=== border_fx_ctrl ===
Fig. 1: border_fx_ctrl, wiring heat map
Bar = 20 um. The die is cut into 15 by 15 equal tiles; white is low, dark blue is high, scaled to the fullest tile. Values are wire area over tile area, all layers added.
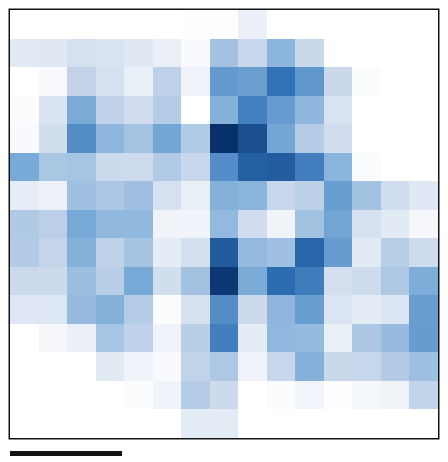

--- src/rtl/border_fx_ctrl.sv ---
// Border effect controller: frame-synchronous mode/colour shadow registers
// for an OLED border overlay (OFF / STATIC / BLINK / CYCLE).
module border_fx_ctrl #(
    parameter int FRAME_LAST = 6143,
    parameter int FX_FRAMES  = 15
) (
    input  logic        clock,
    input  logic        reset_n,
    input  logic [12:0] pixel_index,
    input  logic        SW_12,
    input  logic        SW_11,
    input  logic        mode_btn,
    output logic [15:0] border_color,
    output logic [1:0]  border_width,
    output logic [1:0]  mode,
    output logic        frame_start
);

    typedef enum logic [1:0] {
        M_OFF    = 2'd0,
        M_STATIC = 2'd1,
        M_BLINK  = 2'd2,
        M_CYCLE  = 2'd3
    } mode_e;

    localparam logic [12:0] IDX_LAST = 13'(FRAME_LAST);
    localparam logic [7:0]  FX_LAST  = 8'(FX_FRAMES - 1);

    mode_e       mode_q, mode_d;
    logic [12:0] idx_prev_q, idx_prev_d;
    logic        fs_q, fs_d;
    logic        pend_q, pend_d;
    logic [7:0]  cnt_q, cnt_d;
    logic        phase_q, phase_d;
    logic [1:0]  pal_q, pal_d;
    logic [15:0] color_q, color_d;
    logic [1:0]  width_q, width_d;

    logic        advance;
    logic        wrap;
    logic [15:0] base;

    always_ff @(posedge clock or negedge reset_n) begin
        if (!reset_n) begin
            mode_q     <= M_OFF;
            idx_prev_q <= 13'h1FFF;
            fs_q       <= 1'b0;
            pend_q     <= 1'b0;
            cnt_q      <= 8'd0;
            phase_q    <= 1'b0;
            pal_q      <= 2'd0;
            color_q    <= 16'h0000;
            width_q    <= 2'd0;
        end else begin
            mode_q     <= mode_d;
            idx_prev_q <= idx_prev_d;
            fs_q       <= fs_d;
            pend_q     <= pend_d;
            cnt_q      <= cnt_d;
            phase_q    <= phase_d;
            pal_q      <= pal_d;
            color_q    <= color_d;
            width_q    <= width_d;
        end
    end

    // Out-of-range scan indices are ignored so they cannot fake a boundary.
    always_comb begin
        idx_prev_d = idx_prev_q;
        if (pixel_index <= IDX_LAST) idx_prev_d = pixel_index;
        fs_d    = (pixel_index == 13'd0) && (idx_prev_q != 13'd0);
        advance = fs_q && (pend_q || mode_btn);
        wrap    = (cnt_q == FX_LAST);
        pend_d  = fs_q ? 1'b0 : (pend_q || mode_btn);
        mode_d  = mode_q;
        if (advance) begin
            unique case (mode_q)
                M_OFF:    mode_d = M_STATIC;
                M_STATIC: mode_d = M_BLINK;
                M_BLINK:  mode_d = M_CYCLE;
                M_CYCLE:  mode_d = M_OFF;
            endcase
        end
    end

    // A mode change overrides any step tick landing on the same frame.
    always_comb begin
        cnt_d   = cnt_q;
        phase_d = phase_q;
        pal_d   = pal_q;
        if (advance) begin
            cnt_d   = 8'd0;
            phase_d = 1'b0;
            pal_d   = 2'd0;
        end else if (fs_q) begin
            cnt_d = wrap ? 8'd0 : cnt_q + 8'd1;
            if (wrap) begin
                phase_d = ~phase_q;
                pal_d   = pal_q + 2'd1;
            end
        end
    end

    always_comb begin
        if (SW_12)      base = 16'hF800;
        else if (SW_11) base = 16'h001F;
        else            base = 16'hFFFF;
        color_d = color_q;
        width_d = width_q;
        if (fs_q) begin
            width_d = 2'd3;
            unique case (mode_d)
                M_OFF: begin
                    color_d = 16'h0000;
                    width_d = 2'd0;
                end
                M_STATIC: color_d = base;
                M_BLINK:  color_d = phase_d ? 16'h0000 : base;
                M_CYCLE: begin
                    unique case (pal_d)
                        2'd0: color_d = 16'hF800;
                        2'd1: color_d = 16'h07E0;
                        2'd2: color_d = 16'h001F;
                        2'd3: color_d = 16'hFFFF;
                    endcase
                end
            endcase
        end
    end

    assign border_color = color_q;
    assign border_width = width_q;
    assign mode         = mode_q;
    assign frame_start  = fs_q;

endmodule
--- config.mk ---
export PLATFORM = sky130hd
export DESIGN_NAME = border_fx_ctrl
export DESIGN_NICKNAME = d
export VERILOG_FILES = /design/src/rtl/border_fx_ctrl.sv
export SDC_FILE = /design/constraint.sdc
export NUM_CORES = 1
export LEC_CHECK = 0
export CAP_MARGIN = 20
export CELL_PAD_IN_SITES_DETAIL_PLACEMENT = 0
export CELL_PAD_IN_SITES_GLOBAL_PLACEMENT = 1
export CORE_MARGIN = 3
export CORE_UTILIZATION = 35
export CTS_BUF_LIST = sky130_fd_sc_hd__clkbuf_8
export CTS_CLUSTER_DIAMETER = 200
export DETAILED_ROUTE_END_ITERATION = 12
export PLACE_DENSITY = 0.71
export SLEW_MARGIN = 30
export SYNTH_ARGS = -nofsm -noshare
export SYNTH_HDL_FRONTEND = slang
export SYNTH_SLANG_ARGS = --single-unit
--- constraint.sdc ---
create_clock -name clock -period 6.05 [get_ports clock]
set_clock_uncertainty 0.2 [all_clocks]
set_input_delay 1.5125 -clock clock [delete_from_list [all_inputs] [get_ports clock]]
set_output_delay 1.5125 -clock clock [all_outputs]
set_load 0.01 [all_outputs]
=== ids_dma_flat ===
File: src/rtl/ids_dma_if.sv
// ids_dma_if -- command and DMEM-side bus bundle for the ids_dma word-copy engine.
//
// Signal groups:
//   command : i_start, i_src_addr, i_dst_addr, i_len   (environment -> DMA)
//   status  : o_busy, o_done                          (DMA -> environment)
//   bus     : o_req_dma, o_dma_addr, o_dma_read, o_dma_write, o_dma_size,
//             o_dma_din (DMA -> arbiter/memory); i_gnt_dma, i_dma_dout
//             (arbiter/memory -> DMA)
//
// Modports:
//   master : the DMA engine side (drives status and bus request/strobes)
//   slave  : the environment side (drives command, grant and read data)
interface ids_dma_if #(
    parameter int LEN_W = 16
);
    logic             i_start;
    logic [31:0]      i_src_addr;
    logic [31:0]      i_dst_addr;
    logic [LEN_W-1:0] i_len;
    logic             o_busy;
    logic             o_done;
    logic             o_req_dma;
    logic             i_gnt_dma;
    logic [31:0]      o_dma_addr;
    logic             o_dma_read;
    logic             o_dma_write;
    logic [3:0]       o_dma_size;
    logic [31:0]      o_dma_din;
    logic [31:0]      i_dma_dout;

    modport master (
        input  i_start, i_src_addr, i_dst_addr, i_len, i_gnt_dma, i_dma_dout,
        output o_busy, o_done, o_req_dma, o_dma_addr, o_dma_read, o_dma_write,
               o_dma_size, o_dma_din
    );

    modport slave (
        output i_start, i_src_addr, i_dst_addr, i_len, i_gnt_dma, i_dma_dout,
        input  o_busy, o_done, o_req_dma, o_dma_addr, o_dma_read, o_dma_write,
               o_dma_size, o_dma_din
    );
endinterface

File: src/rtl/ids_dma.sv
// ids_dma -- single-channel word-copy DMA engine on a shared DMEM port.
//
// Copies i_len 32-bit words from i_src_addr to i_dst_addr in ascending order,
// one read followed by one write per word (3 cycles per word at best). The bus
// grant can be withdrawn on any cycle; the request and all bus outputs are held
// until it returns.
//
// Ports:
//   i_clk    : clock, rising edge
//   i_rst    : synchronous active-high reset
//   i_abort  : (only with IDS_DMA_ABORT_EN) return to IDLE without o_done
//   bus      : ids_dma_if.master -- command, status and DMEM bus signals
//
// Configuration macro: IDS_DMA_ABORT_EN adds the i_abort input.
//
// State table:
//   IDLE    | waiting for i_start
//   RD_REQ  | requesting bus, read strobe at source address
//   RD_WAIT | capturing read data returned by memory
//   WR_REQ  | requesting bus, write strobe at destination address
//   DONE    | one-cycle o_done pulse
module ids_dma #(
    parameter int LEN_W = 16
) (
    input  logic         i_clk,
    input  logic         i_rst,
`ifdef IDS_DMA_ABORT_EN
    input  logic         i_abort,
`endif
    ids_dma_if.master    bus
);

    typedef enum logic [2:0] {
        IDLE    = 3'd0,
        RD_REQ  = 3'd1,
        RD_WAIT = 3'd2,
        WR_REQ  = 3'd3,
        DONE    = 3'd4
    } state_t;

    state_t           state_q, state_d;
    logic [31:0]      src_q, src_d;
    logic [31:0]      dst_q, dst_d;
    logic [LEN_W-1:0] len_q, len_d;
    logic [31:0]      data_q, data_d;

    logic             req;
    logic             rd;
    logic             wr;
    logic             done;
    logic [31:0]      addr;
    logic [31:0]      din;

    always_ff @(posedge i_clk) begin
        if (i_rst) begin
            state_q <= IDLE;
            src_q   <= '0;
            dst_q   <= '0;
            len_q   <= '0;
            data_q  <= '0;
        end else begin
            state_q <= state_d;
            src_q   <= src_d;
            dst_q   <= dst_d;
            len_q   <= len_d;
            data_q  <= data_d;
        end
    end

    always_comb begin
        state_d = state_q;
        src_d   = src_q;
        dst_d   = dst_q;
        len_d   = len_q;
        data_d  = data_q;
        req     = 1'b0;
        rd      = 1'b0;
        wr      = 1'b0;
        done    = 1'b0;
        addr    = '0;
        din     = '0;

        case (state_q)
            IDLE: begin
                if (bus.i_start) begin
                    if (bus.i_len != '0) begin
                        // Word-aligned addresses only; low bits are dropped here
                        // so the increment path never has to mask them.
                        src_d   = {bus.i_src_addr[31:2], 2'b00};
                        dst_d   = {bus.i_dst_addr[31:2], 2'b00};
                        len_d   = bus.i_len;
                        state_d = RD_REQ;
                    end else begin
                        state_d = DONE;
                    end
                end
            end
            RD_REQ: begin
                req  = 1'b1;
                rd   = 1'b1;
                addr = src_q;
                if (bus.i_gnt_dma) begin
                    state_d = RD_WAIT;
                end
            end
            RD_WAIT: begin
                data_d  = bus.i_dma_dout;
                state_d = WR_REQ;
            end
            WR_REQ: begin
                req  = 1'b1;
                wr   = 1'b1;
                addr = dst_q;
                din  = data_q;
                if (bus.i_gnt_dma) begin
                    src_d   = src_q + 32'd4;
                    dst_d   = dst_q + 32'd4;
                    len_d   = len_q - LEN_W'(1);
                    state_d = (len_q == LEN_W'(1)) ? DONE : RD_REQ;
                end
            end
            DONE: begin
                done    = 1'b1;
                state_d = IDLE;
            end
            default: begin
                state_d = IDLE;
            end
        endcase

`ifdef IDS_DMA_ABORT_EN
        // Abort overrides the next state only; a write granted this cycle has
        // already happened on the bus.
        if (i_abort && (state_q != IDLE)) begin
            state_d = IDLE;
        end
`endif
    end

    assign bus.o_busy      = (state_q != IDLE);
    assign bus.o_done      = done;
    assign bus.o_req_dma   = req;
    assign bus.o_dma_read  = rd;
    assign bus.o_dma_write = wr;
    assign bus.o_dma_addr  = addr;
    assign bus.o_dma_din   = din;
    assign bus.o_dma_size  = 4'b1111;

endmodule

File: src/flat_wrapper.sv
// flat-port wrapper written by rule: the top's interface ports become plain ports
module ids_dma_flat 
#(
    parameter int LEN_W = 16
)
  (i_clk, i_rst, bus_i_start, bus_i_src_addr, bus_i_dst_addr, bus_i_len, bus_i_gnt_dma, bus_i_dma_dout, bus_o_busy, bus_o_done, bus_o_req_dma, bus_o_dma_addr, bus_o_dma_read, bus_o_dma_write, bus_o_dma_size, bus_o_dma_din);
  ids_dma_if #(.LEN_W(LEN_W)) bus_i ();
  input  logic i_clk;
  input  logic i_rst;
  input wire logic [$bits(bus_i.i_start)-1:0] bus_i_start;
  input wire logic [$bits(bus_i.i_src_addr)-1:0] bus_i_src_addr;
  input wire logic [$bits(bus_i.i_dst_addr)-1:0] bus_i_dst_addr;
  input wire logic [$bits(bus_i.i_len)-1:0] bus_i_len;
  input wire logic [$bits(bus_i.i_gnt_dma)-1:0] bus_i_gnt_dma;
  input wire logic [$bits(bus_i.i_dma_dout)-1:0] bus_i_dma_dout;
  output wire logic [$bits(bus_i.o_busy)-1:0] bus_o_busy;
  output wire logic [$bits(bus_i.o_done)-1:0] bus_o_done;
  output wire logic [$bits(bus_i.o_req_dma)-1:0] bus_o_req_dma;
  output wire logic [$bits(bus_i.o_dma_addr)-1:0] bus_o_dma_addr;
  output wire logic [$bits(bus_i.o_dma_read)-1:0] bus_o_dma_read;
  output wire logic [$bits(bus_i.o_dma_write)-1:0] bus_o_dma_write;
  output wire logic [$bits(bus_i.o_dma_size)-1:0] bus_o_dma_size;
  output wire logic [$bits(bus_i.o_dma_din)-1:0] bus_o_dma_din;
  assign bus_i.i_start = bus_i_start;
  assign bus_i.i_src_addr = bus_i_src_addr;
  assign bus_i.i_dst_addr = bus_i_dst_addr;
  assign bus_i.i_len = bus_i_len;
  assign bus_i.i_gnt_dma = bus_i_gnt_dma;
  assign bus_i.i_dma_dout = bus_i_dma_dout;
  assign bus_o_busy = bus_i.o_busy;
  assign bus_o_done = bus_i.o_done;
  assign bus_o_req_dma = bus_i.o_req_dma;
  assign bus_o_dma_addr = bus_i.o_dma_addr;
  assign bus_o_dma_read = bus_i.o_dma_read;
  assign bus_o_dma_write = bus_i.o_dma_write;
  assign bus_o_dma_size = bus_i.o_dma_size;
  assign bus_o_dma_din = bus_i.o_dma_din;
  ids_dma #(.LEN_W(LEN_W)) u_core (.i_clk(i_clk), .i_rst(i_rst), .bus(bus_i));
endmodule
File: config.mk
export PLATFORM = sky130hd
export DESIGN_NAME = ids_dma_flat
export DESIGN_NICKNAME = d
export VERILOG_FILES = /design/src/rtl/ids_dma_if.sv /design/src/rtl/ids_dma.sv /design/src/flat_wrapper.sv
export SDC_FILE = /design/constraint.sdc
export NUM_CORES = 1
export LEC_CHECK = 0
export ABC_AREA = 1
export CAP_MARGIN = 10
export CORE_MARGIN = 2
export CORE_UTILIZATION = 40
export CTS_CLUSTER_DIAMETER = 80
export CTS_CLUSTER_SIZE = 14
export DETAILED_ROUTE_END_ITERATION = 8
export GPL_TIMING_DRIVEN = 0
export PLACE_DENSITY = 0.74
export SKIP_LAST_GASP = 1
export SYNTH_ARGS = -nofsm -noshare
export SYNTH_HDL_FRONTEND = slang
export SYNTH_SLANG_ARGS = --single-unit
File: constraint.sdc
create_clock -name i_clk -period 2.9 [get_ports i_clk]
set_clock_uncertainty 0.1 [all_clocks]
set_input_delay 0.58 -clock i_clk [delete_from_list [all_inputs] [get_ports i_clk]]
set_output_delay 0.58 -clock i_clk [all_outputs]
set_load 0.01 [all_outputs]
Fig. 2: border_fx_ctrl, clock wires, drivers and flops
Bar = 20 um.
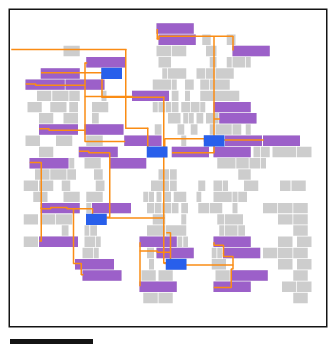
[cells driving clock nets] blue | count: 5
[flip-flops] purple | count: 32
[clock wires] orange | length: 458 um
routed clock nets	6
clk ins delay skew pair: 0.28 ns
Clock Power: 0.163 mW
Clock Power Share: 0.368

About Fig. 1:
tiles over half the peak	13%
densest ninth of the die	middle
nearly empty tiles	25%
mean over tiles	0.099
Vias: 1305
GRT Util Overall: 0.133

==> results.sh, border_fx_ctrl <==
# implementation run metrics
export IMPL_viasPerCell=4.98
export IMPL_rows=25
export IMPL_ant_nets=0
export IMPL_hold_end="idx_prev_q[11]"
export IMPL_seq_share=0.373
export IMPL_top_layer="met4"
export IMPL_finalInstanceArea_um2=2190
export IMPL_most_common_cell="dfrtp_1"
export IMPL_lay_top_cells="clkdlybuf4s50_1 (38), dfrtp_1 (19), dfstp_2 (13)"
export IMPL_synth_seq_share=0.469
export IMPL_area_growth_pct=25.6
export IMPL_largest_class="sequential cells"
export IMPL_fp_utilization=0.367
export IMPL_grt_pass1_vias=1370
export IMPL_status="completed"
export IMPL_yosys_warnings=0
export IMPL_sh_comb_area=0.353
export IMPL_crit_path_cell_trace="clkdlybuf4s50_1, o21a_1, or2_1, inv_2, ha_1, nor2_1, nor3_1, a211o_1"
export IMPL_nMultiInputCombCells=106
export IMPL_fillerInstances=451
export IMPL_cts_buffers=5
export IMPL_layout_top_cell="clkdlybuf4s50_1"
export IMPL_clockBufferDepth=2
export IMPL_worstPathMaxFanout=14
export IMPL_fp_dieW_um=76.6
export IMPL_mi_logic_area_um2=772
export IMPL_syn_avg_cell_area_um2=10.6
export IMPL_pin_count=39
border_fx_ctrl: power breakdown:
group / total (mW) / internal (mW) / switching [mW]
sequential: 0.234 / 0.228 / 0.00590
combinational: 0.0457 / 0.0280 / 0.0177
clock: 0.163 / 0.0892 / 0.0736
border_fx_ctrl: flip-flops by register name, indices dropped and copies added, names as in the netlist:
name / flops
idx_prev_q: 13
cnt_q: 8
border_width: 1
pal_q: 2
phase_q: 1
frame_start: 1
border_color: 3
pend_q: 1
mode: 2
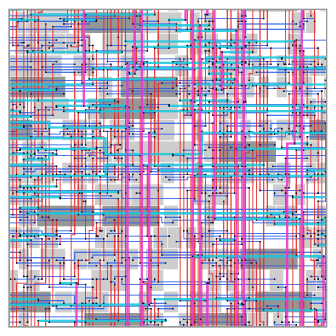
Fig. 3. Layout detail (ids_dma_flat).
Window x 50 to 90, y 50 to 90 um. Cells in gray, sequential cells in the stronger gray; small squares are vias.
layer	color
met2	red
met1	blue
met4	magenta
met3	cyan
sequential cells in the window	12
most frequent	nand2_1 (26), nor2_1 (25), inv_1 (18)
cells with their middle in the window	169
netlist names of flops here include	u_core.src_q (6), u_core.dst_q (4), u_core.len_q (2)

==> results.sh, ids_dma_flat <==
# implementation run metrics
export IMPL_status="completed"
export IMPL_reg2reg_slack_ns=0.64
export IMPL_placed_cells=1679
export IMPL_swShare=0.461
export IMPL_cts_buffers=9
export IMPL_maxSlewViolCount=0
export IMPL_drc=0
export IMPL_async_flop_share=0
export IMPL_finish_utilization=0.551
export IMPL_criticalPathCategory="reg2out"
export IMPL_hp_start="u_core.data_q[0]"
export IMPL_synth_flops=111
export IMPL_top_logic_kind="simple AND/OR/NAND/NOR gates"
export IMPL_htreeDepth=3
export IMPL_cp_top_family="buffers and inverters"
export IMPL_grt_usage=0.299
export IMPL_arrival_ns=2.21
export IMPL_synth_top_area_share=0.304
export IMPL_drive_above_1_share=0.0633
export IMPL_crit_path_cell_trace="inv_1, nor3_4, inv_2, clkbuf_4, o21ai_2, clkdlybuf4s50_1"
export IMPL_p_clk_frac=0.194
export IMPL_synth_cell_types=35
export IMPL_hold_depth=2
export IMPL_ys_sh_adder=0.00686
export IMPL_most_common_cell="nand2_1"
export IMPL_finalSetupViolations=0
export IMPL_reg2reg_to="u_core.src_q[18]"
export IMPL_num_vias=9212
export IMPL_fin_crit_sh=0.998
export IMPL_antenna_found_initial=0
==> ids_dma_flat: cell type report <==
type | count | area, um2
multi-input cells | 969 | 4340
inverters | 121 | 457
well taps | 229 | 287
flip-flops and latches | 111 | 2220
plain buffers | 71 | 424
fillers | 1814 | 8030
repair buffers | 182 | 1840
clock buffers | 9 | 225
clock inverters | 7 | 70.1
==> ids_dma_flat: power by group through the flow <==
stage	combinational (mW)	clock, mW	sequential (mW)
after floorplan	1.86	0	2.28
after global placement	2.85	0	2.39
after detailed placement	2.89	0	2.39
after CTS	2.96	1.30	2.36
after global routing	3.32	1.36	2.45
final	3.02	1.30	2.39

## Gallery

Clock wiring as the flow saved it.
Plate I
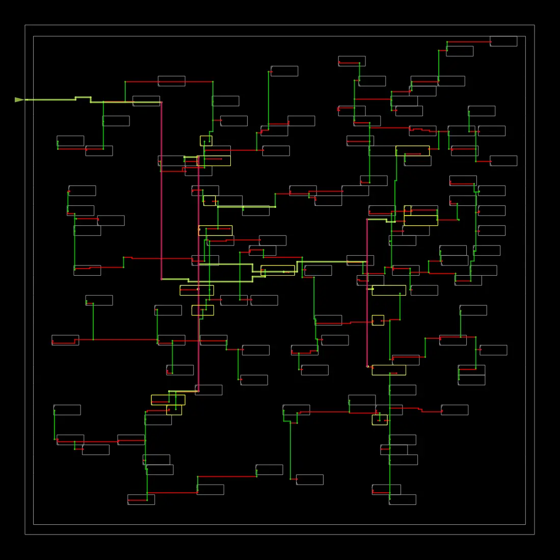
Plate II
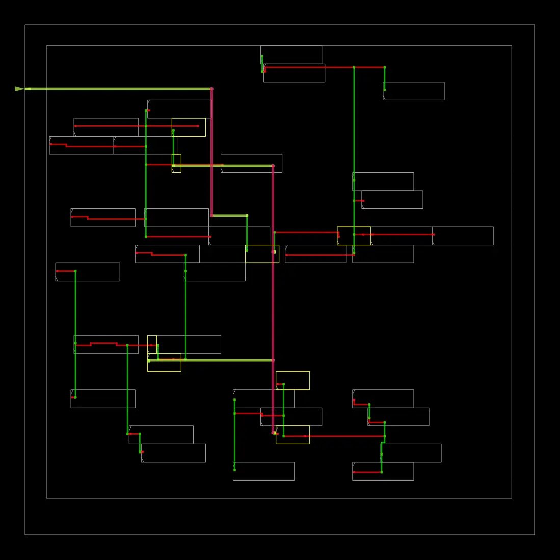
border_fx_ctrl is Plate II.
ids_dma_flat is Plate I.
- most clock buffers: Plate I
- most sequential cells: Plate I


=== sop_et_sweep_ctrl ===
Fig. 4: sop_et_sweep_ctrl, clock wires, drivers and flops
Bar = 20 um.
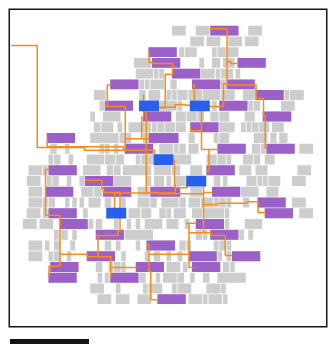

### src/rtl/sop_et_sweep_ctrl.sv
// sop_et_sweep_ctrl: exhaustive error sweep of a runtime-configured shared-product SOP
// against the exact |a-b| function, reporting max error, error count and pass/fail.
`default_nettype none

module sop_et_sweep_ctrl #(
    parameter int N_IN   = 4,
    parameter int N_OUT  = 2,
    parameter int N_PROD = 2,
    parameter int LPP    = 4,
    parameter int ET     = 2,
    parameter int CFG_W  = 2*N_PROD*N_IN + N_PROD*N_OUT + N_OUT
) (
    input  logic             clk,
    input  logic             rst,
    input  logic             start,
    input  logic [CFG_W-1:0] cfg,
    output logic             busy,
    output logic             done,
    output logic             cfg_err,
    output logic [N_OUT-1:0] max_err,
    output logic [N_IN:0]    err_cnt,
    output logic             pass
);

    localparam int          POL_BASE = N_PROD*N_IN;
    localparam int          ACT_BASE = 2*N_PROD*N_IN;
    localparam int          OEN_BASE = 2*N_PROD*N_IN + N_PROD*N_OUT;
    localparam logic [31:0] ET_C     = 32'(ET);

    typedef enum logic [2:0] {
        S_IDLE  = 3'd0,
        S_CHECK = 3'd1,
        S_SWEEP = 3'd2,
        S_DRAIN = 3'd3,
        S_DONE  = 3'd4
    } state_t;

    state_t             state_q;
    logic [CFG_W-1:0]   cfg_q;
    logic [N_IN-1:0]    vec_q;
    logic [N_OUT-1:0]   err_q;
    logic               err_vld_q;
    logic               busy_q;
    logic               done_q;
    logic               cfg_err_q;
    logic [N_OUT-1:0]   max_err_q;
    logic [N_IN:0]      err_cnt_q;
    logic               pass_q;

    logic [N_PROD-1:0]  prod_w;
    logic [N_OUT-1:0]   approx_w;
    logic [N_OUT-1:0]   a_w;
    logic [N_OUT-1:0]   b_w;
    logic [N_OUT-1:0]   exact_w;
    logic [N_OUT-1:0]   err_w;
    logic               lpp_viol_w;
    logic [N_OUT-1:0]   max_err_d;
    logic [N_IN:0]      err_cnt_d;

    function automatic logic lpp_violation(input logic [CFG_W-1:0] c);
        int pop;
        lpp_violation = 1'b0;
        for (int p = 0; p < N_PROD; p++) begin
            pop = 0;
            for (int i = 0; i < N_IN; i++) begin
                pop = pop + int'(c[p*N_IN + i]);
            end
            if (pop > LPP) begin
                lpp_violation = 1'b1;
            end
        end
    endfunction

    // A literal drops its product when the input bit disagrees with the polarity;
    // products with no literals stay at 1.
    always_comb begin
        prod_w = '1;
        for (int p = 0; p < N_PROD; p++) begin
            for (int i = 0; i < N_IN; i++) begin
                if (cfg_q[p*N_IN + i] && (cfg_q[POL_BASE + p*N_IN + i] != vec_q[i])) begin
                    prod_w[p] = 1'b0;
                end
            end
        end
    end

    always_comb begin
        approx_w = '0;
        for (int o = 0; o < N_OUT; o++) begin
            for (int p = 0; p < N_PROD; p++) begin
                if (cfg_q[ACT_BASE + p*N_OUT + o] && prod_w[p]) begin
                    approx_w[o] = 1'b1;
                end
            end
            approx_w[o] = approx_w[o] & cfg_q[OEN_BASE + o];
        end
    end

    assign a_w        = vec_q[N_OUT-1:0];
    assign b_w        = vec_q[N_IN-1:N_OUT];
    assign exact_w    = (a_w >= b_w) ? (a_w - b_w) : (b_w - a_w);
    assign err_w      = (exact_w >= approx_w) ? (exact_w - approx_w) : (approx_w - exact_w);
    assign lpp_viol_w = lpp_violation(cfg_q);

    // Accumulator next-state; pass on the DRAIN edge must see the final error.
    always_comb begin
        max_err_d = max_err_q;
        err_cnt_d = err_cnt_q;
        if (err_vld_q) begin
            if (err_q > max_err_q) begin
                max_err_d = err_q;
            end
            if (err_q != '0) begin
                err_cnt_d = err_cnt_q + (N_IN+1)'(1);
            end
        end
    end

    always_ff @(posedge clk) begin
        if (rst) begin
            state_q   <= S_IDLE;
            cfg_q     <= '0;
            vec_q     <= '0;
            err_q     <= '0;
            err_vld_q <= 1'b0;
            busy_q    <= 1'b0;
            done_q    <= 1'b0;
            cfg_err_q <= 1'b0;
            max_err_q <= '0;
            err_cnt_q <= '0;
            pass_q    <= 1'b0;
        end else begin
            done_q    <= 1'b0;
            err_q     <= err_w;
            err_vld_q <= (state_q == S_SWEEP);
            max_err_q <= max_err_d;
            err_cnt_q <= err_cnt_d;

            case (state_q)
                S_IDLE: begin
                    if (start) begin
                        cfg_q     <= cfg;
                        max_err_q <= '0;
                        err_cnt_q <= '0;
                        pass_q    <= 1'b0;
                        cfg_err_q <= 1'b0;
                        busy_q    <= 1'b1;
                        state_q   <= S_CHECK;
                    end
                end
                S_CHECK: begin
                    if (lpp_viol_w) begin
                        cfg_err_q <= 1'b1;
                        pass_q    <= 1'b0;
                        busy_q    <= 1'b0;
                        done_q    <= 1'b1;
                        state_q   <= S_DONE;
                    end else begin
                        vec_q   <= '0;
                        state_q <= S_SWEEP;
                    end
                end
                S_SWEEP: begin
                    vec_q <= vec_q + N_IN'(1);
                    if (vec_q == '1) begin
                        state_q <= S_DRAIN;
                    end
                end
                S_DRAIN: begin
                    pass_q  <= (32'(max_err_d) <= ET_C) && !cfg_err_q;
                    busy_q  <= 1'b0;
                    done_q  <= 1'b1;
                    state_q <= S_DONE;
                end
                S_DONE: begin
                    state_q <= S_IDLE;
                end
                default: begin
                    busy_q  <= 1'b0;
                    state_q <= S_IDLE;
                end
            endcase
        end
    end

    assign busy    = busy_q;
    assign done    = done_q;
    assign cfg_err = cfg_err_q;
    assign max_err = max_err_q;
    assign err_cnt = err_cnt_q;
    assign pass    = pass_q;

endmodule

`default_nettype wire
### config.mk
export PLATFORM = sky130hd
export DESIGN_NAME = sop_et_sweep_ctrl
export DESIGN_NICKNAME = d
export VERILOG_FILES = /design/src/rtl/sop_et_sweep_ctrl.sv
export SDC_FILE = /design/constraint.sdc
export NUM_CORES = 1
export LEC_CHECK = 0
export ABC_CLOCK_PERIOD_IN_PS = 2800
export CORE_MARGIN = 3
export CORE_UTILIZATION = 40
export CTS_BUF_LIST = sky130_fd_sc_hd__clkbuf_8
export DETAILED_ROUTE_END_ITERATION = 10
export GPL_ROUTABILITY_DRIVEN = 0
export PLACE_DENSITY = 0.76
export SLEW_MARGIN = 10
export SYNTH_ARGS = -nofsm -noshare
export SYNTH_HDL_FRONTEND = slang
export SYNTH_SLANG_ARGS = --single-unit
### constraint.sdc
create_clock -name clk -period 2.8 [get_ports clk]
set_clock_uncertainty 0.15 [all_clocks]
set_input_delay 0.28 -clock clk [delete_from_list [all_inputs] [get_ports clk]]
set_output_delay 0.28 -clock clk [all_outputs]
set_load 0.05 [all_outputs]
=== decode_prefix_seq ===
==> config.mk <==
export PLATFORM = sky130hd
export DESIGN_NAME = decode_prefix_seq
export DESIGN_NICKNAME = d
export VERILOG_FILES = /design/src/rtl/decode_prefix_seq.sv
export SDC_FILE = /design/constraint.sdc
export NUM_CORES = 1
export LEC_CHECK = 0
export CAP_MARGIN = 20
export CORE_MARGIN = 5
export CORE_UTILIZATION = 54
export DETAILED_ROUTE_END_ITERATION = 10
export GPL_TIMING_DRIVEN = 1
export PLACE_DENSITY_LB_ADDON = 0.2
export SLEW_MARGIN = 10
export SYNTH_ARGS = -nofsm -noshare
export SYNTH_HDL_FRONTEND = slang
export SYNTH_SLANG_ARGS = --single-unit
==> constraint.sdc <==
create_clock -name clock -period 4.2 [get_ports clock]
set_input_delay 0.84 -clock clock [delete_from_list [all_inputs] [get_ports clock]]
set_output_delay 0.84 -clock clock [all_outputs]
set_load 0.005 [all_outputs]
==> src/rtl/decode_prefix_seq.sv <==
// decode_prefix_seq: folds EXTEND/INDEX prefixes into the following target word through a single output entry
module decode_prefix_seq #(
  parameter int WORD_W          = 15,
  parameter int MAX_INDEX_DEPTH = 1,
  parameter int RESET_HOLD      = 1
) (
  input  logic              clock,
  input  logic              rst_l,
  input  logic              flush,
  input  logic              in_valid,
  output logic              in_ready,
  input  logic [WORD_W-1:0] instr,
  input  logic [WORD_W-1:0] index_data,
  output logic              out_valid,
  input  logic              out_ready,
  output logic [WORD_W-1:0] out_instr,
  output logic              out_extended,
  output logic              out_indexed,
  output logic              out_suppress,
  output logic              int_inhibit,
  output logic              chain_err
);
  typedef enum logic [1:0] {BASE, EXT, IDX, IDX_EXT} state_t;
  state_t            r_state, w_state_nxt;
  logic [WORD_W-1:0] r_acc, r_out_instr, w_eff;
  logic [2:0]        r_depth;
  logic [3:0]        r_hold;
  logic              r_out_valid, r_out_ext, r_out_idx, r_out_sup, r_chain_err;
  logic [2:0]        w_op;
  logic [11:0]       w_addr;
  logic              w_ext_pend, w_is_ext, w_is_idx, w_acc, w_tgt, w_ovf, w_hold_nz, w_sup;
  // All classification is done on the word after the accumulated index offset.
  assign w_eff      = instr + r_acc;
  assign w_op       = w_eff[14:12];
  assign w_addr     = w_eff[11:0];
  assign w_ext_pend = (r_state == EXT) || (r_state == IDX_EXT);
  assign w_is_ext   = !w_ext_pend && w_op == 3'd0 && w_addr == 12'o0006;
  assign w_is_idx   = w_op == 3'd5 && (w_ext_pend || w_addr[11:10] == 2'b00);
  assign in_ready   = !r_out_valid || out_ready;
  assign w_acc      = in_valid && in_ready && !flush;
  assign w_tgt      = w_acc && !w_is_ext && !w_is_idx;
  assign w_ovf      = w_acc && w_is_idx && r_depth == 3'(MAX_INDEX_DEPTH);
  assign w_hold_nz  = r_hold != 4'd0;
  assign w_sup      = w_op == 3'd0 && !w_ext_pend && w_addr != 12'o0002 && w_addr != 12'o0006 && w_hold_nz;
  always_comb begin
    w_state_nxt = r_state;
    if (flush)
      w_state_nxt = BASE;
    else if (w_acc)
      w_state_nxt = w_is_ext ? ((r_state == IDX) ? IDX_EXT : EXT) :
                    w_is_idx ? (w_ovf ? BASE : (w_ext_pend ? IDX_EXT : IDX)) : BASE;
  end
  always_ff @(posedge clock) begin
    if (!rst_l) begin
      r_state     <= BASE;
      r_acc       <= '0;
      r_depth     <= '0;
      r_hold      <= 4'(RESET_HOLD);
      r_out_valid <= 1'b0;
      r_out_instr <= '0;
      r_out_ext   <= 1'b0;
      r_out_idx   <= 1'b0;
      r_out_sup   <= 1'b0;
      r_chain_err <= 1'b0;
    end else begin
      r_state     <= w_state_nxt;
      r_hold      <= w_hold_nz ? r_hold - 4'd1 : r_hold;
      r_chain_err <= w_ovf;
      r_out_valid <= !flush && (w_tgt || (r_out_valid && !out_ready));
      if (flush || w_tgt || w_ovf) begin
        r_acc   <= '0;
        r_depth <= '0;
      end else if (w_acc && w_is_idx) begin
        r_acc   <= r_acc + index_data;
        r_depth <= r_depth + 3'd1;
      end
      if (w_tgt) begin
        r_out_instr <= w_eff;
        r_out_ext   <= w_ext_pend;
        r_out_idx   <= r_depth != 3'd0;
        r_out_sup   <= w_sup;
      end
    end
  end
  assign out_valid    = r_out_valid;
  assign out_instr    = r_out_instr;
  assign out_extended = r_out_ext;
  assign out_indexed  = r_out_idx;
  assign out_suppress = r_out_sup;
  assign chain_err    = r_chain_err;
  assign int_inhibit  = r_state != BASE;
endmodule
=== mu0_control_unit ===
## src/rtl/mu0_control_unit.sv

```systemverilog
// mu0_control_unit: phase sequencer, instruction register and control decode for an
// MU0 core with ARM-style register ops, memory wait states, HALT/resume, illegal-opcode
// trapping and a retired-instruction counter.
//
// Parameters:
//   WIDTH  instruction/data word width (>= 16)
//   CNT_W  width of the retired-instruction counter
// Ports:
//   CLK, RESET                 clock (rising edge), asynchronous active-high reset
//   MEM_DATA, MEM_READY        program memory read data and access-complete flag
//   EQ, MI                     accumulator zero / negative flags
//   RUN                        resume request while halted
//   FETCH, EXEC1, EXEC2        one-hot phase indicators
//   HALTED                     sequencer parked after STP
//   IR, IR_LOAD                instruction register and its capture strobe
//   EXTRA .. MUX3_useAllBits   datapath controls
//   ILLEGAL                    one-cycle pulse while an undefined opcode executes
//   INSTR_CNT                  retired-instruction count (wraps)
module mu0_control_unit #(
  parameter int unsigned WIDTH = 16,
  parameter int unsigned CNT_W = 16
) (
  input  logic             CLK,
  input  logic             RESET,
  input  logic [WIDTH-1:0] MEM_DATA,
  input  logic             MEM_READY,
  input  logic             EQ,
  input  logic             MI,
  input  logic             RUN,
  output logic             FETCH,
  output logic             EXEC1,
  output logic             EXEC2,
  output logic             HALTED,
  output logic [WIDTH-1:0] IR,
  output logic             IR_LOAD,
  output logic             EXTRA,
  output logic             Wren,
  output logic             MUX1,
  output logic             MUX3,
  output logic             PC_sload,
  output logic             PC_cnt_en,
  output logic             ACC_EN,
  output logic             ACC_LOAD,
  output logic             ACC_SHIFTIN,
  output logic             ADDSUB,
  output logic             MUX3_useAllBits,
  output logic             ILLEGAL,
  output logic [CNT_W-1:0] INSTR_CNT
);

  typedef enum logic [1:0] {StFetch, StExec1, StExec2, StHalt} state_e;

  state_e           state_q, state_d;
  logic [WIDTH-1:0] ir_q;
  logic [CNT_W-1:0] cnt_q;
  logic             retire;

  // Instruction decode
  logic [3:0] op;
  logic       is_arm;
  logic op_lda, op_sta, op_add, op_sub, op_jmp, op_jmi, op_jeq, op_stp;
  logic op_ldi, op_lsr, op_asr, op_arm, op_ill;
  logic mem_op, two_phase;

  assign op        = ir_q[WIDTH-1 -: 4];
  assign is_arm    = ir_q[WIDTH-1] & ir_q[WIDTH-2];
  assign op_lda    = (op == 4'h0);
  assign op_sta    = (op == 4'h1);
  assign op_add    = (op == 4'h2);
  assign op_sub    = (op == 4'h3);
  assign op_jmp    = (op == 4'h4);
  assign op_jmi    = (op == 4'h5);
  assign op_jeq    = (op == 4'h6);
  assign op_stp    = (op == 4'h7);
  assign op_ldi    = (op == 4'h8);
  assign op_lsr    = (op == 4'hA);
  assign op_asr    = (op == 4'hB);
  // ARM sub-ops live in IR[6:4]; only 0xx are defined
  assign op_arm    = is_arm & ~ir_q[6];
  assign op_ill    = (op == 4'h9) | (is_arm & ir_q[6]);
  assign mem_op    = op_lda | op_sta | op_add | op_sub;
  assign two_phase = op_lda | op_add | op_sub;

  // Phase decode
  logic in_fetch, in_exec1, in_exec2, in_halt;
  logic waiting, rdy_ok, live;

  assign in_fetch = (state_q == StFetch);
  assign in_exec1 = (state_q == StExec1);
  assign in_exec2 = (state_q == StExec2);
  assign in_halt  = (state_q == StHalt);

  // Phases that sit on a memory access only fire side effects on the ready cycle
  assign waiting  = in_fetch | in_exec2 | (in_exec1 & mem_op);
  assign rdy_ok   = ~waiting | MEM_READY;
  // Reset blanks every strobe, including the ones the FETCH state would raise
  assign live     = ~RESET;

  always_comb begin
    state_d = state_q;
    unique case (state_q)
      StFetch: begin
        if (MEM_READY) state_d = StExec1;
      end
      StExec1: begin
        if (op_stp) begin
          state_d = StHalt;
        end else if (mem_op && !MEM_READY) begin
          state_d = StExec1;
        end else if (two_phase) begin
          state_d = StExec2;
        end else begin
          state_d = StFetch;
        end
      end
      StExec2: begin
        if (MEM_READY) state_d = StFetch;
      end
      StHalt: begin
        if (RUN) state_d = StFetch;
      end
      default: state_d = StFetch;
    endcase
  end

  // An instruction retires when its execute phase hands back to FETCH or parks in HALT;
  // resuming from HALT does not retire the STP a second time.
  assign retire = (in_exec1 | in_exec2) & ((state_d == StFetch) | (state_d == StHalt));

  always_ff @(posedge CLK or posedge RESET) begin
    if (RESET) begin
      state_q <= StFetch;
      ir_q    <= '0;
      cnt_q   <= '0;
    end else begin
      state_q <= state_d;
      if (in_fetch && MEM_READY) ir_q <= MEM_DATA;
      if (retire) cnt_q <= cnt_q + CNT_W'(1);
    end
  end

  // Raw side-effect strobes before memory/reset gating
  logic sload_raw, cnt_en_raw, acc_en_raw, acc_load_raw;

  assign sload_raw    = in_exec1 & (op_jmp | (op_jmi & MI) | (op_jeq & EQ));
  assign cnt_en_raw   = (in_exec2 & two_phase)
                      | (in_exec1 & (op_sta | op_ldi | op_lsr | op_asr | op_arm | op_ill))
                      | (in_exec1 & ((op_jmi & ~MI) | (op_jeq & ~EQ)))
                      | (in_halt & RUN);
  assign acc_en_raw   = (in_exec2 & two_phase) | (in_exec1 & (op_ldi | op_lsr | op_asr));
  assign acc_load_raw = (in_exec2 & two_phase) | (in_exec1 & op_ldi);

  assign FETCH     = in_fetch;
  assign EXEC1     = in_exec1;
  assign EXEC2     = in_exec2;
  assign HALTED    = in_halt;
  assign IR        = ir_q;
  assign INSTR_CNT = cnt_q;

  assign IR_LOAD   = live & rdy_ok & in_fetch;
  assign PC_sload  = live & rdy_ok & sload_raw;
  assign PC_cnt_en = live & rdy_ok & cnt_en_raw;
  assign ACC_EN    = live & rdy_ok & acc_en_raw;
  assign ACC_LOAD  = live & rdy_ok & acc_load_raw;

  // Level controls held steady across wait states
  assign EXTRA           = live & in_exec1 & two_phase;
  assign MUX1            = live & in_exec1 & mem_op;
  assign Wren            = live & in_exec1 & op_sta;
  assign MUX3            = live & ((in_exec2 & op_lda) | (in_exec1 & op_ldi));
  assign ADDSUB          = live & in_exec2 & op_add;
  assign ACC_SHIFTIN     = live & in_exec1 & op_asr & MI;
  assign MUX3_useAllBits = live & ((in_exec2 & op_lda) | (in_exec1 & (op_lsr | op_asr)));
  assign ILLEGAL         = live & in_exec1 & op_ill;

endmodule

```

## config.mk

```make
export PLATFORM = sky130hd
export DESIGN_NAME = mu0_control_unit
export DESIGN_NICKNAME = d
export VERILOG_FILES = /design/src/rtl/mu0_control_unit.sv
export SDC_FILE = /design/constraint.sdc
export NUM_CORES = 1
export LEC_CHECK = 0
export CAP_MARGIN = 40
export CORE_MARGIN = 3
export CORE_UTILIZATION = 44
export DETAILED_ROUTE_END_ITERATION = 8
export PLACE_DENSITY = 0.8
export SETUP_SLACK_MARGIN = 0.4
export SLEW_MARGIN = 10
export SYNTH_ARGS = -nofsm -noshare
export SYNTH_HDL_FRONTEND = slang
export SYNTH_SLANG_ARGS = --single-unit
```

## constraint.sdc

```tcl
create_clock -name CLK -period 3.4 [get_ports CLK]
set_input_delay 0.85 -clock CLK [delete_from_list [all_inputs] [get_ports CLK]]
set_output_delay 0.85 -clock CLK [all_outputs]
set_load 0.03 [all_outputs]
```

=== train_sensor_emulator ===
<file path="config.mk">
export PLATFORM = sky130hd
export DESIGN_NAME = train_sensor_emulator
export DESIGN_NICKNAME = d
export VERILOG_FILES = /design/src/rtl/train_sensor_emulator.sv
export SDC_FILE = /design/constraint.sdc
export NUM_CORES = 1
export LEC_CHECK = 0
export CAP_MARGIN = 20
export CORE_ASPECT_RATIO = 1.1
export CORE_MARGIN = 3
export CORE_UTILIZATION = 38
export DETAILED_ROUTE_END_ITERATION = 7
export PLACE_DENSITY = 0.61
export SYNTH_ARGS = -nofsm -noshare
export SYNTH_HDL_FRONTEND = slang
export SYNTH_SLANG_ARGS = --single-unit
</file>
<file path="constraint.sdc">
create_clock -name clk -period 3.5 [get_ports clk]
set_input_delay 0.35 -clock clk [delete_from_list [all_inputs] [get_ports clk]]
set_output_delay 0.35 -clock clk [all_outputs]
set_load 0.1 [all_outputs]
</file>
<file path="src/rtl/train_sensor_emulator.sv">
// Emulates a train passing track sensors S1..S6: one pulse per sensor, a programmable gap
// between pulses, either direction, single run or looping laps. All outputs are registered.
module train_sensor_emulator #(
    parameter int unsigned PULSE_LEN = 4,
    parameter int unsigned GAP_W     = 19
) (
    input  logic             clk,
    input  logic             rst,
    input  logic             start,
    input  logic             abort,
    input  logic [GAP_W-1:0] seg_ticks,
    input  logic             dir,
    input  logic             loop,
    output logic [5:0]       sensors,
    output logic [2:0]       sensor_idx,
    output logic             busy,
    output logic             done,
    output logic [7:0]       lap_count
);

    localparam int unsigned PcW = (PULSE_LEN > 1) ? $clog2(PULSE_LEN) : 1;

    typedef enum logic [1:0] {StIdle, StPulse, StGap, StDone} state_e;

    state_e           state_q, state_d;
    logic [2:0]       idx_q, idx_d;
    logic [PcW-1:0]   pcnt_q, pcnt_d;
    logic [GAP_W-1:0] gcnt_q, gcnt_d;
    logic [GAP_W-1:0] seg_q, seg_d;
    logic             dir_q, dir_d;
    logic             loop_q, loop_d;
    logic [7:0]       lap_q, lap_d;
    logic [5:0]       sensors_q, sensors_d;
    logic             busy_q, busy_d;
    logic             done_q, done_d;

    logic             last_pulse;
    logic [2:0]       end_idx;
    logic [2:0]       first_idx;

    assign last_pulse = (pcnt_q == PcW'(PULSE_LEN - 1));
    assign end_idx    = dir_q ? 3'd0 : 3'd5;
    assign first_idx  = dir_q ? 3'd5 : 3'd0;

    // State and output registers
    always_ff @(posedge clk) begin
        if (rst) begin
            state_q   <= StIdle;
            idx_q     <= '0;
            pcnt_q    <= '0;
            gcnt_q    <= '0;
            seg_q     <= '0;
            dir_q     <= 1'b0;
            loop_q    <= 1'b0;
            lap_q     <= '0;
            sensors_q <= '0;
            busy_q    <= 1'b0;
            done_q    <= 1'b0;
        end else begin
            state_q   <= state_d;
            idx_q     <= idx_d;
            pcnt_q    <= pcnt_d;
            gcnt_q    <= gcnt_d;
            seg_q     <= seg_d;
            dir_q     <= dir_d;
            loop_q    <= loop_d;
            lap_q     <= lap_d;
            sensors_q <= sensors_d;
            busy_q    <= busy_d;
            done_q    <= done_d;
        end
    end

    // Next-state logic
    always_comb begin
        state_d = state_q;
        idx_d   = idx_q;
        pcnt_d  = pcnt_q;
        gcnt_d  = gcnt_q;
        seg_d   = seg_q;
        dir_d   = dir_q;
        loop_d  = loop_q;
        lap_d   = lap_q;
        if (abort && (state_q != StIdle)) begin
            state_d = StIdle;
        end else begin
            unique case (state_q)
                StIdle: begin
                    if (start && !abort && (seg_ticks != '0)) begin
                        seg_d   = seg_ticks;
                        dir_d   = dir;
                        loop_d  = loop;
                        idx_d   = dir ? 3'd5 : 3'd0;
                        lap_d   = '0;
                        pcnt_d  = '0;
                        state_d = StPulse;
                    end
                end
                StPulse: begin
                    if (last_pulse) begin
                        pcnt_d = '0;
                        gcnt_d = seg_q;
                        if (idx_q != end_idx) begin
                            idx_d   = dir_q ? idx_q - 3'd1 : idx_q + 3'd1;
                            state_d = StGap;
                        end else if (loop_q) begin
                            lap_d   = lap_q + 8'd1;
                            idx_d   = first_idx;
                            state_d = StGap;
                        end else begin
                            lap_d   = lap_q + 8'd1;
                            state_d = StDone;
                        end
                    end else begin
                        pcnt_d = pcnt_q + PcW'(1);
                    end
                end
                StGap: begin
                    // Counter was loaded with a non-zero gap, so the exit test is at 1
                    if (gcnt_q == GAP_W'(1)) begin
                        state_d = StPulse;
                    end else begin
                        gcnt_d = gcnt_q - GAP_W'(1);
                    end
                end
                StDone:  state_d = StIdle;
                default: state_d = StIdle;
            endcase
        end
    end

    // Outputs are computed from the next state so the registered values line up with it
    always_comb begin
        sensors_d = '0;
        if (state_d == StPulse) begin
            sensors_d = 6'b000001 << idx_d;
        end
        busy_d = (state_d != StIdle);
        done_d = (state_d == StDone);
    end

    assign sensors    = sensors_q;
    assign sensor_idx = idx_q;
    assign busy       = busy_q;
    assign done       = done_q;
    assign lap_count  = lap_q;

endmodule

</file>
Fig. 5: mu0_control_unit, clock wiring as the flow saved it
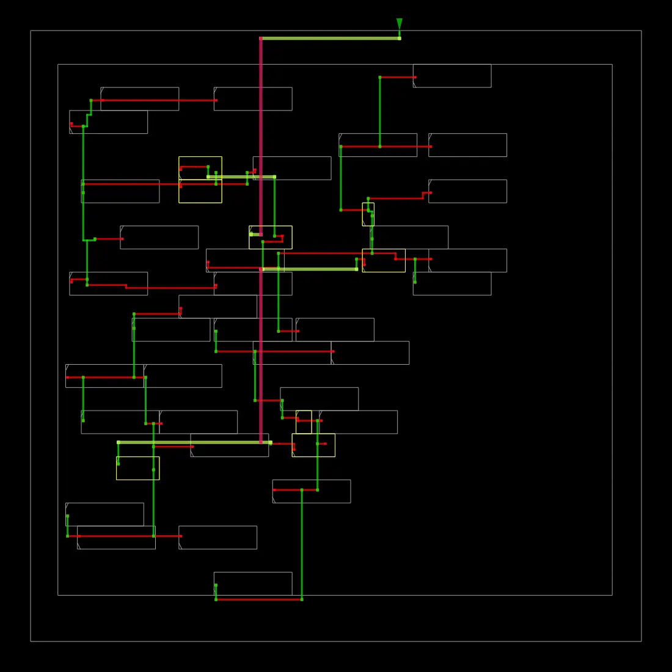
Setup Skew: 0.00643 ns
Num CTS Buffers: 5
FF+latch count: 34
Clock buffer cells: 7
CTS Sinks: 34

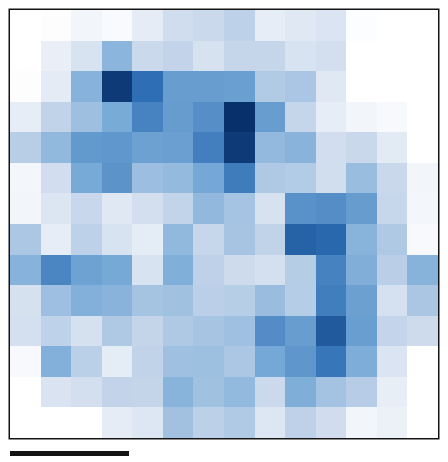
Fig. 6. Wiring heat map (mu0_control_unit).
Bar = 20 um. The die is cut into 14 by 14 equal tiles; white is low, dark blue is high, scaled to the fullest tile. Values are wire area over tile area, all layers added.
densest ninth of the die	top middle
fullest tile	0.47
mean over tiles	0.15
tiles over half the peak	19%
emptiest ninth of the die	top right
nearly empty tiles	11%

==> results.sh, mu0_control_unit <==
# implementation run metrics
export IMPL_fillerInstances=350
export IMPL_syn_area_um2=1920
export IMPL_power_internal_mw=1.49
export IMPL_aoi_share=0.135
export IMPL_top_cells_by_area="dfrtp_1 (44%), mux2_2 (10%), xor2_1 (6.9%), a311oi_1 (5.5%), ha_1 (3.3%)"
export IMPL_cp_start_kind="input pin"
export IMPL_edf_count=0
export IMPL_max_slew_margin=0.549
export IMPL_timing_fmax_mhz=348
export IMPL_clockBufferDepth=2
export IMPL_syn_nets=209
export IMPL_top_layer="met4"
export IMPL_seq_share=0.308
export IMPL_mi_logic_area_um2=1010
export IMPL_crit_path_cell_trace="clkdlybuf4s50_1, buf_4, and3_4, dlygate4sd2_1"
export IMPL_power_switching_mw=1.33
export IMPL_busiest_layer="met2"
export IMPL_port_buffers=70
export IMPL_die_h_um=72.0
export IMPL_ys_chip_area_um2=1920
export IMPL_synth_seq_share=0.444
export IMPL_clock_latency_ns=0.28
export IMPL_worst_pin_slew_ns=0.675
export IMPL_status="completed"
export IMPL_top_area_cell="dfrtp_1"
export IMPL_core_area_um2=4090
export IMPL_ys_sh_xor=0.0686
export IMPL_synth_cells=182
export IMPL_rows=23
export IMPL_yosys_warnings=0
export IMPL_reg2reg_depth=7
export IMPL_hold_viol=0
export IMPL_wire_per_inst_um=15.8
export IMPL_ant_nets=0
export IMPL_holdWs_ns=0.475
export IMPL_finalWeightedCongestion=0.774
export IMPL_dp_hpwl_um=3500
export IMPL_fin_crit_sh=0.844
export IMPL_ff_latch_area_um2=851
export IMPL_drive_above_1_share=0.181
export IMPL_grt_util_met1=0.268
export IMPL_criticalPathCategory="in2out"
export IMPL_tritoncts="built"
export IMPL_antenna_found_initial=0
export IMPL_hp_start="INSTR_CNT[15]"
export IMPL_reg2reg_slack_ns=0.57
export IMPL_num_vias=1699
export IMPL_root_buffer="clkbuf_8"
export IMPL_cpPeakStageDelay_ns=0.48
export IMPL_async_flop_share=1.00
export IMPL_area_growth_pct=44.0
export IMPL_hold_depth=1
export IMPL_htreeDepth=2
export IMPL_inv_count=6
export IMPL_critPathRequiredTime_ns=2.55
export IMPL_power_frac_comb=0.593
export IMPL_synthFlopType="dfrtp_1"
export IMPL_rr_startpoint="state_q[0]"
export IMPL_synth_cell_types=37
==> mu0_control_unit: synthesized netlist by cell type, drive strengths merged (2+ instances only) <==
cell type / count
nor2: 10
nor3b: 2
and3: 4
nor3: 4
nand2b: 3
mux2: 17
a21oi: 5
buf: 3
nand4: 5
nor4: 2
o21ai: 3
ha: 5
dfrtp: 34
a311oi: 12
and4: 4
nor2b: 4
nand3: 4
clkbuf: 8
a31oi: 3
xor2: 15
nand2: 12
inv: 6
and2: 4
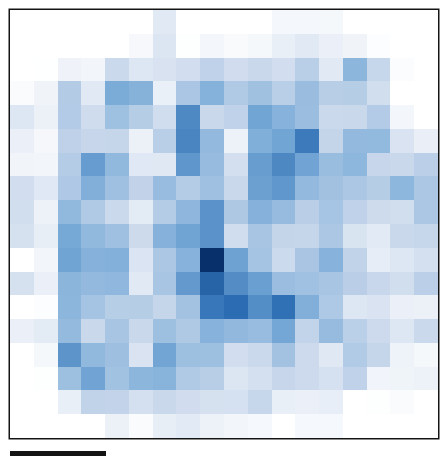
Fig. 7. Wiring heat map (decode_prefix_seq).
Bar = 20 um. The die is cut into 18 by 18 equal tiles; white is low, dark blue is high, scaled to the fullest tile. Values are wire area over tile area, all layers added.
emptiest ninth of the die	top left
densest ninth of the die	middle
fullest tile	0.61

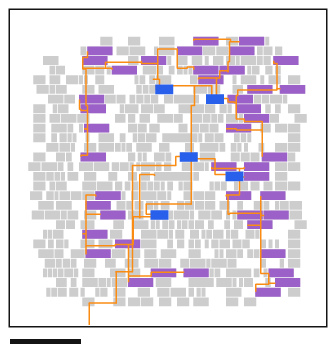
Fig. 8. Clock wires, drivers and flops (decode_prefix_seq).
Bar = 20 um.
[flip-flops] purple | count: 44
[clock wires] orange | length: 540 um
[cells driving clock nets] blue | count: 5
routed clock nets	6

==> results.sh, decode_prefix_seq <==
# implementation run metrics
export IMPL_arrival_ns=4.28
export IMPL_pre_cts_slack_ns=-0.129
export IMPL_p_leak_nw=1.61
export IMPL_worstPathMaxFanout=18
export IMPL_p_total_mw=1.01
export IMPL_rows=28
export IMPL_cp_start_kind="input pin"
export IMPL_synth_top_area_share=0.261
export IMPL_most_common_cell="dfxtp_1"
export IMPL_timing_fmax_mhz=247
export IMPL_cp_startpoint="instr[0]"
export IMPL_hold_end="out_instr[4]"
export IMPL_fillerInstances=488
export IMPL_top_cells_by_area="dfxtp_1 (26%), ha_1 (12%), xnor2_1 (4.7%), mux2i_1 (4.2%), nor2_1 (4.0%)"
export IMPL_ant_nets=0
export IMPL_fin_crit_sh=0.964
export IMPL_clk_power_mw=0.317
export IMPL_placed_cells=535
export IMPL_status="completed"
export IMPL_grt_util_met1=0.264
export IMPL_clock_sinks=44
export IMPL_drt_iter0_drc=259
export IMPL_criticalPathCategory="in2reg"
export IMPL_wl_met3_um=372
export IMPL_grt_met3_usage=0.0258
export IMPL_aoi_share=0.214
export IMPL_power_frac_comb=0.230
export IMPL_finish_utilization=0.708
export IMPL_drive_above_1_share=0.120
export IMPL_rsz0062_at_grt="false"
export IMPL_synthFlopType="dfxtp_1"
export IMPL_crit_path_cell_trace="clkdlybuf4s50_1, ha_1, inv_1, fa_1, nand2b_1, a21o_1, a211oi_2, buf_4, o211ai_1, mux2_2, a211oi_2, a311oi_2, a211o_1, buf_12, a211oi_2"
export IMPL_top_logic_kind="simple AND/OR/NAND/NOR gates"
export IMPL_fp_utilization=0.563
export IMPL_htreeDepth=2
export IMPL_synth_flops=44
export IMPL_antenna_found_initial=0
export IMPL_hp_class="reg2reg"
## decode_prefix_seq: cell type report
type,instances,share of cell area
Multi-Input combinational cell,318,0.550
Timing Repair Buffer,78,0.177
Clock inverter,2,0.00826
Inverter,20,0.0177
Sequential cell,44,0.208
Tap cell,75,0.0221
Clock buffer,6,0.0171
## decode_prefix_seq: critical path, delay by kind of cell
family / cells / cell delay [ns]
buffers and inverters: 4 / 0.86
AOI/OAI and AO/OA: 7 / 1.53
muxes: 1 / 0.30
and+or+nand+nor: 1 / 0.20
adders and majority gates: 2 / 0.53
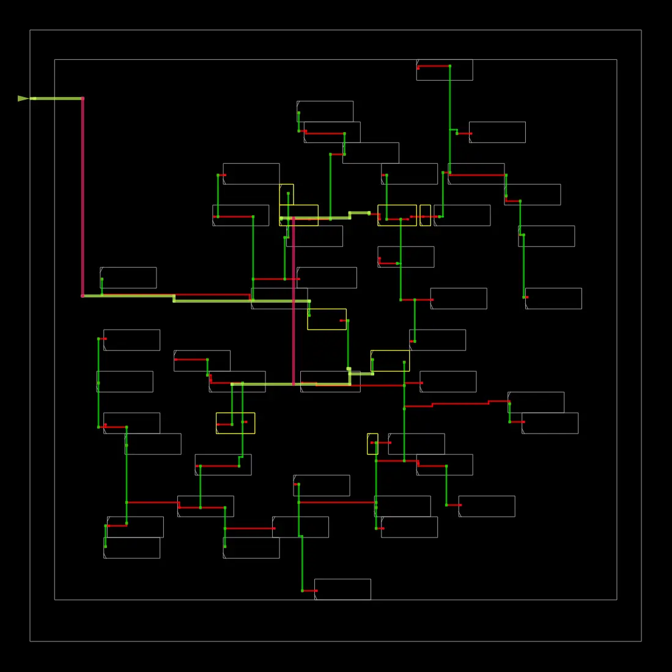
Fig. 9. Clock wiring as the flow saved it (sop_et_sweep_ctrl).
Clock Power: 0.369 mW
Clock buffer cells: 5
CTS Sinks: 43

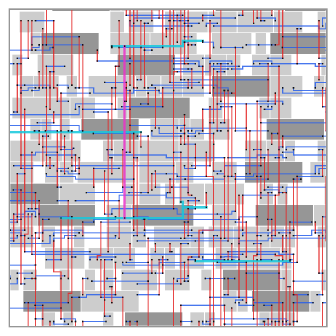
Fig. 10. Layout detail (sop_et_sweep_ctrl).
Window x 20 to 60, y 20 to 60 um. Cells in gray, sequential cells in the stronger gray; small squares are vias.
layer	color
met2	red
met3	cyan
met4	magenta
met1	blue
sequential cells in the window	16
cells with their middle in the window	134
most frequent	inv_1 (17), nand2_1 (15), dfxtp_1 (14)
netlist names of flops here include	cfg_q (8), vec_q (4)

## Picture notes: Fig. 4
[clock wires] orange | length: 522 um
[cells driving clock nets] blue | count: 5
[flip-flops] purple | count: 43
flops lie	spread over the die

==> results.sh, sop_et_sweep_ctrl <==
# implementation run metrics
export IMPL_status="completed"
export IMPL_cp_start_kind="register"
export IMPL_powerSeq_mw=0.671
export IMPL_power_top_group="registers"
export IMPL_cpPeakStageDelay_ns=0.46
export IMPL_grt_pass1_vias=1727
export IMPL_rr_startpoint="vec_q[0]"
export IMPL_dpl_instance_area_um2=2600
export IMPL_nMultiInputCombCells=183
export IMPL_syn_avg_cell_area_um2=8.40
export IMPL_cp_top_family="adder cells"
export IMPL_edf_count=0
export IMPL_top_area_cell="dfxtp_1"
export IMPL_maxSlewViolCount=0
export IMPL_power_density_nw_per_um2=461
export IMPL_fp_dieW_um=80.0
export IMPL_grt_max_degree=32
export IMPL_synthFlopType="dfxtp_1"
export IMPL_num_vias=1815
export IMPL_n_antenna_cell=0
export IMPL_die_h_um=80.0
export IMPL_synth_seq_share=0.393
export IMPL_yosys_top_cells_count="nand2_1 (54), dfxtp_1 (43), a21oi_1 (23), inv_1 (22), nor2_1 (17)"
export IMPL_num_nets_final=340
export IMPL_crit_path_cell_trace="inv_1, ha_1, fa_1, a21boi_0, o21ai_1, fa_1, a22o_1, a221oi_1, nor2_1"
export IMPL_setup_ws_ns=0.184
==> sop_et_sweep_ctrl: per-stage QoR <==
| step | cells | setup TNS, ns |
|---|---|---|
| 2_1_floorplan | 261 | 0 |
| 3_3_place_gp | 359 | 0 |
| 3_5_place_dp | 359 | -0.0163 |
| 4_1_cts | 367 | 0 |
| 5_1_grt | 367 | 0 |
| 6_report | 367 | 0 |
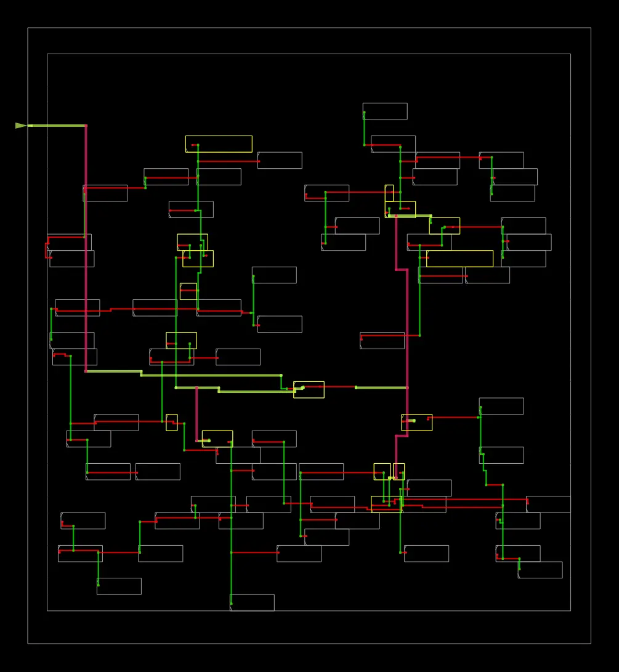
Fig. 11. Clock wiring as the flow saved it (train_sensor_emulator).
Setup Skew: 0.0109 ns
CTS Sinks: 63
Clock Power: 0.686 mW
clk ins delay skew pair: 0.34 ns
Num CTS Buffers: 9

==> results.sh, train_sensor_emulator <==
# implementation run metrics
export IMPL_n_antenna_cell=0
export IMPL_die_h_um=102
export IMPL_root_buffer="clkbuf_8"
export IMPL_flop_count=63
export IMPL_clock_cell_area_share=0.0542
export IMPL_clock_buffers=10
export IMPL_drc=0
export IMPL_drt_iter0_drc=109
export IMPL_synth_cells=381
export IMPL_grt_max_degree=51
export IMPL_hp_start="gcnt_q[14]"
export IMPL_wire_per_inst_um=14.4
export IMPL_path_clk_slew_ns=0.07
export IMPL_status="completed"
export IMPL_finalSetupViolations=0
export IMPL_crit_path_end_kind="output port"
export IMPL_drive_above_1_share=0.0920
export IMPL_grt_met3_usage=0.0324
export IMPL_fillerInstances=791
export IMPL_simple_gate_share=0.249
export IMPL_crit_path_top_delay_cell="clkdlybuf4s50_1"
export IMPL_aoi_share=0.210
export IMPL_syn_area_um2=3200
export IMPL_grt_overflow=0
export IMPL_crit_end="sensor_idx[1]"
export IMPL_ant_nets=0
export IMPL_cp_start_kind="register"
export IMPL_reg2reg_to="sensors[5]"
export IMPL_hold_depth=2
export IMPL_largest_class="logic gates"
export IMPL_num_nets_final=449
export IMPL_timing_fmax_mhz=416
export IMPL_ff_latch_area_um2=1260
export IMPL_synth_flops=63
export IMPL_top_layer="met4"
export IMPL_ir_drop_v=0.000169
export IMPL_top_logic_kind="simple AND/OR/NAND/NOR gates"
export IMPL_seq_share=0.322
export IMPL_rsz0062_at_grt="false"
export IMPL_n_all_buffers=48
export IMPL_hold_viol=0
export IMPL_post_synth_mux_area_share=0.0696
export IMPL_max_slew_margin=0.335
export IMPL_ys_sh_xor=0.0164
export IMPL_crit_path_cell_trace="clkdlybuf4s50_1"
export IMPL_cpPeakStageDelay_ns=1.20
export IMPL_async_flop_share=0
export IMPL_instances_no_fill=532
export IMPL_worst_pin_slew_ns=0.994
export IMPL_cap_violations=0
export IMPL_chipArea_um2=9560
export IMPL_htreeDepth=3
export IMPL_nWellTaps=108
export IMPL_wl_met2_um=3750
export IMPL_port_buffers=43
export IMPL_met1_length_um=3600
export IMPL_inv_count=7
export IMPL_cts_hold_buf=0
export IMPL_criticalPathCategory="reg2out"
export IMPL_synth_cell_types=63
export IMPL_core_area_um2=8040
export IMPL_period_minus_slack_ns=2.41
export IMPL_power_density_nw_per_um2=408
export IMPL_syn_avg_cell_area_um2=8.40
-- train_sensor_emulator: power by group --
group          internal [mW]  switching [mW]
Clock                  0.399           0.288
Sequential             0.735          0.0154
Combinational         0.0697          0.0943
Total                   1.20           0.398
-- train_sensor_emulator: worst register-to-register path, delay by kind of cell (launching register included) --
| kind | cells | cell delay, ns |
|---|---|---|
| AND-OR/OR-AND | 4 | 1.03 |
| flip-flops | 1 | 0.40 |
| adder cells (fa/ha/maj) | 1 | 0.46 |
| AND/OR/NAND/NOR | 2 | 0.34 |

## Gallery

Signal wires on met3.
Cells faint in the background.
(a)
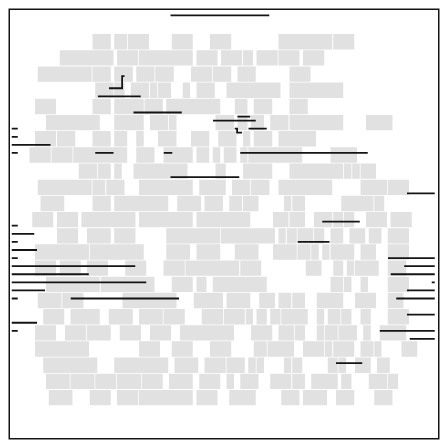
(b)
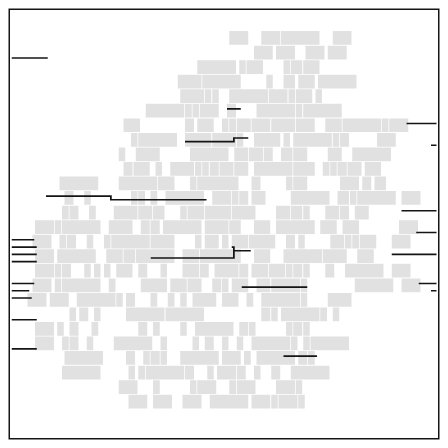
(c)
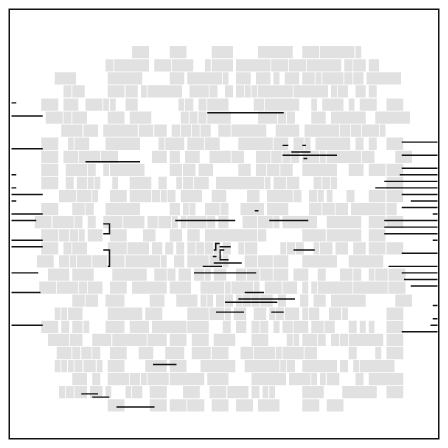
(d)
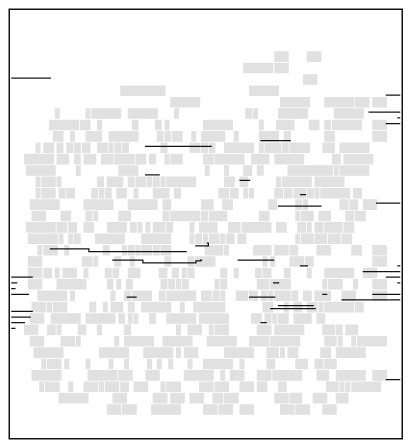
(b): sop_et_sweep_ctrl
(a): mu0_control_unit
(d): train_sensor_emulator
(c): decode_prefix_seq


=== issue_unit ===
File: config.mk
export PLATFORM = sky130hd
export DESIGN_NAME = issue_unit
export DESIGN_NICKNAME = d
export VERILOG_FILES = /design/src/rtl/issue_unit.sv
export SDC_FILE = /design/constraint.sdc
export NUM_CORES = 1
export LEC_CHECK = 0
export ABC_AREA = 1
export CAP_MARGIN = 15
export CORE_AREA = 2 2 210 212
export DETAILED_ROUTE_END_ITERATION = 12
export DIE_AREA = 0 0 212 214
export GPL_TIMING_DRIVEN = 0
export SYNTH_ARGS = -nofsm -noshare
export SYNTH_HDL_FRONTEND = slang
export SYNTH_SLANG_ARGS = --single-unit
File: constraint.sdc
create_clock -name clk -period 11.71 [get_ports clk]
set_clock_uncertainty 0.2 [all_clocks]
set_input_delay 1.7565 -clock clk [delete_from_list [all_inputs] [get_ports clk]]
set_output_delay 1.7565 -clock clk [all_outputs]
set_load 0.03 [all_outputs]
File: src/rtl/issue_unit.sv
// issue_unit
// Credit-based in-order dispatch from a multi-way decode group into a set of
// reservation stations. A reorder buffer also has to have room for each
// instruction. Each station and the ROB has a free-entry counter. A way
// issues only if every lower valid way issued and credit is left after the
// lower ways of the same cycle take theirs. Refused ways are not buffered:
// upstream must present them again.
//
// Ports
//   clk, reset     rising-edge clock, asynchronous active-high reset
//   flush          synchronous flush: drops the group, refills all credits
//   single_issue   at most the lowest valid way may issue
//   in_valid       per-way valid (0 = bubble)
//   in_station     per-way target station, packed lane-major
//   in_payload     per-way opaque payload, packed lane-major
//   st_release     per-station one-entry-freed pulse
//   rob_release    number of ROB entries retired this cycle
//   accepted       per-way accept (combinational)
//   stop           some valid way refused (combinational)
//   out_valid      registered issued valid, same lane as the input
//   out_station    registered station index
//   out_payload    registered payload
//   credit_err     sticky: a release overflowed a counter
module issue_unit #(
  parameter int XLEN      = 32,
  parameter int WAYS      = 2,
  parameter int NUM_ST    = 3,
  parameter int ST_DEPTH  = 4,
  parameter int ROB_DEPTH = 8,
  parameter int PW        = 2*XLEN+64,
  localparam int SW  = (NUM_ST > 1) ? $clog2(NUM_ST) : 1,
  localparam int RRW = $clog2(WAYS+1)
) (
  input  logic                 clk,
  input  logic                 reset,
  input  logic                 flush,
  input  logic                 single_issue,
  input  logic [WAYS-1:0]      in_valid,
  input  logic [WAYS*SW-1:0]   in_station,
  input  logic [WAYS*PW-1:0]   in_payload,
  input  logic [NUM_ST-1:0]    st_release,
  input  logic [RRW-1:0]       rob_release,
  output logic [WAYS-1:0]      accepted,
  output logic                 stop,
  output logic [WAYS-1:0]      out_valid,
  output logic [WAYS*SW-1:0]   out_station,
  output logic [WAYS*PW-1:0]   out_payload,
  output logic                 credit_err
);

  localparam int SCW = $clog2(ST_DEPTH+1);
  localparam int RCW = $clog2(ROB_DEPTH+1);

  logic [SCW-1:0] st_cnt  [NUM_ST];
  logic [SCW-1:0] st_take [NUM_ST];
  logic [SCW-1:0] st_nxt  [NUM_ST];
  logic [SCW:0]   st_sum  [NUM_ST];
  logic [RCW-1:0] rob_cnt;
  logic [RCW-1:0] rob_take;
  logic [RCW-1:0] rob_nxt;
  logic [RCW:0]   rob_sum;
  logic           ovf;

  logic           blocked;
  logic           seen_valid;
  logic           st_ok;
  logic [SW-1:0]  sel;

  // Walk the ways from lowest to highest. st_take and rob_take count what
  // the lower ways already took this cycle. The first refused valid way
  // sets blocked, which keeps the issue in order. Bubbles do not touch
  // blocked or the counts.
  always_comb begin
    accepted   = '0;
    blocked    = 1'b0;
    seen_valid = 1'b0;
    rob_take   = '0;
    st_ok      = 1'b0;
    sel        = '0;
    for (int s = 0; s < NUM_ST; s++) st_take[s] = '0;
    for (int w = 0; w < WAYS; w++) begin
      sel   = in_station[w*SW +: SW];
      st_ok = 1'b0;
      for (int s = 0; s < NUM_ST; s++)
        if (sel == SW'(s) && st_cnt[s] > st_take[s]) st_ok = 1'b1;
      if (in_valid[w]) begin
        if (!reset && !flush && !blocked && !(single_issue && seen_valid) &&
            st_ok && rob_cnt > rob_take) begin
          accepted[w] = 1'b1;
          rob_take    = rob_take + RCW'(1);
          for (int s = 0; s < NUM_ST; s++)
            if (sel == SW'(s)) st_take[s] = st_take[s] + SCW'(1);
        end else begin
          blocked = 1'b1;
        end
        seen_valid = 1'b1;
      end
    end
    stop = !reset && !flush && |(in_valid & ~accepted);
  end

  // Next counter values: current - issued + released, saturating at depth.
  // The issued count never exceeds the current value, so the subtraction
  // cannot wrap.
  always_comb begin
    ovf = 1'b0;
    for (int s = 0; s < NUM_ST; s++) begin
      st_sum[s] = {1'b0, st_cnt[s]} - {1'b0, st_take[s]} + (SCW+1)'(st_release[s]);
      if (st_sum[s] > (SCW+1)'(ST_DEPTH)) begin
        st_nxt[s] = SCW'(ST_DEPTH);
        ovf       = 1'b1;
      end else begin
        st_nxt[s] = st_sum[s][SCW-1:0];
      end
    end
    rob_sum = {1'b0, rob_cnt} - {1'b0, rob_take} + (RCW+1)'(rob_release);
    if (rob_sum > (RCW+1)'(ROB_DEPTH)) begin
      rob_nxt = RCW'(ROB_DEPTH);
      ovf     = 1'b1;
    end else begin
      rob_nxt = rob_sum[RCW-1:0];
    end
  end

  always_ff @(posedge clk or posedge reset) begin
    if (reset) begin
      for (int s = 0; s < NUM_ST; s++) st_cnt[s] <= SCW'(ST_DEPTH);
      rob_cnt     <= RCW'(ROB_DEPTH);
      out_valid   <= '0;
      out_station <= '0;
      out_payload <= '0;
      credit_err  <= 1'b0;
    end else if (flush) begin
      // Any release that arrives with a flush is ignored. The refill already
      // covers it.
      for (int s = 0; s < NUM_ST; s++) st_cnt[s] <= SCW'(ST_DEPTH);
      rob_cnt   <= RCW'(ROB_DEPTH);
      out_valid <= '0;
    end else begin
      for (int s = 0; s < NUM_ST; s++) st_cnt[s] <= st_nxt[s];
      rob_cnt   <= rob_nxt;
      out_valid <= accepted;
      for (int w = 0; w < WAYS; w++) begin
        if (accepted[w]) begin
          out_station[w*SW +: SW] <= in_station[w*SW +: SW];
          out_payload[w*PW +: PW] <= in_payload[w*PW +: PW];
        end
      end
      if (ovf) credit_err <= 1'b1;
    end
  end

endmodule

=== rr_arb_mux4_ctrl_flat ===
===== config.mk =====
export PLATFORM = sky130hd
export DESIGN_NAME = rr_arb_mux4_ctrl_flat
export DESIGN_NICKNAME = d
export VERILOG_FILES = /design/src/rtl/rr_arb_mux4_ctrl_if.sv /design/src/rtl/rr_arb_mux4_ctrl.sv /design/src/flat_wrapper.sv
export SDC_FILE = /design/constraint.sdc
export NUM_CORES = 1
export LEC_CHECK = 0
export ABC_AREA = 1
export CAP_MARGIN = 25
export CORE_MARGIN = 4
export CORE_UTILIZATION = 35
export DETAILED_ROUTE_END_ITERATION = 10
export PLACE_DENSITY = 0.58
export SETUP_SLACK_MARGIN = 0.15
export SLEW_MARGIN = 20
export SYNTH_ARGS = -nofsm -noshare
export SYNTH_HDL_FRONTEND = slang
export SYNTH_SLANG_ARGS = --single-unit

===== constraint.sdc =====
create_clock -name clk -period 4.12 [get_ports clk]
set_input_delay 1.236 -clock clk [delete_from_list [all_inputs] [get_ports clk]]
set_output_delay 1.236 -clock clk [all_outputs]
set_load 0.02 [all_outputs]

===== src/rtl/rr_arb_mux4_ctrl_if.sv =====
// rtl/rr_arb_mux4_ctrl_if.sv - requester/grant bundle between four requesters and the mux arbiter
interface rr_arb_mux4_ctrl_if;
    logic [3:0] req;
    logic [3:0] gnt;
    logic       gnt_valid;
    logic [1:0] sel;
    logic       timeout;

    modport master (output req, input gnt, input gnt_valid, input sel, input timeout);
    modport slave  (input req, output gnt, output gnt_valid, output sel, output timeout);
endinterface


===== src/rtl/rr_arb_mux4_ctrl.sv =====
// rtl/rr_arb_mux4_ctrl.sv - round-robin 4-way arbiter driving a shared mux select; ARB_TIMEOUT_EN adds forced revoke
module rr_arb_mux4_ctrl #(
    parameter int MAX_HOLD = 8
) (
    input  logic                  clk,
    input  logic                  rst_n,
    rr_arb_mux4_ctrl_if.slave     bus
);
    typedef enum logic {IDLE, GRANT} state_t;

    state_t     state, state_nxt;
    logic [1:0] ptr, ptr_nxt;
    logic [1:0] pick;
    logic       found;
    logic       revoke;
    logic       release_now;
    logic [3:0] gnt_nxt;
    logic       gnt_valid_nxt;
    logic [1:0] sel_nxt;
    logic       timeout_nxt;

    if (MAX_HOLD < 1 || MAX_HOLD > 255) begin : g_bad_max_hold
        $error("MAX_HOLD must be 1..255");
    end

    // Rotating search: lowest offset from ptr wins, so iterate offsets high to low.
    always_comb begin
        found = 1'b0;
        pick  = ptr;
        for (int k = 3; k >= 0; k--) begin
            if (bus.req[ptr + 2'(k)]) begin
                found = 1'b1;
                pick  = ptr + 2'(k);
            end
        end
    end

`ifdef ARB_TIMEOUT_EN
    logic [7:0] hold_cnt;

    always_ff @(posedge clk or negedge rst_n) begin
        if (!rst_n)
            hold_cnt <= 8'd0;
        else if (state == GRANT)
            hold_cnt <= hold_cnt + 8'd1;
        else
            hold_cnt <= 8'd0;
    end

    // sel holds the owner index for the whole GRANT state.
    assign revoke = (state == GRANT) && bus.req[bus.sel] && (hold_cnt == 8'(MAX_HOLD - 1));
`else
    assign revoke = 1'b0;
`endif

    assign release_now = (state == GRANT) && (!bus.req[bus.sel] || revoke);

    always_ff @(posedge clk or negedge rst_n) begin
        if (!rst_n) begin
            state         <= IDLE;
            ptr           <= 2'd0;
            bus.gnt       <= 4'b0000;
            bus.gnt_valid <= 1'b0;
            bus.sel       <= 2'd0;
            bus.timeout   <= 1'b0;
        end else begin
            state         <= state_nxt;
            ptr           <= ptr_nxt;
            bus.gnt       <= gnt_nxt;
            bus.gnt_valid <= gnt_valid_nxt;
            bus.sel       <= sel_nxt;
            bus.timeout   <= timeout_nxt;
        end
    end

    always_comb begin
        state_nxt = state;
        case (state)
            IDLE:    if (found)       state_nxt = GRANT;
            GRANT:   if (release_now) state_nxt = IDLE;
            default:                  state_nxt = IDLE;
        endcase
    end

    always_comb begin
        gnt_nxt       = bus.gnt;
        gnt_valid_nxt = bus.gnt_valid;
        sel_nxt       = bus.sel;
        ptr_nxt       = ptr;
        timeout_nxt   = 1'b0;
        if (state == IDLE && found) begin
            gnt_nxt       = 4'b0001 << pick;
            gnt_valid_nxt = 1'b1;
            sel_nxt       = pick;
        end else if (release_now) begin
            // sel keeps the last owner so the mux output stays stable while idle.
            gnt_nxt       = 4'b0000;
            gnt_valid_nxt = 1'b0;
            ptr_nxt       = bus.sel + 2'd1;
            timeout_nxt   = revoke;
        end
    end
endmodule

===== src/flat_wrapper.sv =====
// flat-port wrapper written by rule: the top's interface ports become plain ports
module rr_arb_mux4_ctrl_flat 
#(
    parameter int MAX_HOLD = 8
)
  (clk, rst_n, bus_req, bus_gnt, bus_gnt_valid, bus_sel, bus_timeout);
  rr_arb_mux4_ctrl_if bus_i ();
  input  logic clk;
  input  logic rst_n;
  input wire logic [$bits(bus_i.req)-1:0] bus_req;
  output wire logic [$bits(bus_i.gnt)-1:0] bus_gnt;
  output wire logic [$bits(bus_i.gnt_valid)-1:0] bus_gnt_valid;
  output wire logic [$bits(bus_i.sel)-1:0] bus_sel;
  output wire logic [$bits(bus_i.timeout)-1:0] bus_timeout;
  assign bus_i.req = bus_req;
  assign bus_gnt = bus_i.gnt;
  assign bus_gnt_valid = bus_i.gnt_valid;
  assign bus_sel = bus_i.sel;
  assign bus_timeout = bus_i.timeout;
  rr_arb_mux4_ctrl #(.MAX_HOLD(MAX_HOLD)) u_core (.clk(clk), .rst_n(rst_n), .bus(bus_i));
endmodule

=== add_share_arbiter ===
[src/rtl/add_share_arbiter.sv]
// Round-robin arbiter that time-shares one combinational adder among N_REQ requesters.
// Operands are registered toward the adder and the sum is captured into a tagged response.
module add_share_arbiter #(
    parameter int unsigned N_REQ = 3,
    parameter int unsigned W     = 8,
    parameter int unsigned IDW   = 2
) (
    input  logic               clk,
    input  logic               rst_n,
    input  logic [N_REQ-1:0]   req_valid,
    input  logic [N_REQ*W-1:0] req_a,
    input  logic [N_REQ*W-1:0] req_b,
    output logic [N_REQ-1:0]   req_ready,
    output logic [W-1:0]       add_a,
    output logic [W-1:0]       add_b,
    input  logic [W-1:0]       add_s,
    output logic               rsp_valid,
    input  logic               rsp_ready,
    output logic [IDW-1:0]     rsp_id,
    output logic [W-1:0]       rsp_sum,
    output logic               busy
);

    typedef enum logic [1:0] {StIdle, StExec, StResp} state_e;

    state_e         state_q, state_d;
    logic [IDW-1:0] ptr_q, ptr_d;
    logic [W-1:0]   add_a_q, add_a_d;
    logic [W-1:0]   add_b_q, add_b_d;
    logic [W-1:0]   rsp_sum_q, rsp_sum_d;
    logic [IDW-1:0] rsp_id_q, rsp_id_d;
    logic           rsp_valid_q, rsp_valid_d;
    logic           busy_q;

    logic           found_hi, found_lo, found;
    logic [IDW-1:0] hi_idx, lo_idx, winner;
    logic [W-1:0]   a_win, b_win;
    logic [N_REQ-1:0] grant;

    // Winner is the lowest valid index at or above ptr, else the lowest valid index below it.
    always_comb begin
        found_hi = 1'b0;
        found_lo = 1'b0;
        hi_idx   = '0;
        lo_idx   = '0;
        for (int i = 0; i < int'(N_REQ); i++) begin
            if (req_valid[i]) begin
                if (IDW'(i) >= ptr_q) begin
                    if (!found_hi) begin
                        found_hi = 1'b1;
                        hi_idx   = IDW'(i);
                    end
                end else if (!found_lo) begin
                    found_lo = 1'b1;
                    lo_idx   = IDW'(i);
                end
            end
        end
        found  = found_hi | found_lo;
        winner = found_hi ? hi_idx : lo_idx;
    end

    always_comb begin
        a_win = '0;
        b_win = '0;
        for (int i = 0; i < int'(N_REQ); i++) begin
            if (IDW'(i) == winner) begin
                a_win = req_a[i*W +: W];
                b_win = req_b[i*W +: W];
            end
        end
    end

    always_comb begin
        state_d     = state_q;
        ptr_d       = ptr_q;
        add_a_d     = add_a_q;
        add_b_d     = add_b_q;
        rsp_sum_d   = rsp_sum_q;
        rsp_id_d    = rsp_id_q;
        rsp_valid_d = rsp_valid_q;
        grant       = '0;
        unique case (state_q)
            StIdle: begin
                if (found) begin
                    for (int i = 0; i < int'(N_REQ); i++) begin
                        grant[i] = (IDW'(i) == winner);
                    end
                    add_a_d  = a_win;
                    add_b_d  = b_win;
                    rsp_id_d = winner;
                    ptr_d    = (winner == IDW'(N_REQ - 1)) ? '0 : winner + 1'b1;
                    state_d  = StExec;
                end
            end
            StExec: begin
                rsp_sum_d   = add_s;
                rsp_valid_d = 1'b1;
                state_d     = StResp;
            end
            StResp: begin
                if (rsp_ready) begin
                    rsp_valid_d = 1'b0;
                    state_d     = StIdle;
                end
            end
            default: state_d = StIdle;
        endcase
    end

    always_ff @(posedge clk) begin
        if (!rst_n) begin
            state_q     <= StIdle;
            ptr_q       <= '0;
            add_a_q     <= '0;
            add_b_q     <= '0;
            rsp_sum_q   <= '0;
            rsp_id_q    <= '0;
            rsp_valid_q <= 1'b0;
            busy_q      <= 1'b0;
        end else begin
            state_q     <= state_d;
            ptr_q       <= ptr_d;
            add_a_q     <= add_a_d;
            add_b_q     <= add_b_d;
            rsp_sum_q   <= rsp_sum_d;
            rsp_id_q    <= rsp_id_d;
            rsp_valid_q <= rsp_valid_d;
            busy_q      <= (state_d != StIdle);
        end
    end

    // Reset masks the accept and busy outputs for the entire reset cycle, not just after the edge.
    assign req_ready = rst_n ? grant : '0;
    assign busy      = busy_q & rst_n;
    assign add_a     = add_a_q;
    assign add_b     = add_b_q;
    assign rsp_sum   = rsp_sum_q;
    assign rsp_id    = rsp_id_q;
    assign rsp_valid = rsp_valid_q;

endmodule

[config.mk]
export PLATFORM = sky130hd
export DESIGN_NAME = add_share_arbiter
export DESIGN_NICKNAME = d
export VERILOG_FILES = /design/src/rtl/add_share_arbiter.sv
export SDC_FILE = /design/constraint.sdc
export NUM_CORES = 1
export LEC_CHECK = 0
export ABC_CLOCK_PERIOD_IN_PS = 1700
export CAP_MARGIN = 20
export CORE_MARGIN = 2
export CORE_UTILIZATION = 58
export CTS_CLUSTER_DIAMETER = 50
export CTS_CLUSTER_SIZE = 28
export DETAILED_ROUTE_END_ITERATION = 8
export DONT_BUFFER_PORTS = 1
export GPL_TIMING_DRIVEN = 1
export PLACE_DENSITY = 0.74
export SLEW_MARGIN = 5
export SYNTH_ARGS = -nofsm -noshare
export SYNTH_HDL_FRONTEND = slang
export SYNTH_SLANG_ARGS = --single-unit
[constraint.sdc]
create_clock -name clk -period 1.7 [get_ports clk]
set_input_delay 0.255 -clock clk [delete_from_list [all_inputs] [get_ports clk]]
set_output_delay 0.255 -clock clk [all_outputs]
set_load 0.05 [all_outputs]
=== hamming16 ===
[config.mk]
export PLATFORM = sky130hd
export DESIGN_NAME = hamming16
export DESIGN_NICKNAME = d
export VERILOG_FILES = /design/src/rtl/hamming_pkg.sv /design/src/rtl/hamming16_popcount4.sv /design/src/rtl/hamming16.sv
export SDC_FILE = /design/constraint.sdc
export NUM_CORES = 1
export LEC_CHECK = 0
export CORE_ASPECT_RATIO = 0.6
export CORE_MARGIN = 3
export CORE_UTILIZATION = 35
export CTS_BUF_LIST = sky130_fd_sc_hd__clkbuf_8
export CTS_CLUSTER_SIZE = 28
export DETAILED_ROUTE_END_ITERATION = 10
export MAX_ROUTING_LAYER = met4
export SYNTH_ARGS = -nofsm -noshare
export SYNTH_HDL_FRONTEND = slang
export SYNTH_SLANG_ARGS = --single-unit
[constraint.sdc]
create_clock -name clk -period 2.7 [get_ports clk]
set_input_delay 0.405 -clock clk [delete_from_list [all_inputs] [get_ports clk]]
set_output_delay 0.405 -clock clk [all_outputs]
set_load 0.1 [all_outputs]
[src/rtl/hamming_pkg.sv]
// -----------------------------------------------------------------------------
// hamming_pkg
//
// Shared constants and types for the hamming16 population-count unit.
//
//   HAM_WIDTH     width of the word being counted (16)
//   HAM_CNT_W     width of the bit count, $clog2(HAM_WIDTH+1) (5)
//   NIB_W         nibble width handled by one popcount4 slice (4)
//   NIB_CNT_W     width of a nibble count, holds 0..4 (3)
//   ham_word_t    one input word
//   ham_cnt_t     one full-word bit count, range 0..HAM_WIDTH
//   nib_cnt_t     one nibble bit count, range 0..NIB_W
// -----------------------------------------------------------------------------
package hamming_pkg;

    localparam int HAM_WIDTH = 16;
    localparam int HAM_CNT_W = 5;

    localparam int NIB_W     = 4;
    localparam int NIB_CNT_W = 3;

    typedef logic [HAM_WIDTH-1:0] ham_word_t;
    typedef logic [HAM_CNT_W-1:0] ham_cnt_t;
    typedef logic [NIB_CNT_W-1:0] nib_cnt_t;

endpackage : hamming_pkg

[src/rtl/hamming16_popcount4.sv]
// -----------------------------------------------------------------------------
// popcount4
//
// Purely combinational 4-bit population count, used as the stage-1 slice of
// hamming16 (one instance per nibble).
//
// Ports:
//   nibble  in   4  bits to count
//   cnt     out  3  number of set bits in nibble, range 0..4
// -----------------------------------------------------------------------------
module popcount4
    import hamming_pkg::*;
(
    input  logic [NIB_W-1:0] nibble,
    output nib_cnt_t         cnt
);

    // Each bit is widened to the result width before adding, so the sum of
    // four ones (4) never wraps inside a 1- or 2-bit intermediate.
    always_comb begin
        cnt = nib_cnt_t'(nibble[0])
            + nib_cnt_t'(nibble[1])
            + nib_cnt_t'(nibble[2])
            + nib_cnt_t'(nibble[3]);
    end

endmodule : popcount4

[src/rtl/hamming16.sv]
// -----------------------------------------------------------------------------
// hamming16
//
// Two-stage pipelined population count (Hamming weight) of a WIDTH-bit word.
//
//   stage 1: the word is split into WIDTH/4 nibbles; each nibble's bit count
//            (0..4) is registered, together with in_valid.
//   stage 2: the nibble counts are summed at full output width and registered
//            into count, together with the stage-1 valid.
//
// A word sampled on clock edge N is reported on count after edge N+2. The
// pipeline advances every cycle regardless of in_valid; consumers qualify
// count with out_valid.
//
// Parameters:
//   WIDTH   input word width, a positive multiple of 4 (default 16)
//   CNT_W   output count width, $clog2(WIDTH+1); derived, not overridable
//
// Ports:
//   clk        in   1      rising-edge clock
//   rst_n      in   1      asynchronous active-low reset; clears all stages
//   in_valid   in   1      x carries a word this cycle
//   x          in   WIDTH  word whose set bits are counted
//   out_valid  out  1      count belongs to a word accepted 2 cycles earlier
//   count      out  CNT_W  number of ones in that word, range 0..WIDTH
// -----------------------------------------------------------------------------
module hamming16
    import hamming_pkg::*;
#(
    parameter  int WIDTH = HAM_WIDTH,
    localparam int CNT_W = $clog2(WIDTH + 1)
) (
    input  logic             clk,
    input  logic             rst_n,
    input  logic             in_valid,
    input  logic [WIDTH-1:0] x,
    output logic             out_valid,
    output logic [CNT_W-1:0] count
);

    localparam int NIBBLES = WIDTH / NIB_W;

    // -------------------------------------------------------------------------
    // Stage 1: per-nibble counts
    // -------------------------------------------------------------------------
    nib_cnt_t nib_cnt_d [NIBBLES];
    nib_cnt_t nib_cnt_q [NIBBLES];
    logic     v1;

    for (genvar g = 0; g < NIBBLES; g++) begin : g_nibble
        popcount4 u_popcount4 (
            .nibble (x[g*NIB_W +: NIB_W]),
            .cnt    (nib_cnt_d[g])
        );
    end

    // NOTE: these registers are a short pipeline, not a memory, so every
    // entry is cleared on reset; that keeps count at 0 (never X) right after
    // reset even though stage 2 adds up whatever stage 1 holds.
    always_ff @(posedge clk or negedge rst_n) begin
        if (!rst_n) begin
            for (int i = 0; i < NIBBLES; i++) begin
                nib_cnt_q[i] <= '0;
            end
            v1 <= 1'b0;
        end else begin
            for (int i = 0; i < NIBBLES; i++) begin
                nib_cnt_q[i] <= nib_cnt_d[i];
            end
            v1 <= in_valid;
        end
    end

    // -------------------------------------------------------------------------
    // Stage 2: adder tree over the nibble counts
    // -------------------------------------------------------------------------
    logic [CNT_W-1:0] sum_d;

    // NOTE: the accumulator is a running combinational value, so it uses
    // blocking assignments and is given a default first; a missing default
    // here would infer a latch.
    // Each nibble count is widened to CNT_W before it is added, so an all-ones
    // word produces exactly WIDTH with no wrap in any narrower intermediate.
    always_comb begin
        sum_d = '0;
        for (int i = 0; i < NIBBLES; i++) begin
            sum_d = sum_d + CNT_W'(nib_cnt_q[i]);
        end
    end

    // NOTE: clocked state is always written with non-blocking assignments so
    // both stages sample their inputs from before the edge.
    always_ff @(posedge clk or negedge rst_n) begin
        if (!rst_n) begin
            count     <= '0;
            out_valid <= 1'b0;
        end else begin
            count     <= sum_d;
            out_valid <= v1;
        end
    end

endmodule : hamming16

=== score_counter ===
**config.mk**
```make
export PLATFORM = sky130hd
export DESIGN_NAME = score_counter
export DESIGN_NICKNAME = d
export VERILOG_FILES = /design/src/rtl/score_counter.sv
export SDC_FILE = /design/constraint.sdc
export NUM_CORES = 1
export LEC_CHECK = 0
export CORE_MARGIN = 10
export CORE_UTILIZATION = 40
export CTS_BUF_LIST = sky130_fd_sc_hd__clkbuf_4 sky130_fd_sc_hd__clkbuf_8 sky130_fd_sc_hd__clkbuf_16
export CTS_CLUSTER_DIAMETER = 100
export DETAILED_ROUTE_END_ITERATION = 8
export PLACE_DENSITY = 0.65
export SYNTH_ARGS = -nofsm -noshare
export SYNTH_HDL_FRONTEND = slang
export SYNTH_SLANG_ARGS = --single-unit
```
**constraint.sdc**
```tcl
create_clock -name clk -period 1.56 [get_ports clk]
set_input_delay 0.468 -clock clk [delete_from_list [all_inputs] [get_ports clk]]
set_output_delay 0.468 -clock clk [all_outputs]
set_load 0.02 [all_outputs]
```
**src/rtl/score_counter.sv**
```systemverilog
// score_counter: synchronised point counter with BCD/hex digits, saturation, win flag and clear
//   clk        system clock
//   reset_n    asynchronous active-low reset
//   point      raw asynchronous point level, one point per rising edge
//   clear      synchronous clear of score and win
//   digits     4 bits per digit, [3:0] least significant
//   win        sticky, set when the score reaches WIN_SCORE (0 disables)
//   point_ack  one-cycle pulse per accepted increment
//   penalty    asynchronous penalty level, only with SCORE_PENALTY_EN defined
module score_counter #(
  parameter int NUM_DIGITS = 2,
  parameter int DECIMAL    = 1,
  parameter int WIN_SCORE  = 7
) (
  input  logic                    clk,
  input  logic                    reset_n,
  input  logic                    point,
  input  logic                    clear,
  output logic [4*NUM_DIGITS-1:0] digits,
  output logic                    win,
  output logic                    point_ack
`ifdef SCORE_PENALTY_EN
  ,
  input  logic                    penalty
`endif
);
  localparam int D = 4 * NUM_DIGITS;
  localparam int RADIX = DECIMAL != 0 ? 10 : 16;
  localparam logic [3:0] TOP = DECIMAL != 0 ? 4'd9 : 4'd15;
  function automatic logic [D-1:0] win_code();
    int v = WIN_SCORE;
    logic [D-1:0] c = '0;
    for (int k = 0; k < NUM_DIGITS; k++) begin
      c[4*k+:4] = 4'(v % RADIX);
      v = v / RADIX;
    end
    return c;
  endfunction
  localparam logic [D-1:0] WIN_CODE = win_code();
  logic s0, s1, prev, inc_req, inc_go, cy;
  logic [D-1:0] inc_val;
  always_ff @(posedge clk or negedge reset_n)
    if (!reset_n) {prev, s1, s0} <= '0;
    else {prev, s1, s0} <= {s1, s0, point};
  assign inc_req = s1 & ~prev;
`ifdef SCORE_PENALTY_EN
  logic p0, p1, pprev, dec_req, dec_go, bw;
  logic [D-1:0] dec_val;
  always_ff @(posedge clk or negedge reset_n)
    if (!reset_n) {pprev, p1, p0} <= '0;
    else {pprev, p1, p0} <= {p1, p0, penalty};
  assign dec_req = p1 & ~pprev;
  always_comb begin
    dec_val = digits;
    bw = 1'b1;
    for (int k = 0; k < NUM_DIGITS; k++) begin
      dec_val[4*k+:4] = bw ? (digits[4*k+:4] == 4'd0 ? TOP : digits[4*k+:4] - 4'd1) : digits[4*k+:4];
      bw = bw & (digits[4*k+:4] == 4'd0);
    end
  end
  // bw ends high only when every digit is 0, i.e. at the floor
  assign inc_go = inc_req & ~dec_req & ~cy & ~win;
  assign dec_go = dec_req & ~inc_req & ~bw & ~win;
`else
  assign inc_go = inc_req & ~cy & ~win;
`endif
  // cy ends high only when every digit is at TOP, i.e. saturated
  always_comb begin
    inc_val = digits;
    cy = 1'b1;
    for (int k = 0; k < NUM_DIGITS; k++) begin
      inc_val[4*k+:4] = cy ? (digits[4*k+:4] == TOP ? 4'd0 : digits[4*k+:4] + 4'd1) : digits[4*k+:4];
      cy = cy & (digits[4*k+:4] == TOP);
    end
  end
  always_ff @(posedge clk or negedge reset_n)
    if (!reset_n) begin
      digits <= '0;
      win <= 1'b0;
      point_ack <= 1'b0;
    end else begin
      point_ack <= inc_go & ~clear;
      if (clear) begin
        digits <= '0;
        win <= 1'b0;
      end else if (inc_go) begin
        digits <= inc_val;
        win <= (WIN_SCORE != 0) && (inc_val == WIN_CODE);
      end
`ifdef SCORE_PENALTY_EN
      else if (dec_go) digits <= dec_val;
`endif
    end
endmodule

```
Fig. 12: rr_arb_mux4_ctrl_flat, wiring heat map
Bar = 20 um. The die is cut into 11 by 11 equal tiles; white is low, dark blue is high, scaled to the fullest tile. Values are wire area over tile area, all layers added.
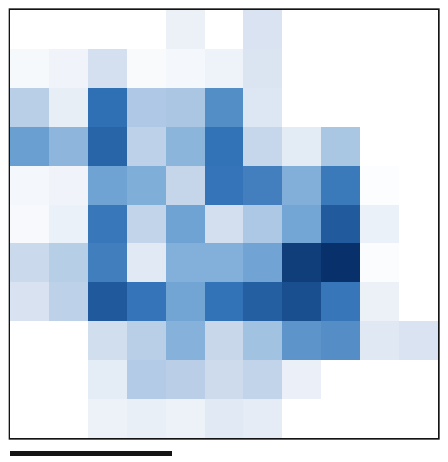
emptiest ninth of the die	top right
densest ninth of the die	middle
fullest tile	0.33
nearly empty tiles	31%
tiles over half the peak	22%
WL per Instance: 10.3 um
Routed WL: 1460 um
GRT Util Overall: 0.127
Vias: 663

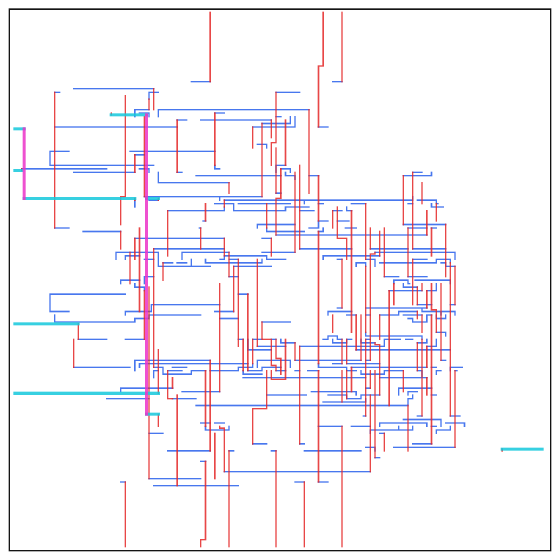
Fig. 13. Wiring by layer (rr_arb_mux4_ctrl_flat).
layer	color	wire length
met2	red	651 um
met3	cyan	42.3 um
met4	magenta	36.0 um
met1	blue	728 um

==> results.sh, rr_arb_mux4_ctrl_flat <==
# implementation run metrics
export IMPL_clk_power_mw=0.0649
export IMPL_finish_utilization=0.475
export IMPL_power_density_nw_per_um2=845
export IMPL_cts_setup_buffers=0
export IMPL_synth_flops=10
export IMPL_dp_hpwl_um=1180
export IMPL_top_area_cell="dfrtp_1"
export IMPL_status="completed"
export IMPL_crit_path_cell_trace="clkdlybuf4s50_1"
export IMPL_finalInstanceArea_um2=856
export IMPL_instances_no_fill=142
export IMPL_top_register="u_core.bus.gnt"
export IMPL_seqPwrFrac=0.270
export IMPL_rows=15
export IMPL_hold_viol=0
export IMPL_pin_count=14
export IMPL_ir_drop_v=0.000298
export IMPL_largest_class="logic gates"
export IMPL_cp_start_kind="register"
export IMPL_die_h_um=52.7
export IMPL_viasPerCell=4.67
export IMPL_grt_pass1_vias=602
export IMPL_flop_count=10
export IMPL_synth_top_area_share=0.357
export IMPL_powerSeq_mw=0.195
export IMPL_cp_top_family="buffers and inverters"
export IMPL_mi_logic_area_um2=379
export IMPL_syn_area_um2=701
export IMPL_holdWs_ns=0.480
export IMPL_use_met2=0.188
rr_arb_mux4_ctrl_flat: logic make-up after synthesis:
family / Yosys count / share of synthesized area
and+or+nand+nor: 64 / 0.407
AOI/OAI and AO/OA: 12 / 0.116
other: 1 / 0.00535
xor gates and xnor gates: 1 / 0.0125
DFF: 10 / 0.357
buffers and inverters: 16 / 0.102
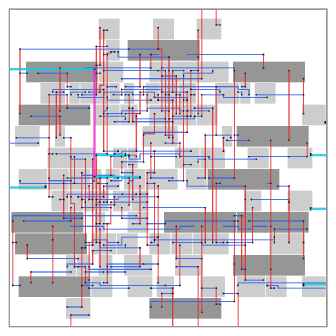
Fig. 14. Layout detail (score_counter).
Window x 10 to 50, y 10 to 50 um. Cells in gray, sequential cells in the stronger gray; small squares are vias.
layer	color
met2	red
met4	magenta
met1	blue
met3	cyan
most frequent	dfrtp_1 (13), buf_4 (10), dlygate4sd2_1 (9)
netlist names of flops here include	digits (8)
sequential cells in the window	13
cells with their middle in the window	83

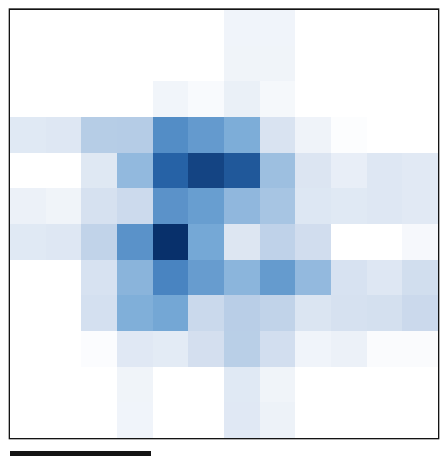
Fig. 15. Wiring heat map (score_counter).
Bar = 20 um. The die is cut into 12 by 12 equal tiles; white is low, dark blue is high, scaled to the fullest tile. Values are wire area over tile area, all layers added.
mean over tiles	0.061
fullest tile	0.40
densest ninth of the die	middle
emptiest ninth of the die	top right
tiles over half the peak	9.7%
Routed WL: 1420 um
WL per Instance: 14.3 um

==> results.sh, score_counter <==
# implementation run metrics
export IMPL_status="completed"
export IMPL_nonClkBufAreaFrac=0.218
export IMPL_wl_met3_um=93
export IMPL_instances_no_fill=99
export IMPL_inv_count=2
export IMPL_clock_latency_ns=0.27
export IMPL_drc=0
export IMPL_fillerInstances=148
export IMPL_top_cells_by_area="dfrtp_1 (49%), nor2_1 (4.5%), a2111oi_4 (4.1%), xnor2_1 (3.9%), nand4_1 (2.8%)"
export IMPL_most_common_cell="dfrtp_1"
export IMPL_core_area_um2=1540
export IMPL_seq_share=0.366
export IMPL_chipArea_um2=3700
export IMPL_lay_top_cells="dfrtp_1 (13), buf_4 (10), dlygate4sd2_1 (9)"
export IMPL_tritoncts="built"
export IMPL_port_buffers=13
export IMPL_grt_pass1_wl_um=2460
export IMPL_p_total_mw=0.634
export IMPL_num_vias=522
export IMPL_antenna_found_initial=0
export IMPL_timing_fmax_mhz=664
export IMPL_async_flop_share=1.00
export IMPL_reg2reg_to="win"
export IMPL_hp_start="s0"
export IMPL_ys_sh_xor=0.0658
export IMPL_period_minus_slack_ns=1.51
export IMPL_met1_length_um=669
export IMPL_setup_tns_ns=0
export IMPL_area_growth_pct=33.6
export IMPL_use_met2=0.140
export IMPL_critPathRequiredTime_ns=1.09
export IMPL_simple_gate_share=0.241
export IMPL_syn_avg_cell_area_um2=11.3
export IMPL_syn_nets=63
export IMPL_fin_skew_ns=0.000741
export IMPL_hp_class="reg2reg"
export IMPL_ys_cells=59
export IMPL_path_depth=1
export IMPL_cpPeakStageDelay_ns=0.41
export IMPL_n_antenna_cell=0
export IMPL_ys_chip_area_um2=666
export IMPL_layout_top_cell="dfrtp_1"
export IMPL_ys_sh_adder=0
export IMPL_grt_usage=0.0870
export IMPL_drive_above_1_share=0.241
export IMPL_root_buffer="clkbuf_4"
export IMPL_finish_utilization=0.577
export IMPL_syn_area_um2=666
export IMPL_post_synth_mux_area_share=0.0150
export IMPL_yosys_top_cells_count="dfrtp_1 (13), nor2_1 (8)"
export IMPL_reg2reg_slack_ns=0.13
export IMPL_setup_ws_ns=0.0541
==> score_counter: state kept, by name (all words and copies together) (netlist names) <==
signal,count
digits,8
point_ack,1
prev,1
s0,1
s1,1
win,1
==> score_counter: power breakdown <==
group / internal (mW) / total [mW] / leakage, nW / switching, mW
logic: 0.0298 / 0.0638 / 0.246 / 0.0340
registers: 0.345 / 0.349 / 0.173 / 0.00433
clock network: 0.116 / 0.222 / 0.0184 / 0.105
total: 0.491 / 0.634 / 0.438 / 0.144
==> score_counter: what timing repair did <==
action,4_1_cts,5_1_grt
gates resized,10,1
setup endpoints to repair,10,3
pin swaps,0,1
hold buffers,0,0
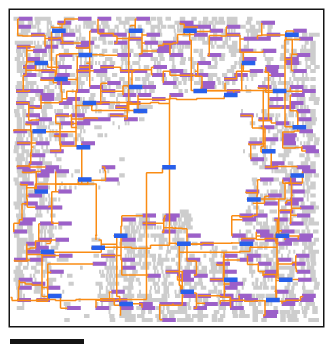
Fig. 16. Clock wires, drivers and flops (issue_unit).
Bar = 50 um.
[cells driving clock nets] blue | count: 35
[clock wires] orange | length: 4340 um
[flip-flops] purple | count: 276
flops lie	spread over the die
routed clock nets	36
clk ins delay skew pair: 0.53 ns
Clock Power Share: 0.218
Clock Power: 1.13 mW

==> results.sh, issue_unit <==
# implementation run metrics
export IMPL_setup_tns_ns=0
export IMPL_htreeDepth=2
export IMPL_finish_utilization=0.448
export IMPL_async_flop_share=1.00
export IMPL_power_switching_mw=2.14
export IMPL_met1_length_um=18400
export IMPL_timing_fmax_mhz=122
export IMPL_powerSeq_mw=1.62
export IMPL_power_internal_mw=3.05
export IMPL_inv_count=55
export IMPL_hp_class="reg2reg"
export IMPL_cp_top_family="buffers and inverters"
export IMPL_top_logic_kind="simple AND/OR/NAND/NOR gates"
export IMPL_finalSetupViolations=0
export IMPL_syn_avg_cell_area_um2=8.71
export IMPL_yosys_top_cells_count="nand2_1 (702), dfrtp_1 (272), nand4_1 (134), inv_1 (53), clkbuf_1 (41)"
export IMPL_cts_buffers=35
export IMPL_most_common_cell="nand2_1"
export IMPL_yosys_warnings=0
export IMPL_ff_latch_area_um2=6910
export IMPL_core_area_um2=42900
export IMPL_lay_top_cells="nand2_1 (702), clkdlybuf4s50_1 (536), dfrtp_1 (272)"
export IMPL_ys_sh_adder=0.0402
export IMPL_cp_common_cell="nand3_1"
export IMPL_ant_nets=0
export IMPL_use_met2=0.351
export IMPL_cp_start_kind="input pin"
export IMPL_power_frac_comb=0.469
export IMPL_p_leak_nw=9.39
export IMPL_hp_start="out_payload[170]"
export IMPL_placed_cells=2481
export IMPL_power_top_group="combinational cells"
export IMPL_nonClkBufAreaFrac=0.303
export IMPL_mi_logic_area_um2=4310
export IMPL_status="completed"
export IMPL_drive_above_1_share=0.0536
issue_unit: worst paths after layout:
kind,end,slack [ns],cells after the start
hold reg to reg,out_payload[170],0.27,2
setup reg to reg,credit_err,5.73,32
hold / removal,out_payload[170],0.27,2
min in group asynchronous,out_payload[30],1.51,2
max in group asynchronous,out_payload[217],8.42,4
setup / recovery,accepted[1],3.52,19
issue_unit: flip-flops by register name (all words and copies together) (netlist names):
name	count
credit_err	1
out_payload	256
out_station	4
out_valid	2
rob_cnt	4
st_cnt	9
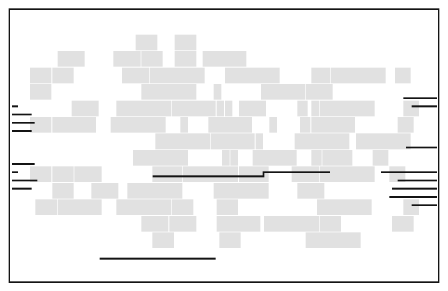
Fig. 17. Signal wires on met3 (hamming16).
Cells faint in the background.
share of all routed wire	9.5%
longest straight run	18.9 um
nets with wire on the layer	18
wire length on this layer	118 um
main direction	horizontal

==> results.sh, hamming16 <==
# implementation run metrics
export IMPL_ys_chip_area_um2=878
export IMPL_status="completed"
export IMPL_rsz0062_at_grt="false"
export IMPL_cp_start_kind="register"
export IMPL_setup_ws_ns=0.380
export IMPL_drt_pass1_iter_count=3
export IMPL_rows=13
export IMPL_power_top_group="combinational cells"
export IMPL_tritoncts="built"
export IMPL_grt_met3_usage=0.0489
export IMPL_pin_count=25
export IMPL_top_area_cell="dfrtp_1"
export IMPL_rr_startpoint="nib_cnt_q[1]"
export IMPL_reg2reg_depth=7
export IMPL_cap_violations=0
export IMPL_pre_cts_slack_ns=0.393
export IMPL_htreeDepth=1
export IMPL_reg2reg_slack_ns=0.38
export IMPL_cp_num_buf_inv=2
export IMPL_powerSeq_mw=0.369
export IMPL_fin_crit_sh=0.859
export IMPL_largest_reg_flops=12
export IMPL_port_buffers=24
export IMPL_wire_per_inst_um=11.2
export IMPL_setup_tns_ns=0
export IMPL_hold_viol=0
export IMPL_num_nets_final=123
export IMPL_antenna_found_initial=0
export IMPL_seqPwrFrac=0.343
export IMPL_arrival_ns=2.45
export IMPL_lay_top_cells="dfrtp_1 (19), clkdlybuf4s50_1 (18), ha_1 (12)"
export IMPL_synth_top_area_share=0.541
export IMPL_wl_met3_um=117
export IMPL_period_minus_slack_ns=2.32
export IMPL_dpl_instance_area_um2=1140
export IMPL_cts_buffers=3
export IMPL_grt_max_degree=20
export IMPL_grt_util_met1=0.127
export IMPL_drc=0
export IMPL_top_layer="met3"
export IMPL_holdWs_ns=0.358
export IMPL_edf_count=0
export IMPL_cpPeakStageDelay_ns=0.52
export IMPL_clock_latency_ns=0.25
export IMPL_n_antenna_cell=0
export IMPL_worst_pin_slew_ns=0.822
export IMPL_synth_cells=53
export IMPL_crit_end="count[3]"
export IMPL_grt_pass1_vias=490
[hamming16: cell type report]
class,count,area (um2)
inverter,8,30.0
fill,206,1090
timing repair buffer,24,225
clock inverter,1,5.00
clock buffer,3,41.3
multi-input combinational,26,373
tap,30,37.5
sequential,19,475
[hamming16: kinds of logic (layout without fill, tap and decap cells)]
| logic type | Yosys count | after routing | synth area share |
|---|---|---|---|
| buf+inv | 8 | 36 | 0.0342 |
| fa+ha+maj | 22 | 22 | 0.399 |
| flops | 19 | 19 | 0.541 |
| simple gates | 2 | 2 | 0.00996 |
| compound gates | 1 | 1 | 0.00569 |
| xor+xnor | 1 | 1 | 0.00997 |
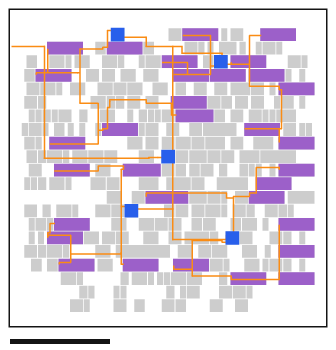
Fig. 18. Clock wires, drivers and flops (add_share_arbiter).
Bar = 20 um.
[cells driving clock nets] blue | count: 5
[flip-flops] purple | count: 32
[clock wires] orange | length: 452 um
flops lie	spread over the die
routed clock nets	6
Clock Power Share: 0.259
Setup Skew: 0.0112 ns

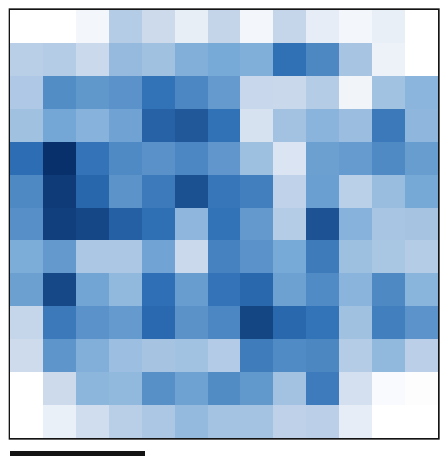
Fig. 19. Wiring heat map (add_share_arbiter).
Bar = 20 um. The die is cut into 13 by 13 equal tiles; white is low, dark blue is high, scaled to the fullest tile. Values are wire area over tile area, all layers added.
tiles over half the peak	47%
mean over tiles	0.23
nearly empty tiles	5.3%
emptiest ninth of the die	top right
fullest tile	0.49
densest ninth of the die	left middle

==> results.sh, add_share_arbiter <==
# implementation run metrics
export IMPL_edf_count=0
export IMPL_finalSetupViolations=0
export IMPL_setup_tns_ns=0
export IMPL_status="completed"
export IMPL_tritoncts="built"
export IMPL_ys_chip_area_um2=2050
export IMPL_ir_drop_v=0.000517
export IMPL_antenna_found_initial=0
export IMPL_port_buffers=0
export IMPL_cap_violations=0
export IMPL_grt_overflow=0
export IMPL_hold_depth=1
export IMPL_fillerInstances=289
export IMPL_cts_hold_buf=0
export IMPL_criticalPathCategory="reg2out"
export IMPL_chipArea_um2=4020
export IMPL_swShare=0.390
export IMPL_layout_top_cell="nand2_1"
export IMPL_syn_area_um2=2050
export IMPL_placed_cells=303
export IMPL_clk_power_mw=0.589
export IMPL_dpl_instance_area_um2=2140
export IMPL_viasPerCell=6.29
export IMPL_die_h_um=63.4
export IMPL_worstPathMaxFanout=4
export IMPL_synth_cells=264
export IMPL_finalInstanceArea_um2=2340
export IMPL_drt_iter0_drc=119
export IMPL_hold_viol=0
export IMPL_n_all_buffers=27
export IMPL_ant_nets=0
export IMPL_flop_count=32
export IMPL_clock_latency_ns=0.35
export IMPL_clockBufferDepth=2
export IMPL_wire_per_inst_um=17.5
export IMPL_synth_top_area_share=0.313
export IMPL_rsz0062_at_grt="true"
export IMPL_ctsResizeCount=8
export IMPL_power_top_group="registers"
export IMPL_simple_gate_share=0.282
## add_share_arbiter: sequential cells by signal (all words and copies together) (netlist names)
| name | count |
|---|---|
| add_a | 8 |
| add_b | 8 |
| busy_q | 1 |
| ptr_q | 2 |
| rsp_id | 2 |
| rsp_sum | 8 |
| rsp_valid | 1 |
| state_q | 2 |
## add_share_arbiter: per-layer routing
layer,part of all wire,up-vias,global-route usage
li1,-,999,-
met1,0.42,922,0.340
met2,0.48,72,0.475
met3,0.084,6,0.0964
met4,0.011,0,0.0870
met5,0,-,0

## Gallery

Clock wiring as the flow saved it.
picture 1
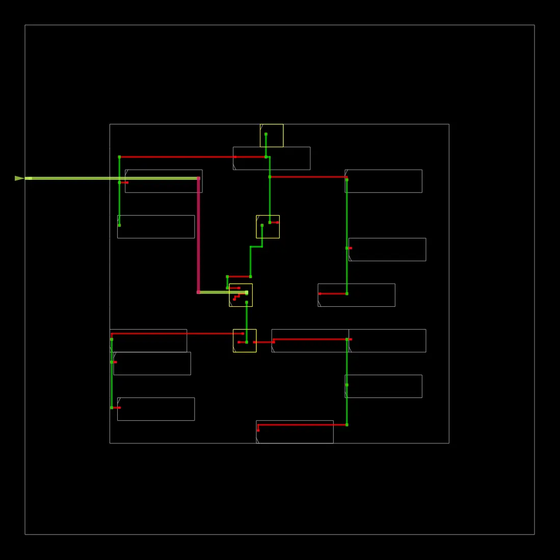
picture 2
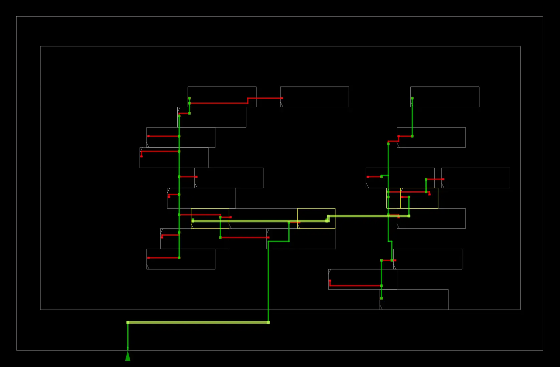
picture 3
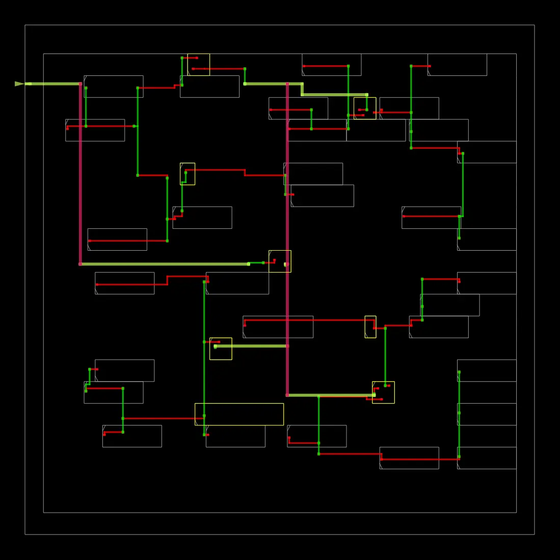
picture 4
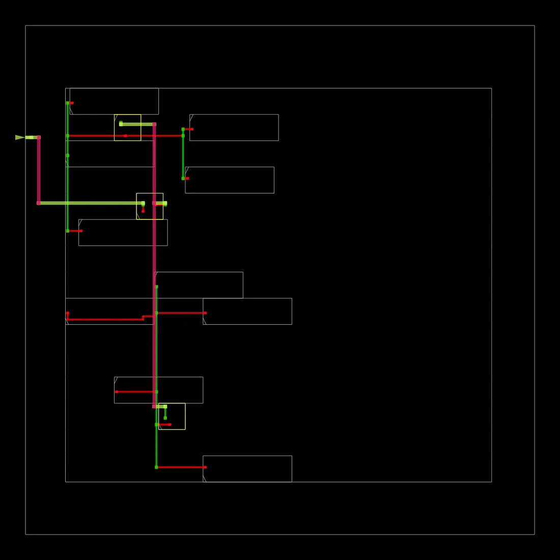
picture 5
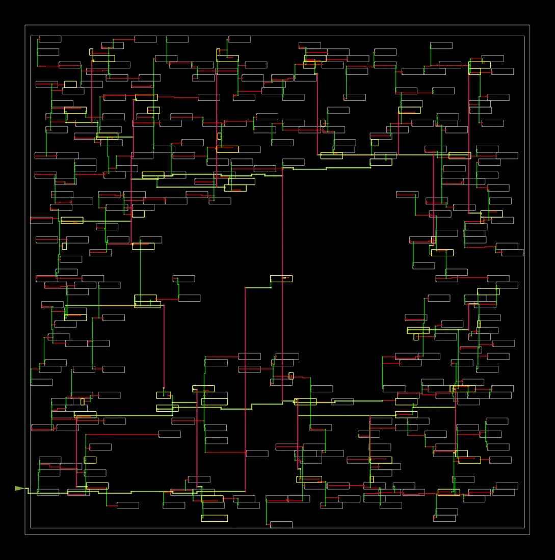
For rr_arb_mux4_ctrl_flat, see picture 4.
For score_counter, see picture 1.
For issue_unit, see picture 5.
For hamming16, see picture 2.
For add_share_arbiter, see picture 3.


=== sa8_feeder ===
Fig. 20: sa8_feeder, signal wires on met3
Cells faint in the background.
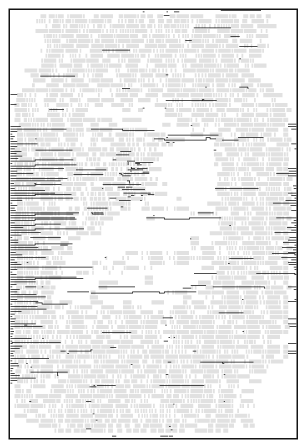
Fig. 21: sa8_feeder, layout detail
Window x 59 to 99, y 98 to 138 um. Cells in gray, sequential cells in the stronger gray; small squares are vias.
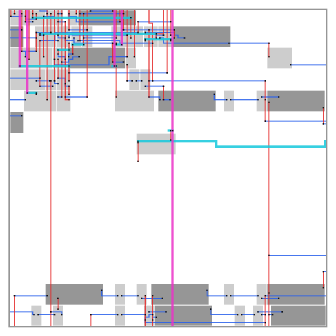
<file path="src/rtl/sa_pkg.sv">
// Shared definitions for the 8x8 systolic-array feeder.
//   WIDTH     operand width per lane
//   N         lanes per side
//   FLUSH     zero-padded drain cycles after the last skewed beat
//   FLUSH_LEN cycles counted after FLUSH entry before COMMIT (N-1+FLUSH)
//   C_WIDTH   width of the flush cycle counter
//   state_t   feeder FSM states
//   lane()    extracts lane idx from a packed vector (lane 0 = MSBs)
package sa_pkg;

    localparam int unsigned WIDTH     = 8;
    localparam int unsigned N         = 8;
    localparam int unsigned FLUSH     = 3 * N - 2;
    localparam int unsigned FLUSH_LEN = N - 1 + FLUSH;
    localparam int unsigned C_WIDTH   = $clog2(FLUSH_LEN + 1);

    typedef enum logic [1:0] {
        StIdle,
        StStream,
        StFlush,
        StCommit
    } state_t;

    function automatic logic [WIDTH-1:0] lane(input logic [N*WIDTH-1:0] vec,
                                              input int unsigned      idx);
        return vec[(N - 1 - idx) * WIDTH +: WIDTH];
    endfunction

endpackage

</file>
<file path="src/rtl/sa_skew_line.sv">
// Per-lane delay line: dout follows din after DEPTH+1 clocks.
//   clk   clock
//   rst   synchronous active-high reset, clears every stage
//   din   lane input
//   dout  lane output (DEPTH=0 is a single register)
module sa_skew_line #(
    parameter int unsigned WIDTH = 8,
    parameter int unsigned DEPTH = 0
) (
    input  logic             clk,
    input  logic             rst,
    input  logic [WIDTH-1:0] din,
    output logic [WIDTH-1:0] dout
);

    logic [WIDTH-1:0] pipe_q [DEPTH+1];

    always_ff @(posedge clk) begin
        if (rst) begin
            for (int unsigned i = 0; i <= DEPTH; i++) begin
                pipe_q[i] <= '0;
            end
        end else begin
            pipe_q[0] <= din;
            for (int unsigned i = 1; i <= DEPTH; i++) begin
                pipe_q[i] <= pipe_q[i-1];
            end
        end
    end

    assign dout = pipe_q[DEPTH];

endmodule

</file>
<file path="src/rtl/sa8_feeder.sv">
// Input stage of the 8x8 systolic array: accepts K-slices (8 activations +
// 8 weights) over valid/ready, skews lane i by i cycles, zero-pads bubbles,
// drains the array after the last slice and pulses control to commit.
//   clk, rst               clock, synchronous active-high reset
//   in_valid/in_ready      slice handshake (in_ready decoded from state)
//   in_act/in_weight       slice data, lane 0 = MSBs
//   in_last                last slice of tile
//   activation/weight      skewed data to the array
//   control                1-cycle commit pulse
//   busy                   state != IDLE
//   tile_beats             beats in the last completed tile
//   k_overflow             sticky: a tile was force-terminated at K_MAX
//   stall_cnt              (SA8_FEED_STALL_CNT_EN only) STREAM cycles without in_valid
module sa8_feeder
    import sa_pkg::*;
#(
    parameter  int unsigned K_MAX = 256,
    localparam int unsigned KW    = $clog2(K_MAX + 1)
) (
    input  logic             clk,
    input  logic             rst,
    input  logic             in_valid,
    output logic             in_ready,
    input  logic [N*WIDTH-1:0] in_act,
    input  logic [N*WIDTH-1:0] in_weight,
    input  logic             in_last,
    output logic [N*WIDTH-1:0] activation,
    output logic [N*WIDTH-1:0] weight,
    output logic             control,
    output logic             busy,
    output logic [KW-1:0]    tile_beats,
`ifdef SA8_FEED_STALL_CNT_EN
    output logic [31:0]      stall_cnt,
`endif
    output logic             k_overflow
);

    state_t               state_q, state_d;
    logic [KW-1:0]        k_q, k_d, k_inc;
    logic [C_WIDTH-1:0]   fcnt_q, fcnt_d;
    logic [KW-1:0]        tb_q, tb_d;
    logic                 ovf_q, ovf_d;
    logic                 control_q, busy_q;
    logic                 accept;

    assign in_ready = !rst && (state_q == StIdle || state_q == StStream);
    assign accept   = in_valid && in_ready;

    always_comb begin
        state_d = state_q;
        k_d     = k_q;
        k_inc   = k_q;
        fcnt_d  = fcnt_q;
        tb_d    = tb_q;
        ovf_d   = ovf_q;
        unique case (state_q)
            StIdle, StStream: begin
                if (accept) begin
                    k_inc = (state_q == StIdle) ? KW'(1) : k_q + KW'(1);
                    k_d   = k_inc;
                    if (in_last || k_inc == KW'(K_MAX)) begin
                        state_d = StFlush;
                        fcnt_d  = '0;
                        if (!in_last) begin
                            ovf_d = 1'b1;
                        end
                    end else begin
                        state_d = StStream;
                    end
                end
            end
            StFlush: begin
                // Entry cycle plus FLUSH_LEN counted cycles drains the deepest lane.
                if (fcnt_q == C_WIDTH'(FLUSH_LEN)) begin
                    state_d = StCommit;
                    tb_d    = k_q;
                end else begin
                    fcnt_d = fcnt_q + C_WIDTH'(1);
                end
            end
            StCommit: begin
                state_d = StIdle;
            end
            default: state_d = StIdle;
        endcase
    end

    always_ff @(posedge clk) begin
        if (rst) begin
            state_q   <= StIdle;
            k_q       <= '0;
            fcnt_q    <= '0;
            tb_q      <= '0;
            ovf_q     <= 1'b0;
            control_q <= 1'b0;
            busy_q    <= 1'b0;
        end else begin
            state_q   <= state_d;
            k_q       <= k_d;
            fcnt_q    <= fcnt_d;
            tb_q      <= tb_d;
            ovf_q     <= ovf_d;
            control_q <= (state_d == StCommit);
            busy_q    <= (state_d != StIdle);
        end
    end

    assign control    = control_q;
    assign busy       = busy_q;
    assign tile_beats = tb_q;
    assign k_overflow = ovf_q;

`ifdef SA8_FEED_STALL_CNT_EN
    logic [31:0] stall_q, stall_d;

    always_comb begin
        stall_d = stall_q;
        if (state_q == StIdle && state_d == StStream) begin
            stall_d = '0;
        end else if (state_q == StStream && !in_valid && stall_q != '1) begin
            stall_d = stall_q + 32'd1;
        end
    end

    always_ff @(posedge clk) begin
        if (rst) begin
            stall_q <= '0;
        end else begin
            stall_q <= stall_d;
        end
    end

    assign stall_cnt = stall_q;
`endif

    // Non-accepted cycles feed zeros so bubbles and drain appear as zero diagonals.
    for (genvar i = 0; i < N; i++) begin : g_lane
        logic [WIDTH-1:0] act_in, wgt_in;

        assign act_in = accept ? lane(in_act, i) : '0;
        assign wgt_in = accept ? lane(in_weight, i) : '0;

        sa_skew_line #(
            .WIDTH(WIDTH),
            .DEPTH(i)
        ) u_act (
            .clk  (clk),
            .rst  (rst),
            .din  (act_in),
            .dout (activation[(N-1-i)*WIDTH +: WIDTH])
        );

        sa_skew_line #(
            .WIDTH(WIDTH),
            .DEPTH(i)
        ) u_wgt (
            .clk  (clk),
            .rst  (rst),
            .din  (wgt_in),
            .dout (weight[(N-1-i)*WIDTH +: WIDTH])
        );
    end

endmodule

</file>
<file path="config.mk">
export PLATFORM = sky130hd
export DESIGN_NAME = sa8_feeder
export DESIGN_NICKNAME = d
export VERILOG_FILES = /design/src/rtl/sa_pkg.sv /design/src/rtl/sa_skew_line.sv /design/src/rtl/sa8_feeder.sv
export SDC_FILE = /design/constraint.sdc
export NUM_CORES = 1
export LEC_CHECK = 0
export ABC_AREA = 1
export CAP_MARGIN = 40
export CORE_AREA = 2 2 156 234
export CTS_BUF_LIST = sky130_fd_sc_hd__clkbuf_2 sky130_fd_sc_hd__clkbuf_4 sky130_fd_sc_hd__clkbuf_8
export DETAILED_ROUTE_END_ITERATION = 6
export DIE_AREA = 0 0 158 236
export PLACE_DENSITY = 0.81
export SETUP_SLACK_MARGIN = 0.5
export SYNTH_ARGS = -nofsm -noshare
export SYNTH_HDL_FRONTEND = slang
export SYNTH_HIERARCHICAL = 1
export SYNTH_SLANG_ARGS = --single-unit
</file>
<file path="constraint.sdc">
create_clock -name clk -period 2.34 [get_ports clk]
set_input_delay 0.468 -clock clk [delete_from_list [all_inputs] [get_ports clk]]
set_output_delay 0.468 -clock clk [all_outputs]
set_load 0.005 [all_outputs]
</file>
==> results.sh <==
# implementation run metrics
export IMPL_synth_cell_types=27
export IMPL_htreeDepth=3
export IMPL_num_nets_final=2683
export IMPL_grt_util_met1=0.174
export IMPL_path_depth=12
export IMPL_p_total_mw=20.0
export IMPL_cap_violations=0
export IMPL_hold_depth=2
export IMPL_aoi_share=0.0108
export IMPL_top_area_cell="dfxtp_1"
export IMPL_cp_num_buf_inv=0
export IMPL_period_minus_slack_ns=1.95
export IMPL_placed_cells=2934
export IMPL_edf_count=0
export IMPL_cts_buffers=84
export IMPL_setup_ws_ns=0.388
export IMPL_ys_cells=2334
export IMPL_path_clk_slew_ns=0.07
export IMPL_reg2reg_slack_ns=0.39
export IMPL_reg2reg_to="fcnt_q[1]"
export IMPL_lay_top_cells="inv_1 (723), nor2_1 (707), dfxtp_1 (591)"
export IMPL_power_frac_comb=0.040
export IMPL_syn_avg_cell_area_um2=8.37
export IMPL_most_common_cell="inv_1"
export IMPL_rows=85
export IMPL_grt_usage=0.175
export IMPL_status="completed"
export IMPL_simple_gate_share=0.159
export IMPL_worst_pin_slew_ns=0.768
export IMPL_finalInstanceArea_um2=23600
export IMPL_drt_iter0_drc=565
export IMPL_cts_hold_buf=0
export IMPL_clock_latency_ns=0.61
export IMPL_clock_sinks=604
export IMPL_ant_nets=0
export IMPL_synth_flops=604
export IMPL_grt_overflow=0
export IMPL_synth_cells=2334
export IMPL_chipArea_um2=37300
export IMPL_wl_met2_um=16400
export IMPL_finalWeightedCongestion=0.866
export IMPL_drive_above_1_share=0.0900
export IMPL_tritoncts="built"
export IMPL_grt_max_degree=200
export IMPL_crit_path_cell_trace="ha_4, nor2_4, nand2_1, nor2_1, nand3_1, nor2_2, nand3_4, nand3_4, nand3_4, nand2_2, nand2_1, nor2_1"
About Fig. 20:
main direction	horizontal
longest straight run	44.9 um
Vias: 12.8k
M3 GR Usage: 0.0597
Routed WL: 32600 um

About Fig. 21:
layer	color
met4	magenta
met1	blue
met2	red
met3	cyan
most frequent	dfxtp_1 (10), inv_1 (9), nor2_1 (8)
netlist names of flops here include	g_lane.u_wgt/pipe_q (7), k_q (2)
cells with their middle in the window	46
sequential cells in the window	10

[area by class of cell]
class                      instances  area (um2)  area share
inverter                         736        2760       0.117
sequential                       604       12100       0.514
antenna                            2        5.00    0.000212
multi-input combinational        835        3470       0.147
clock inverter                    18         229     0.00972
timing repair buffer             287        2710       0.115
clock buffer                     132        1680      0.0713
tap                              478         598      0.0254
[registers in the layout, indices dropped and copies added (netlist names)]
signal and flops:
state_q 2, busy 1, fcnt_q 5, k_q 9, k_overflow 1, tile_beats 9, g_lane.u_act/pipe_q 288, control 1
g_lane.u_wgt/pipe_q 288


==> screenshots <==
Clock wires, drivers and flops.
panel A
Bar = 20 um.
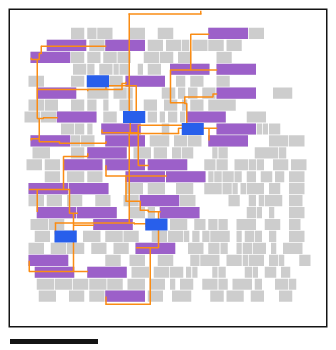
panel B
Bar = 20 um.
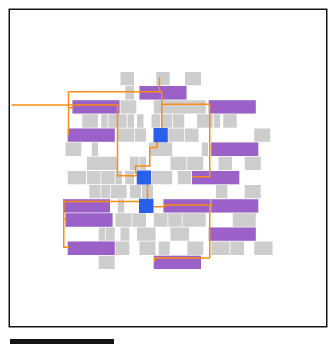
panel C
Bar = 50 um.
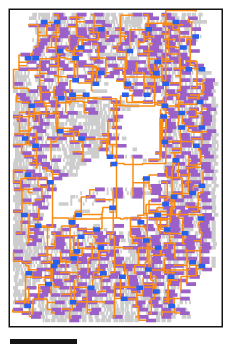
panel D
Bar = 20 um.
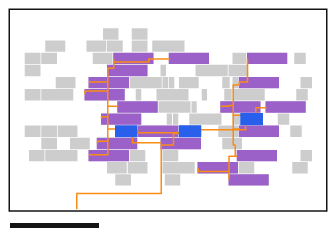
panel E
Bar = 50 um.
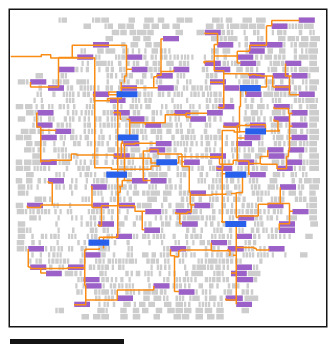
panel F
Bar = 20 um.
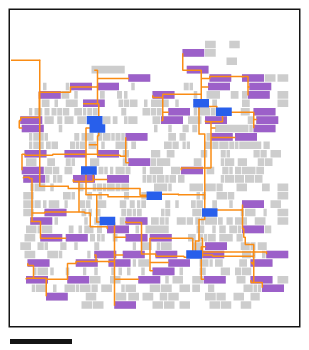
Of these, most sequential cells: panel C
Of these, largest die: panel C
| from | picture |
|---|---|
| ids_dma_flat | panel E |
| sa8_feeder | panel C |
| mu0_control_unit | panel A |
| train_sensor_emulator | panel F |
| score_counter | panel B |
| hamming16 | panel D |


## Gallery

Signal wires on met3.
Cells faint in the background.
image #1
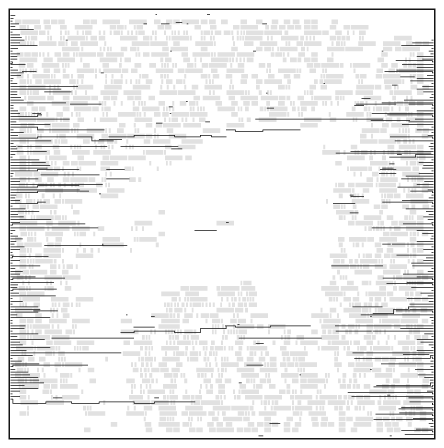
image #2
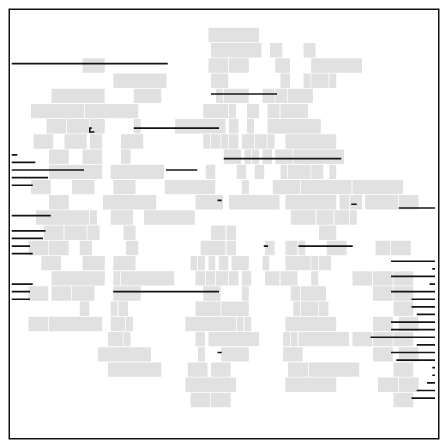
image #3
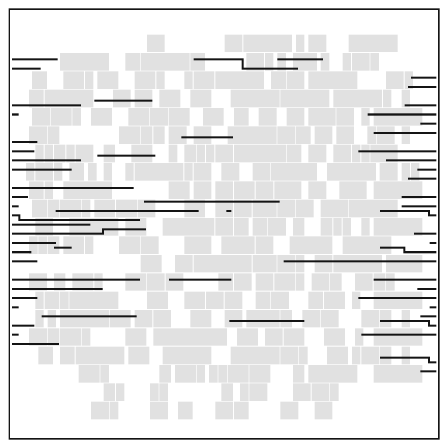
image #4
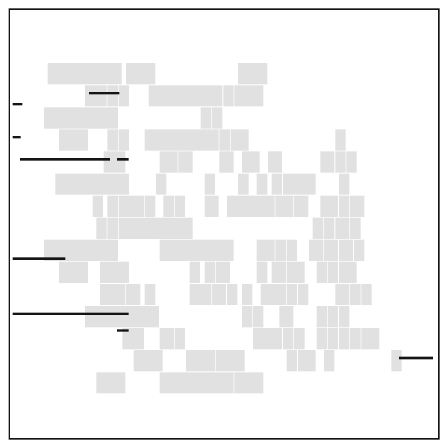
image #5
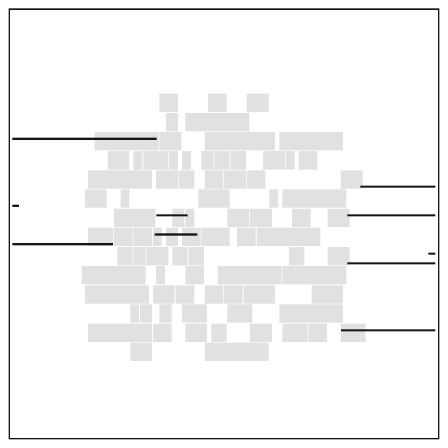
image #6
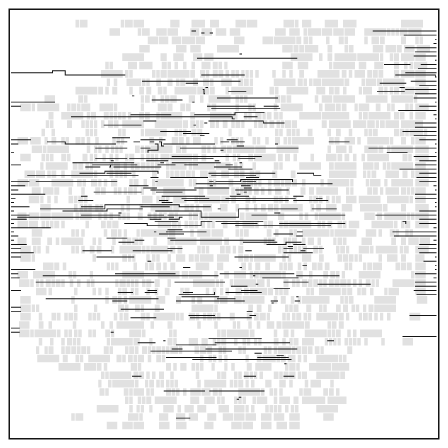
- score_counter = image #5
- issue_unit = image #1
- border_fx_ctrl = image #2
- ids_dma_flat = image #6
- add_share_arbiter = image #3
- rr_arb_mux4_ctrl_flat = image #4

Key to image #2:
share of all routed wire	7.5%
main direction	horizontal
nets with wire on the layer	39
wire length on this layer	265 um
longest straight run	27.6 um

Power and IR drop assume default switching activity.
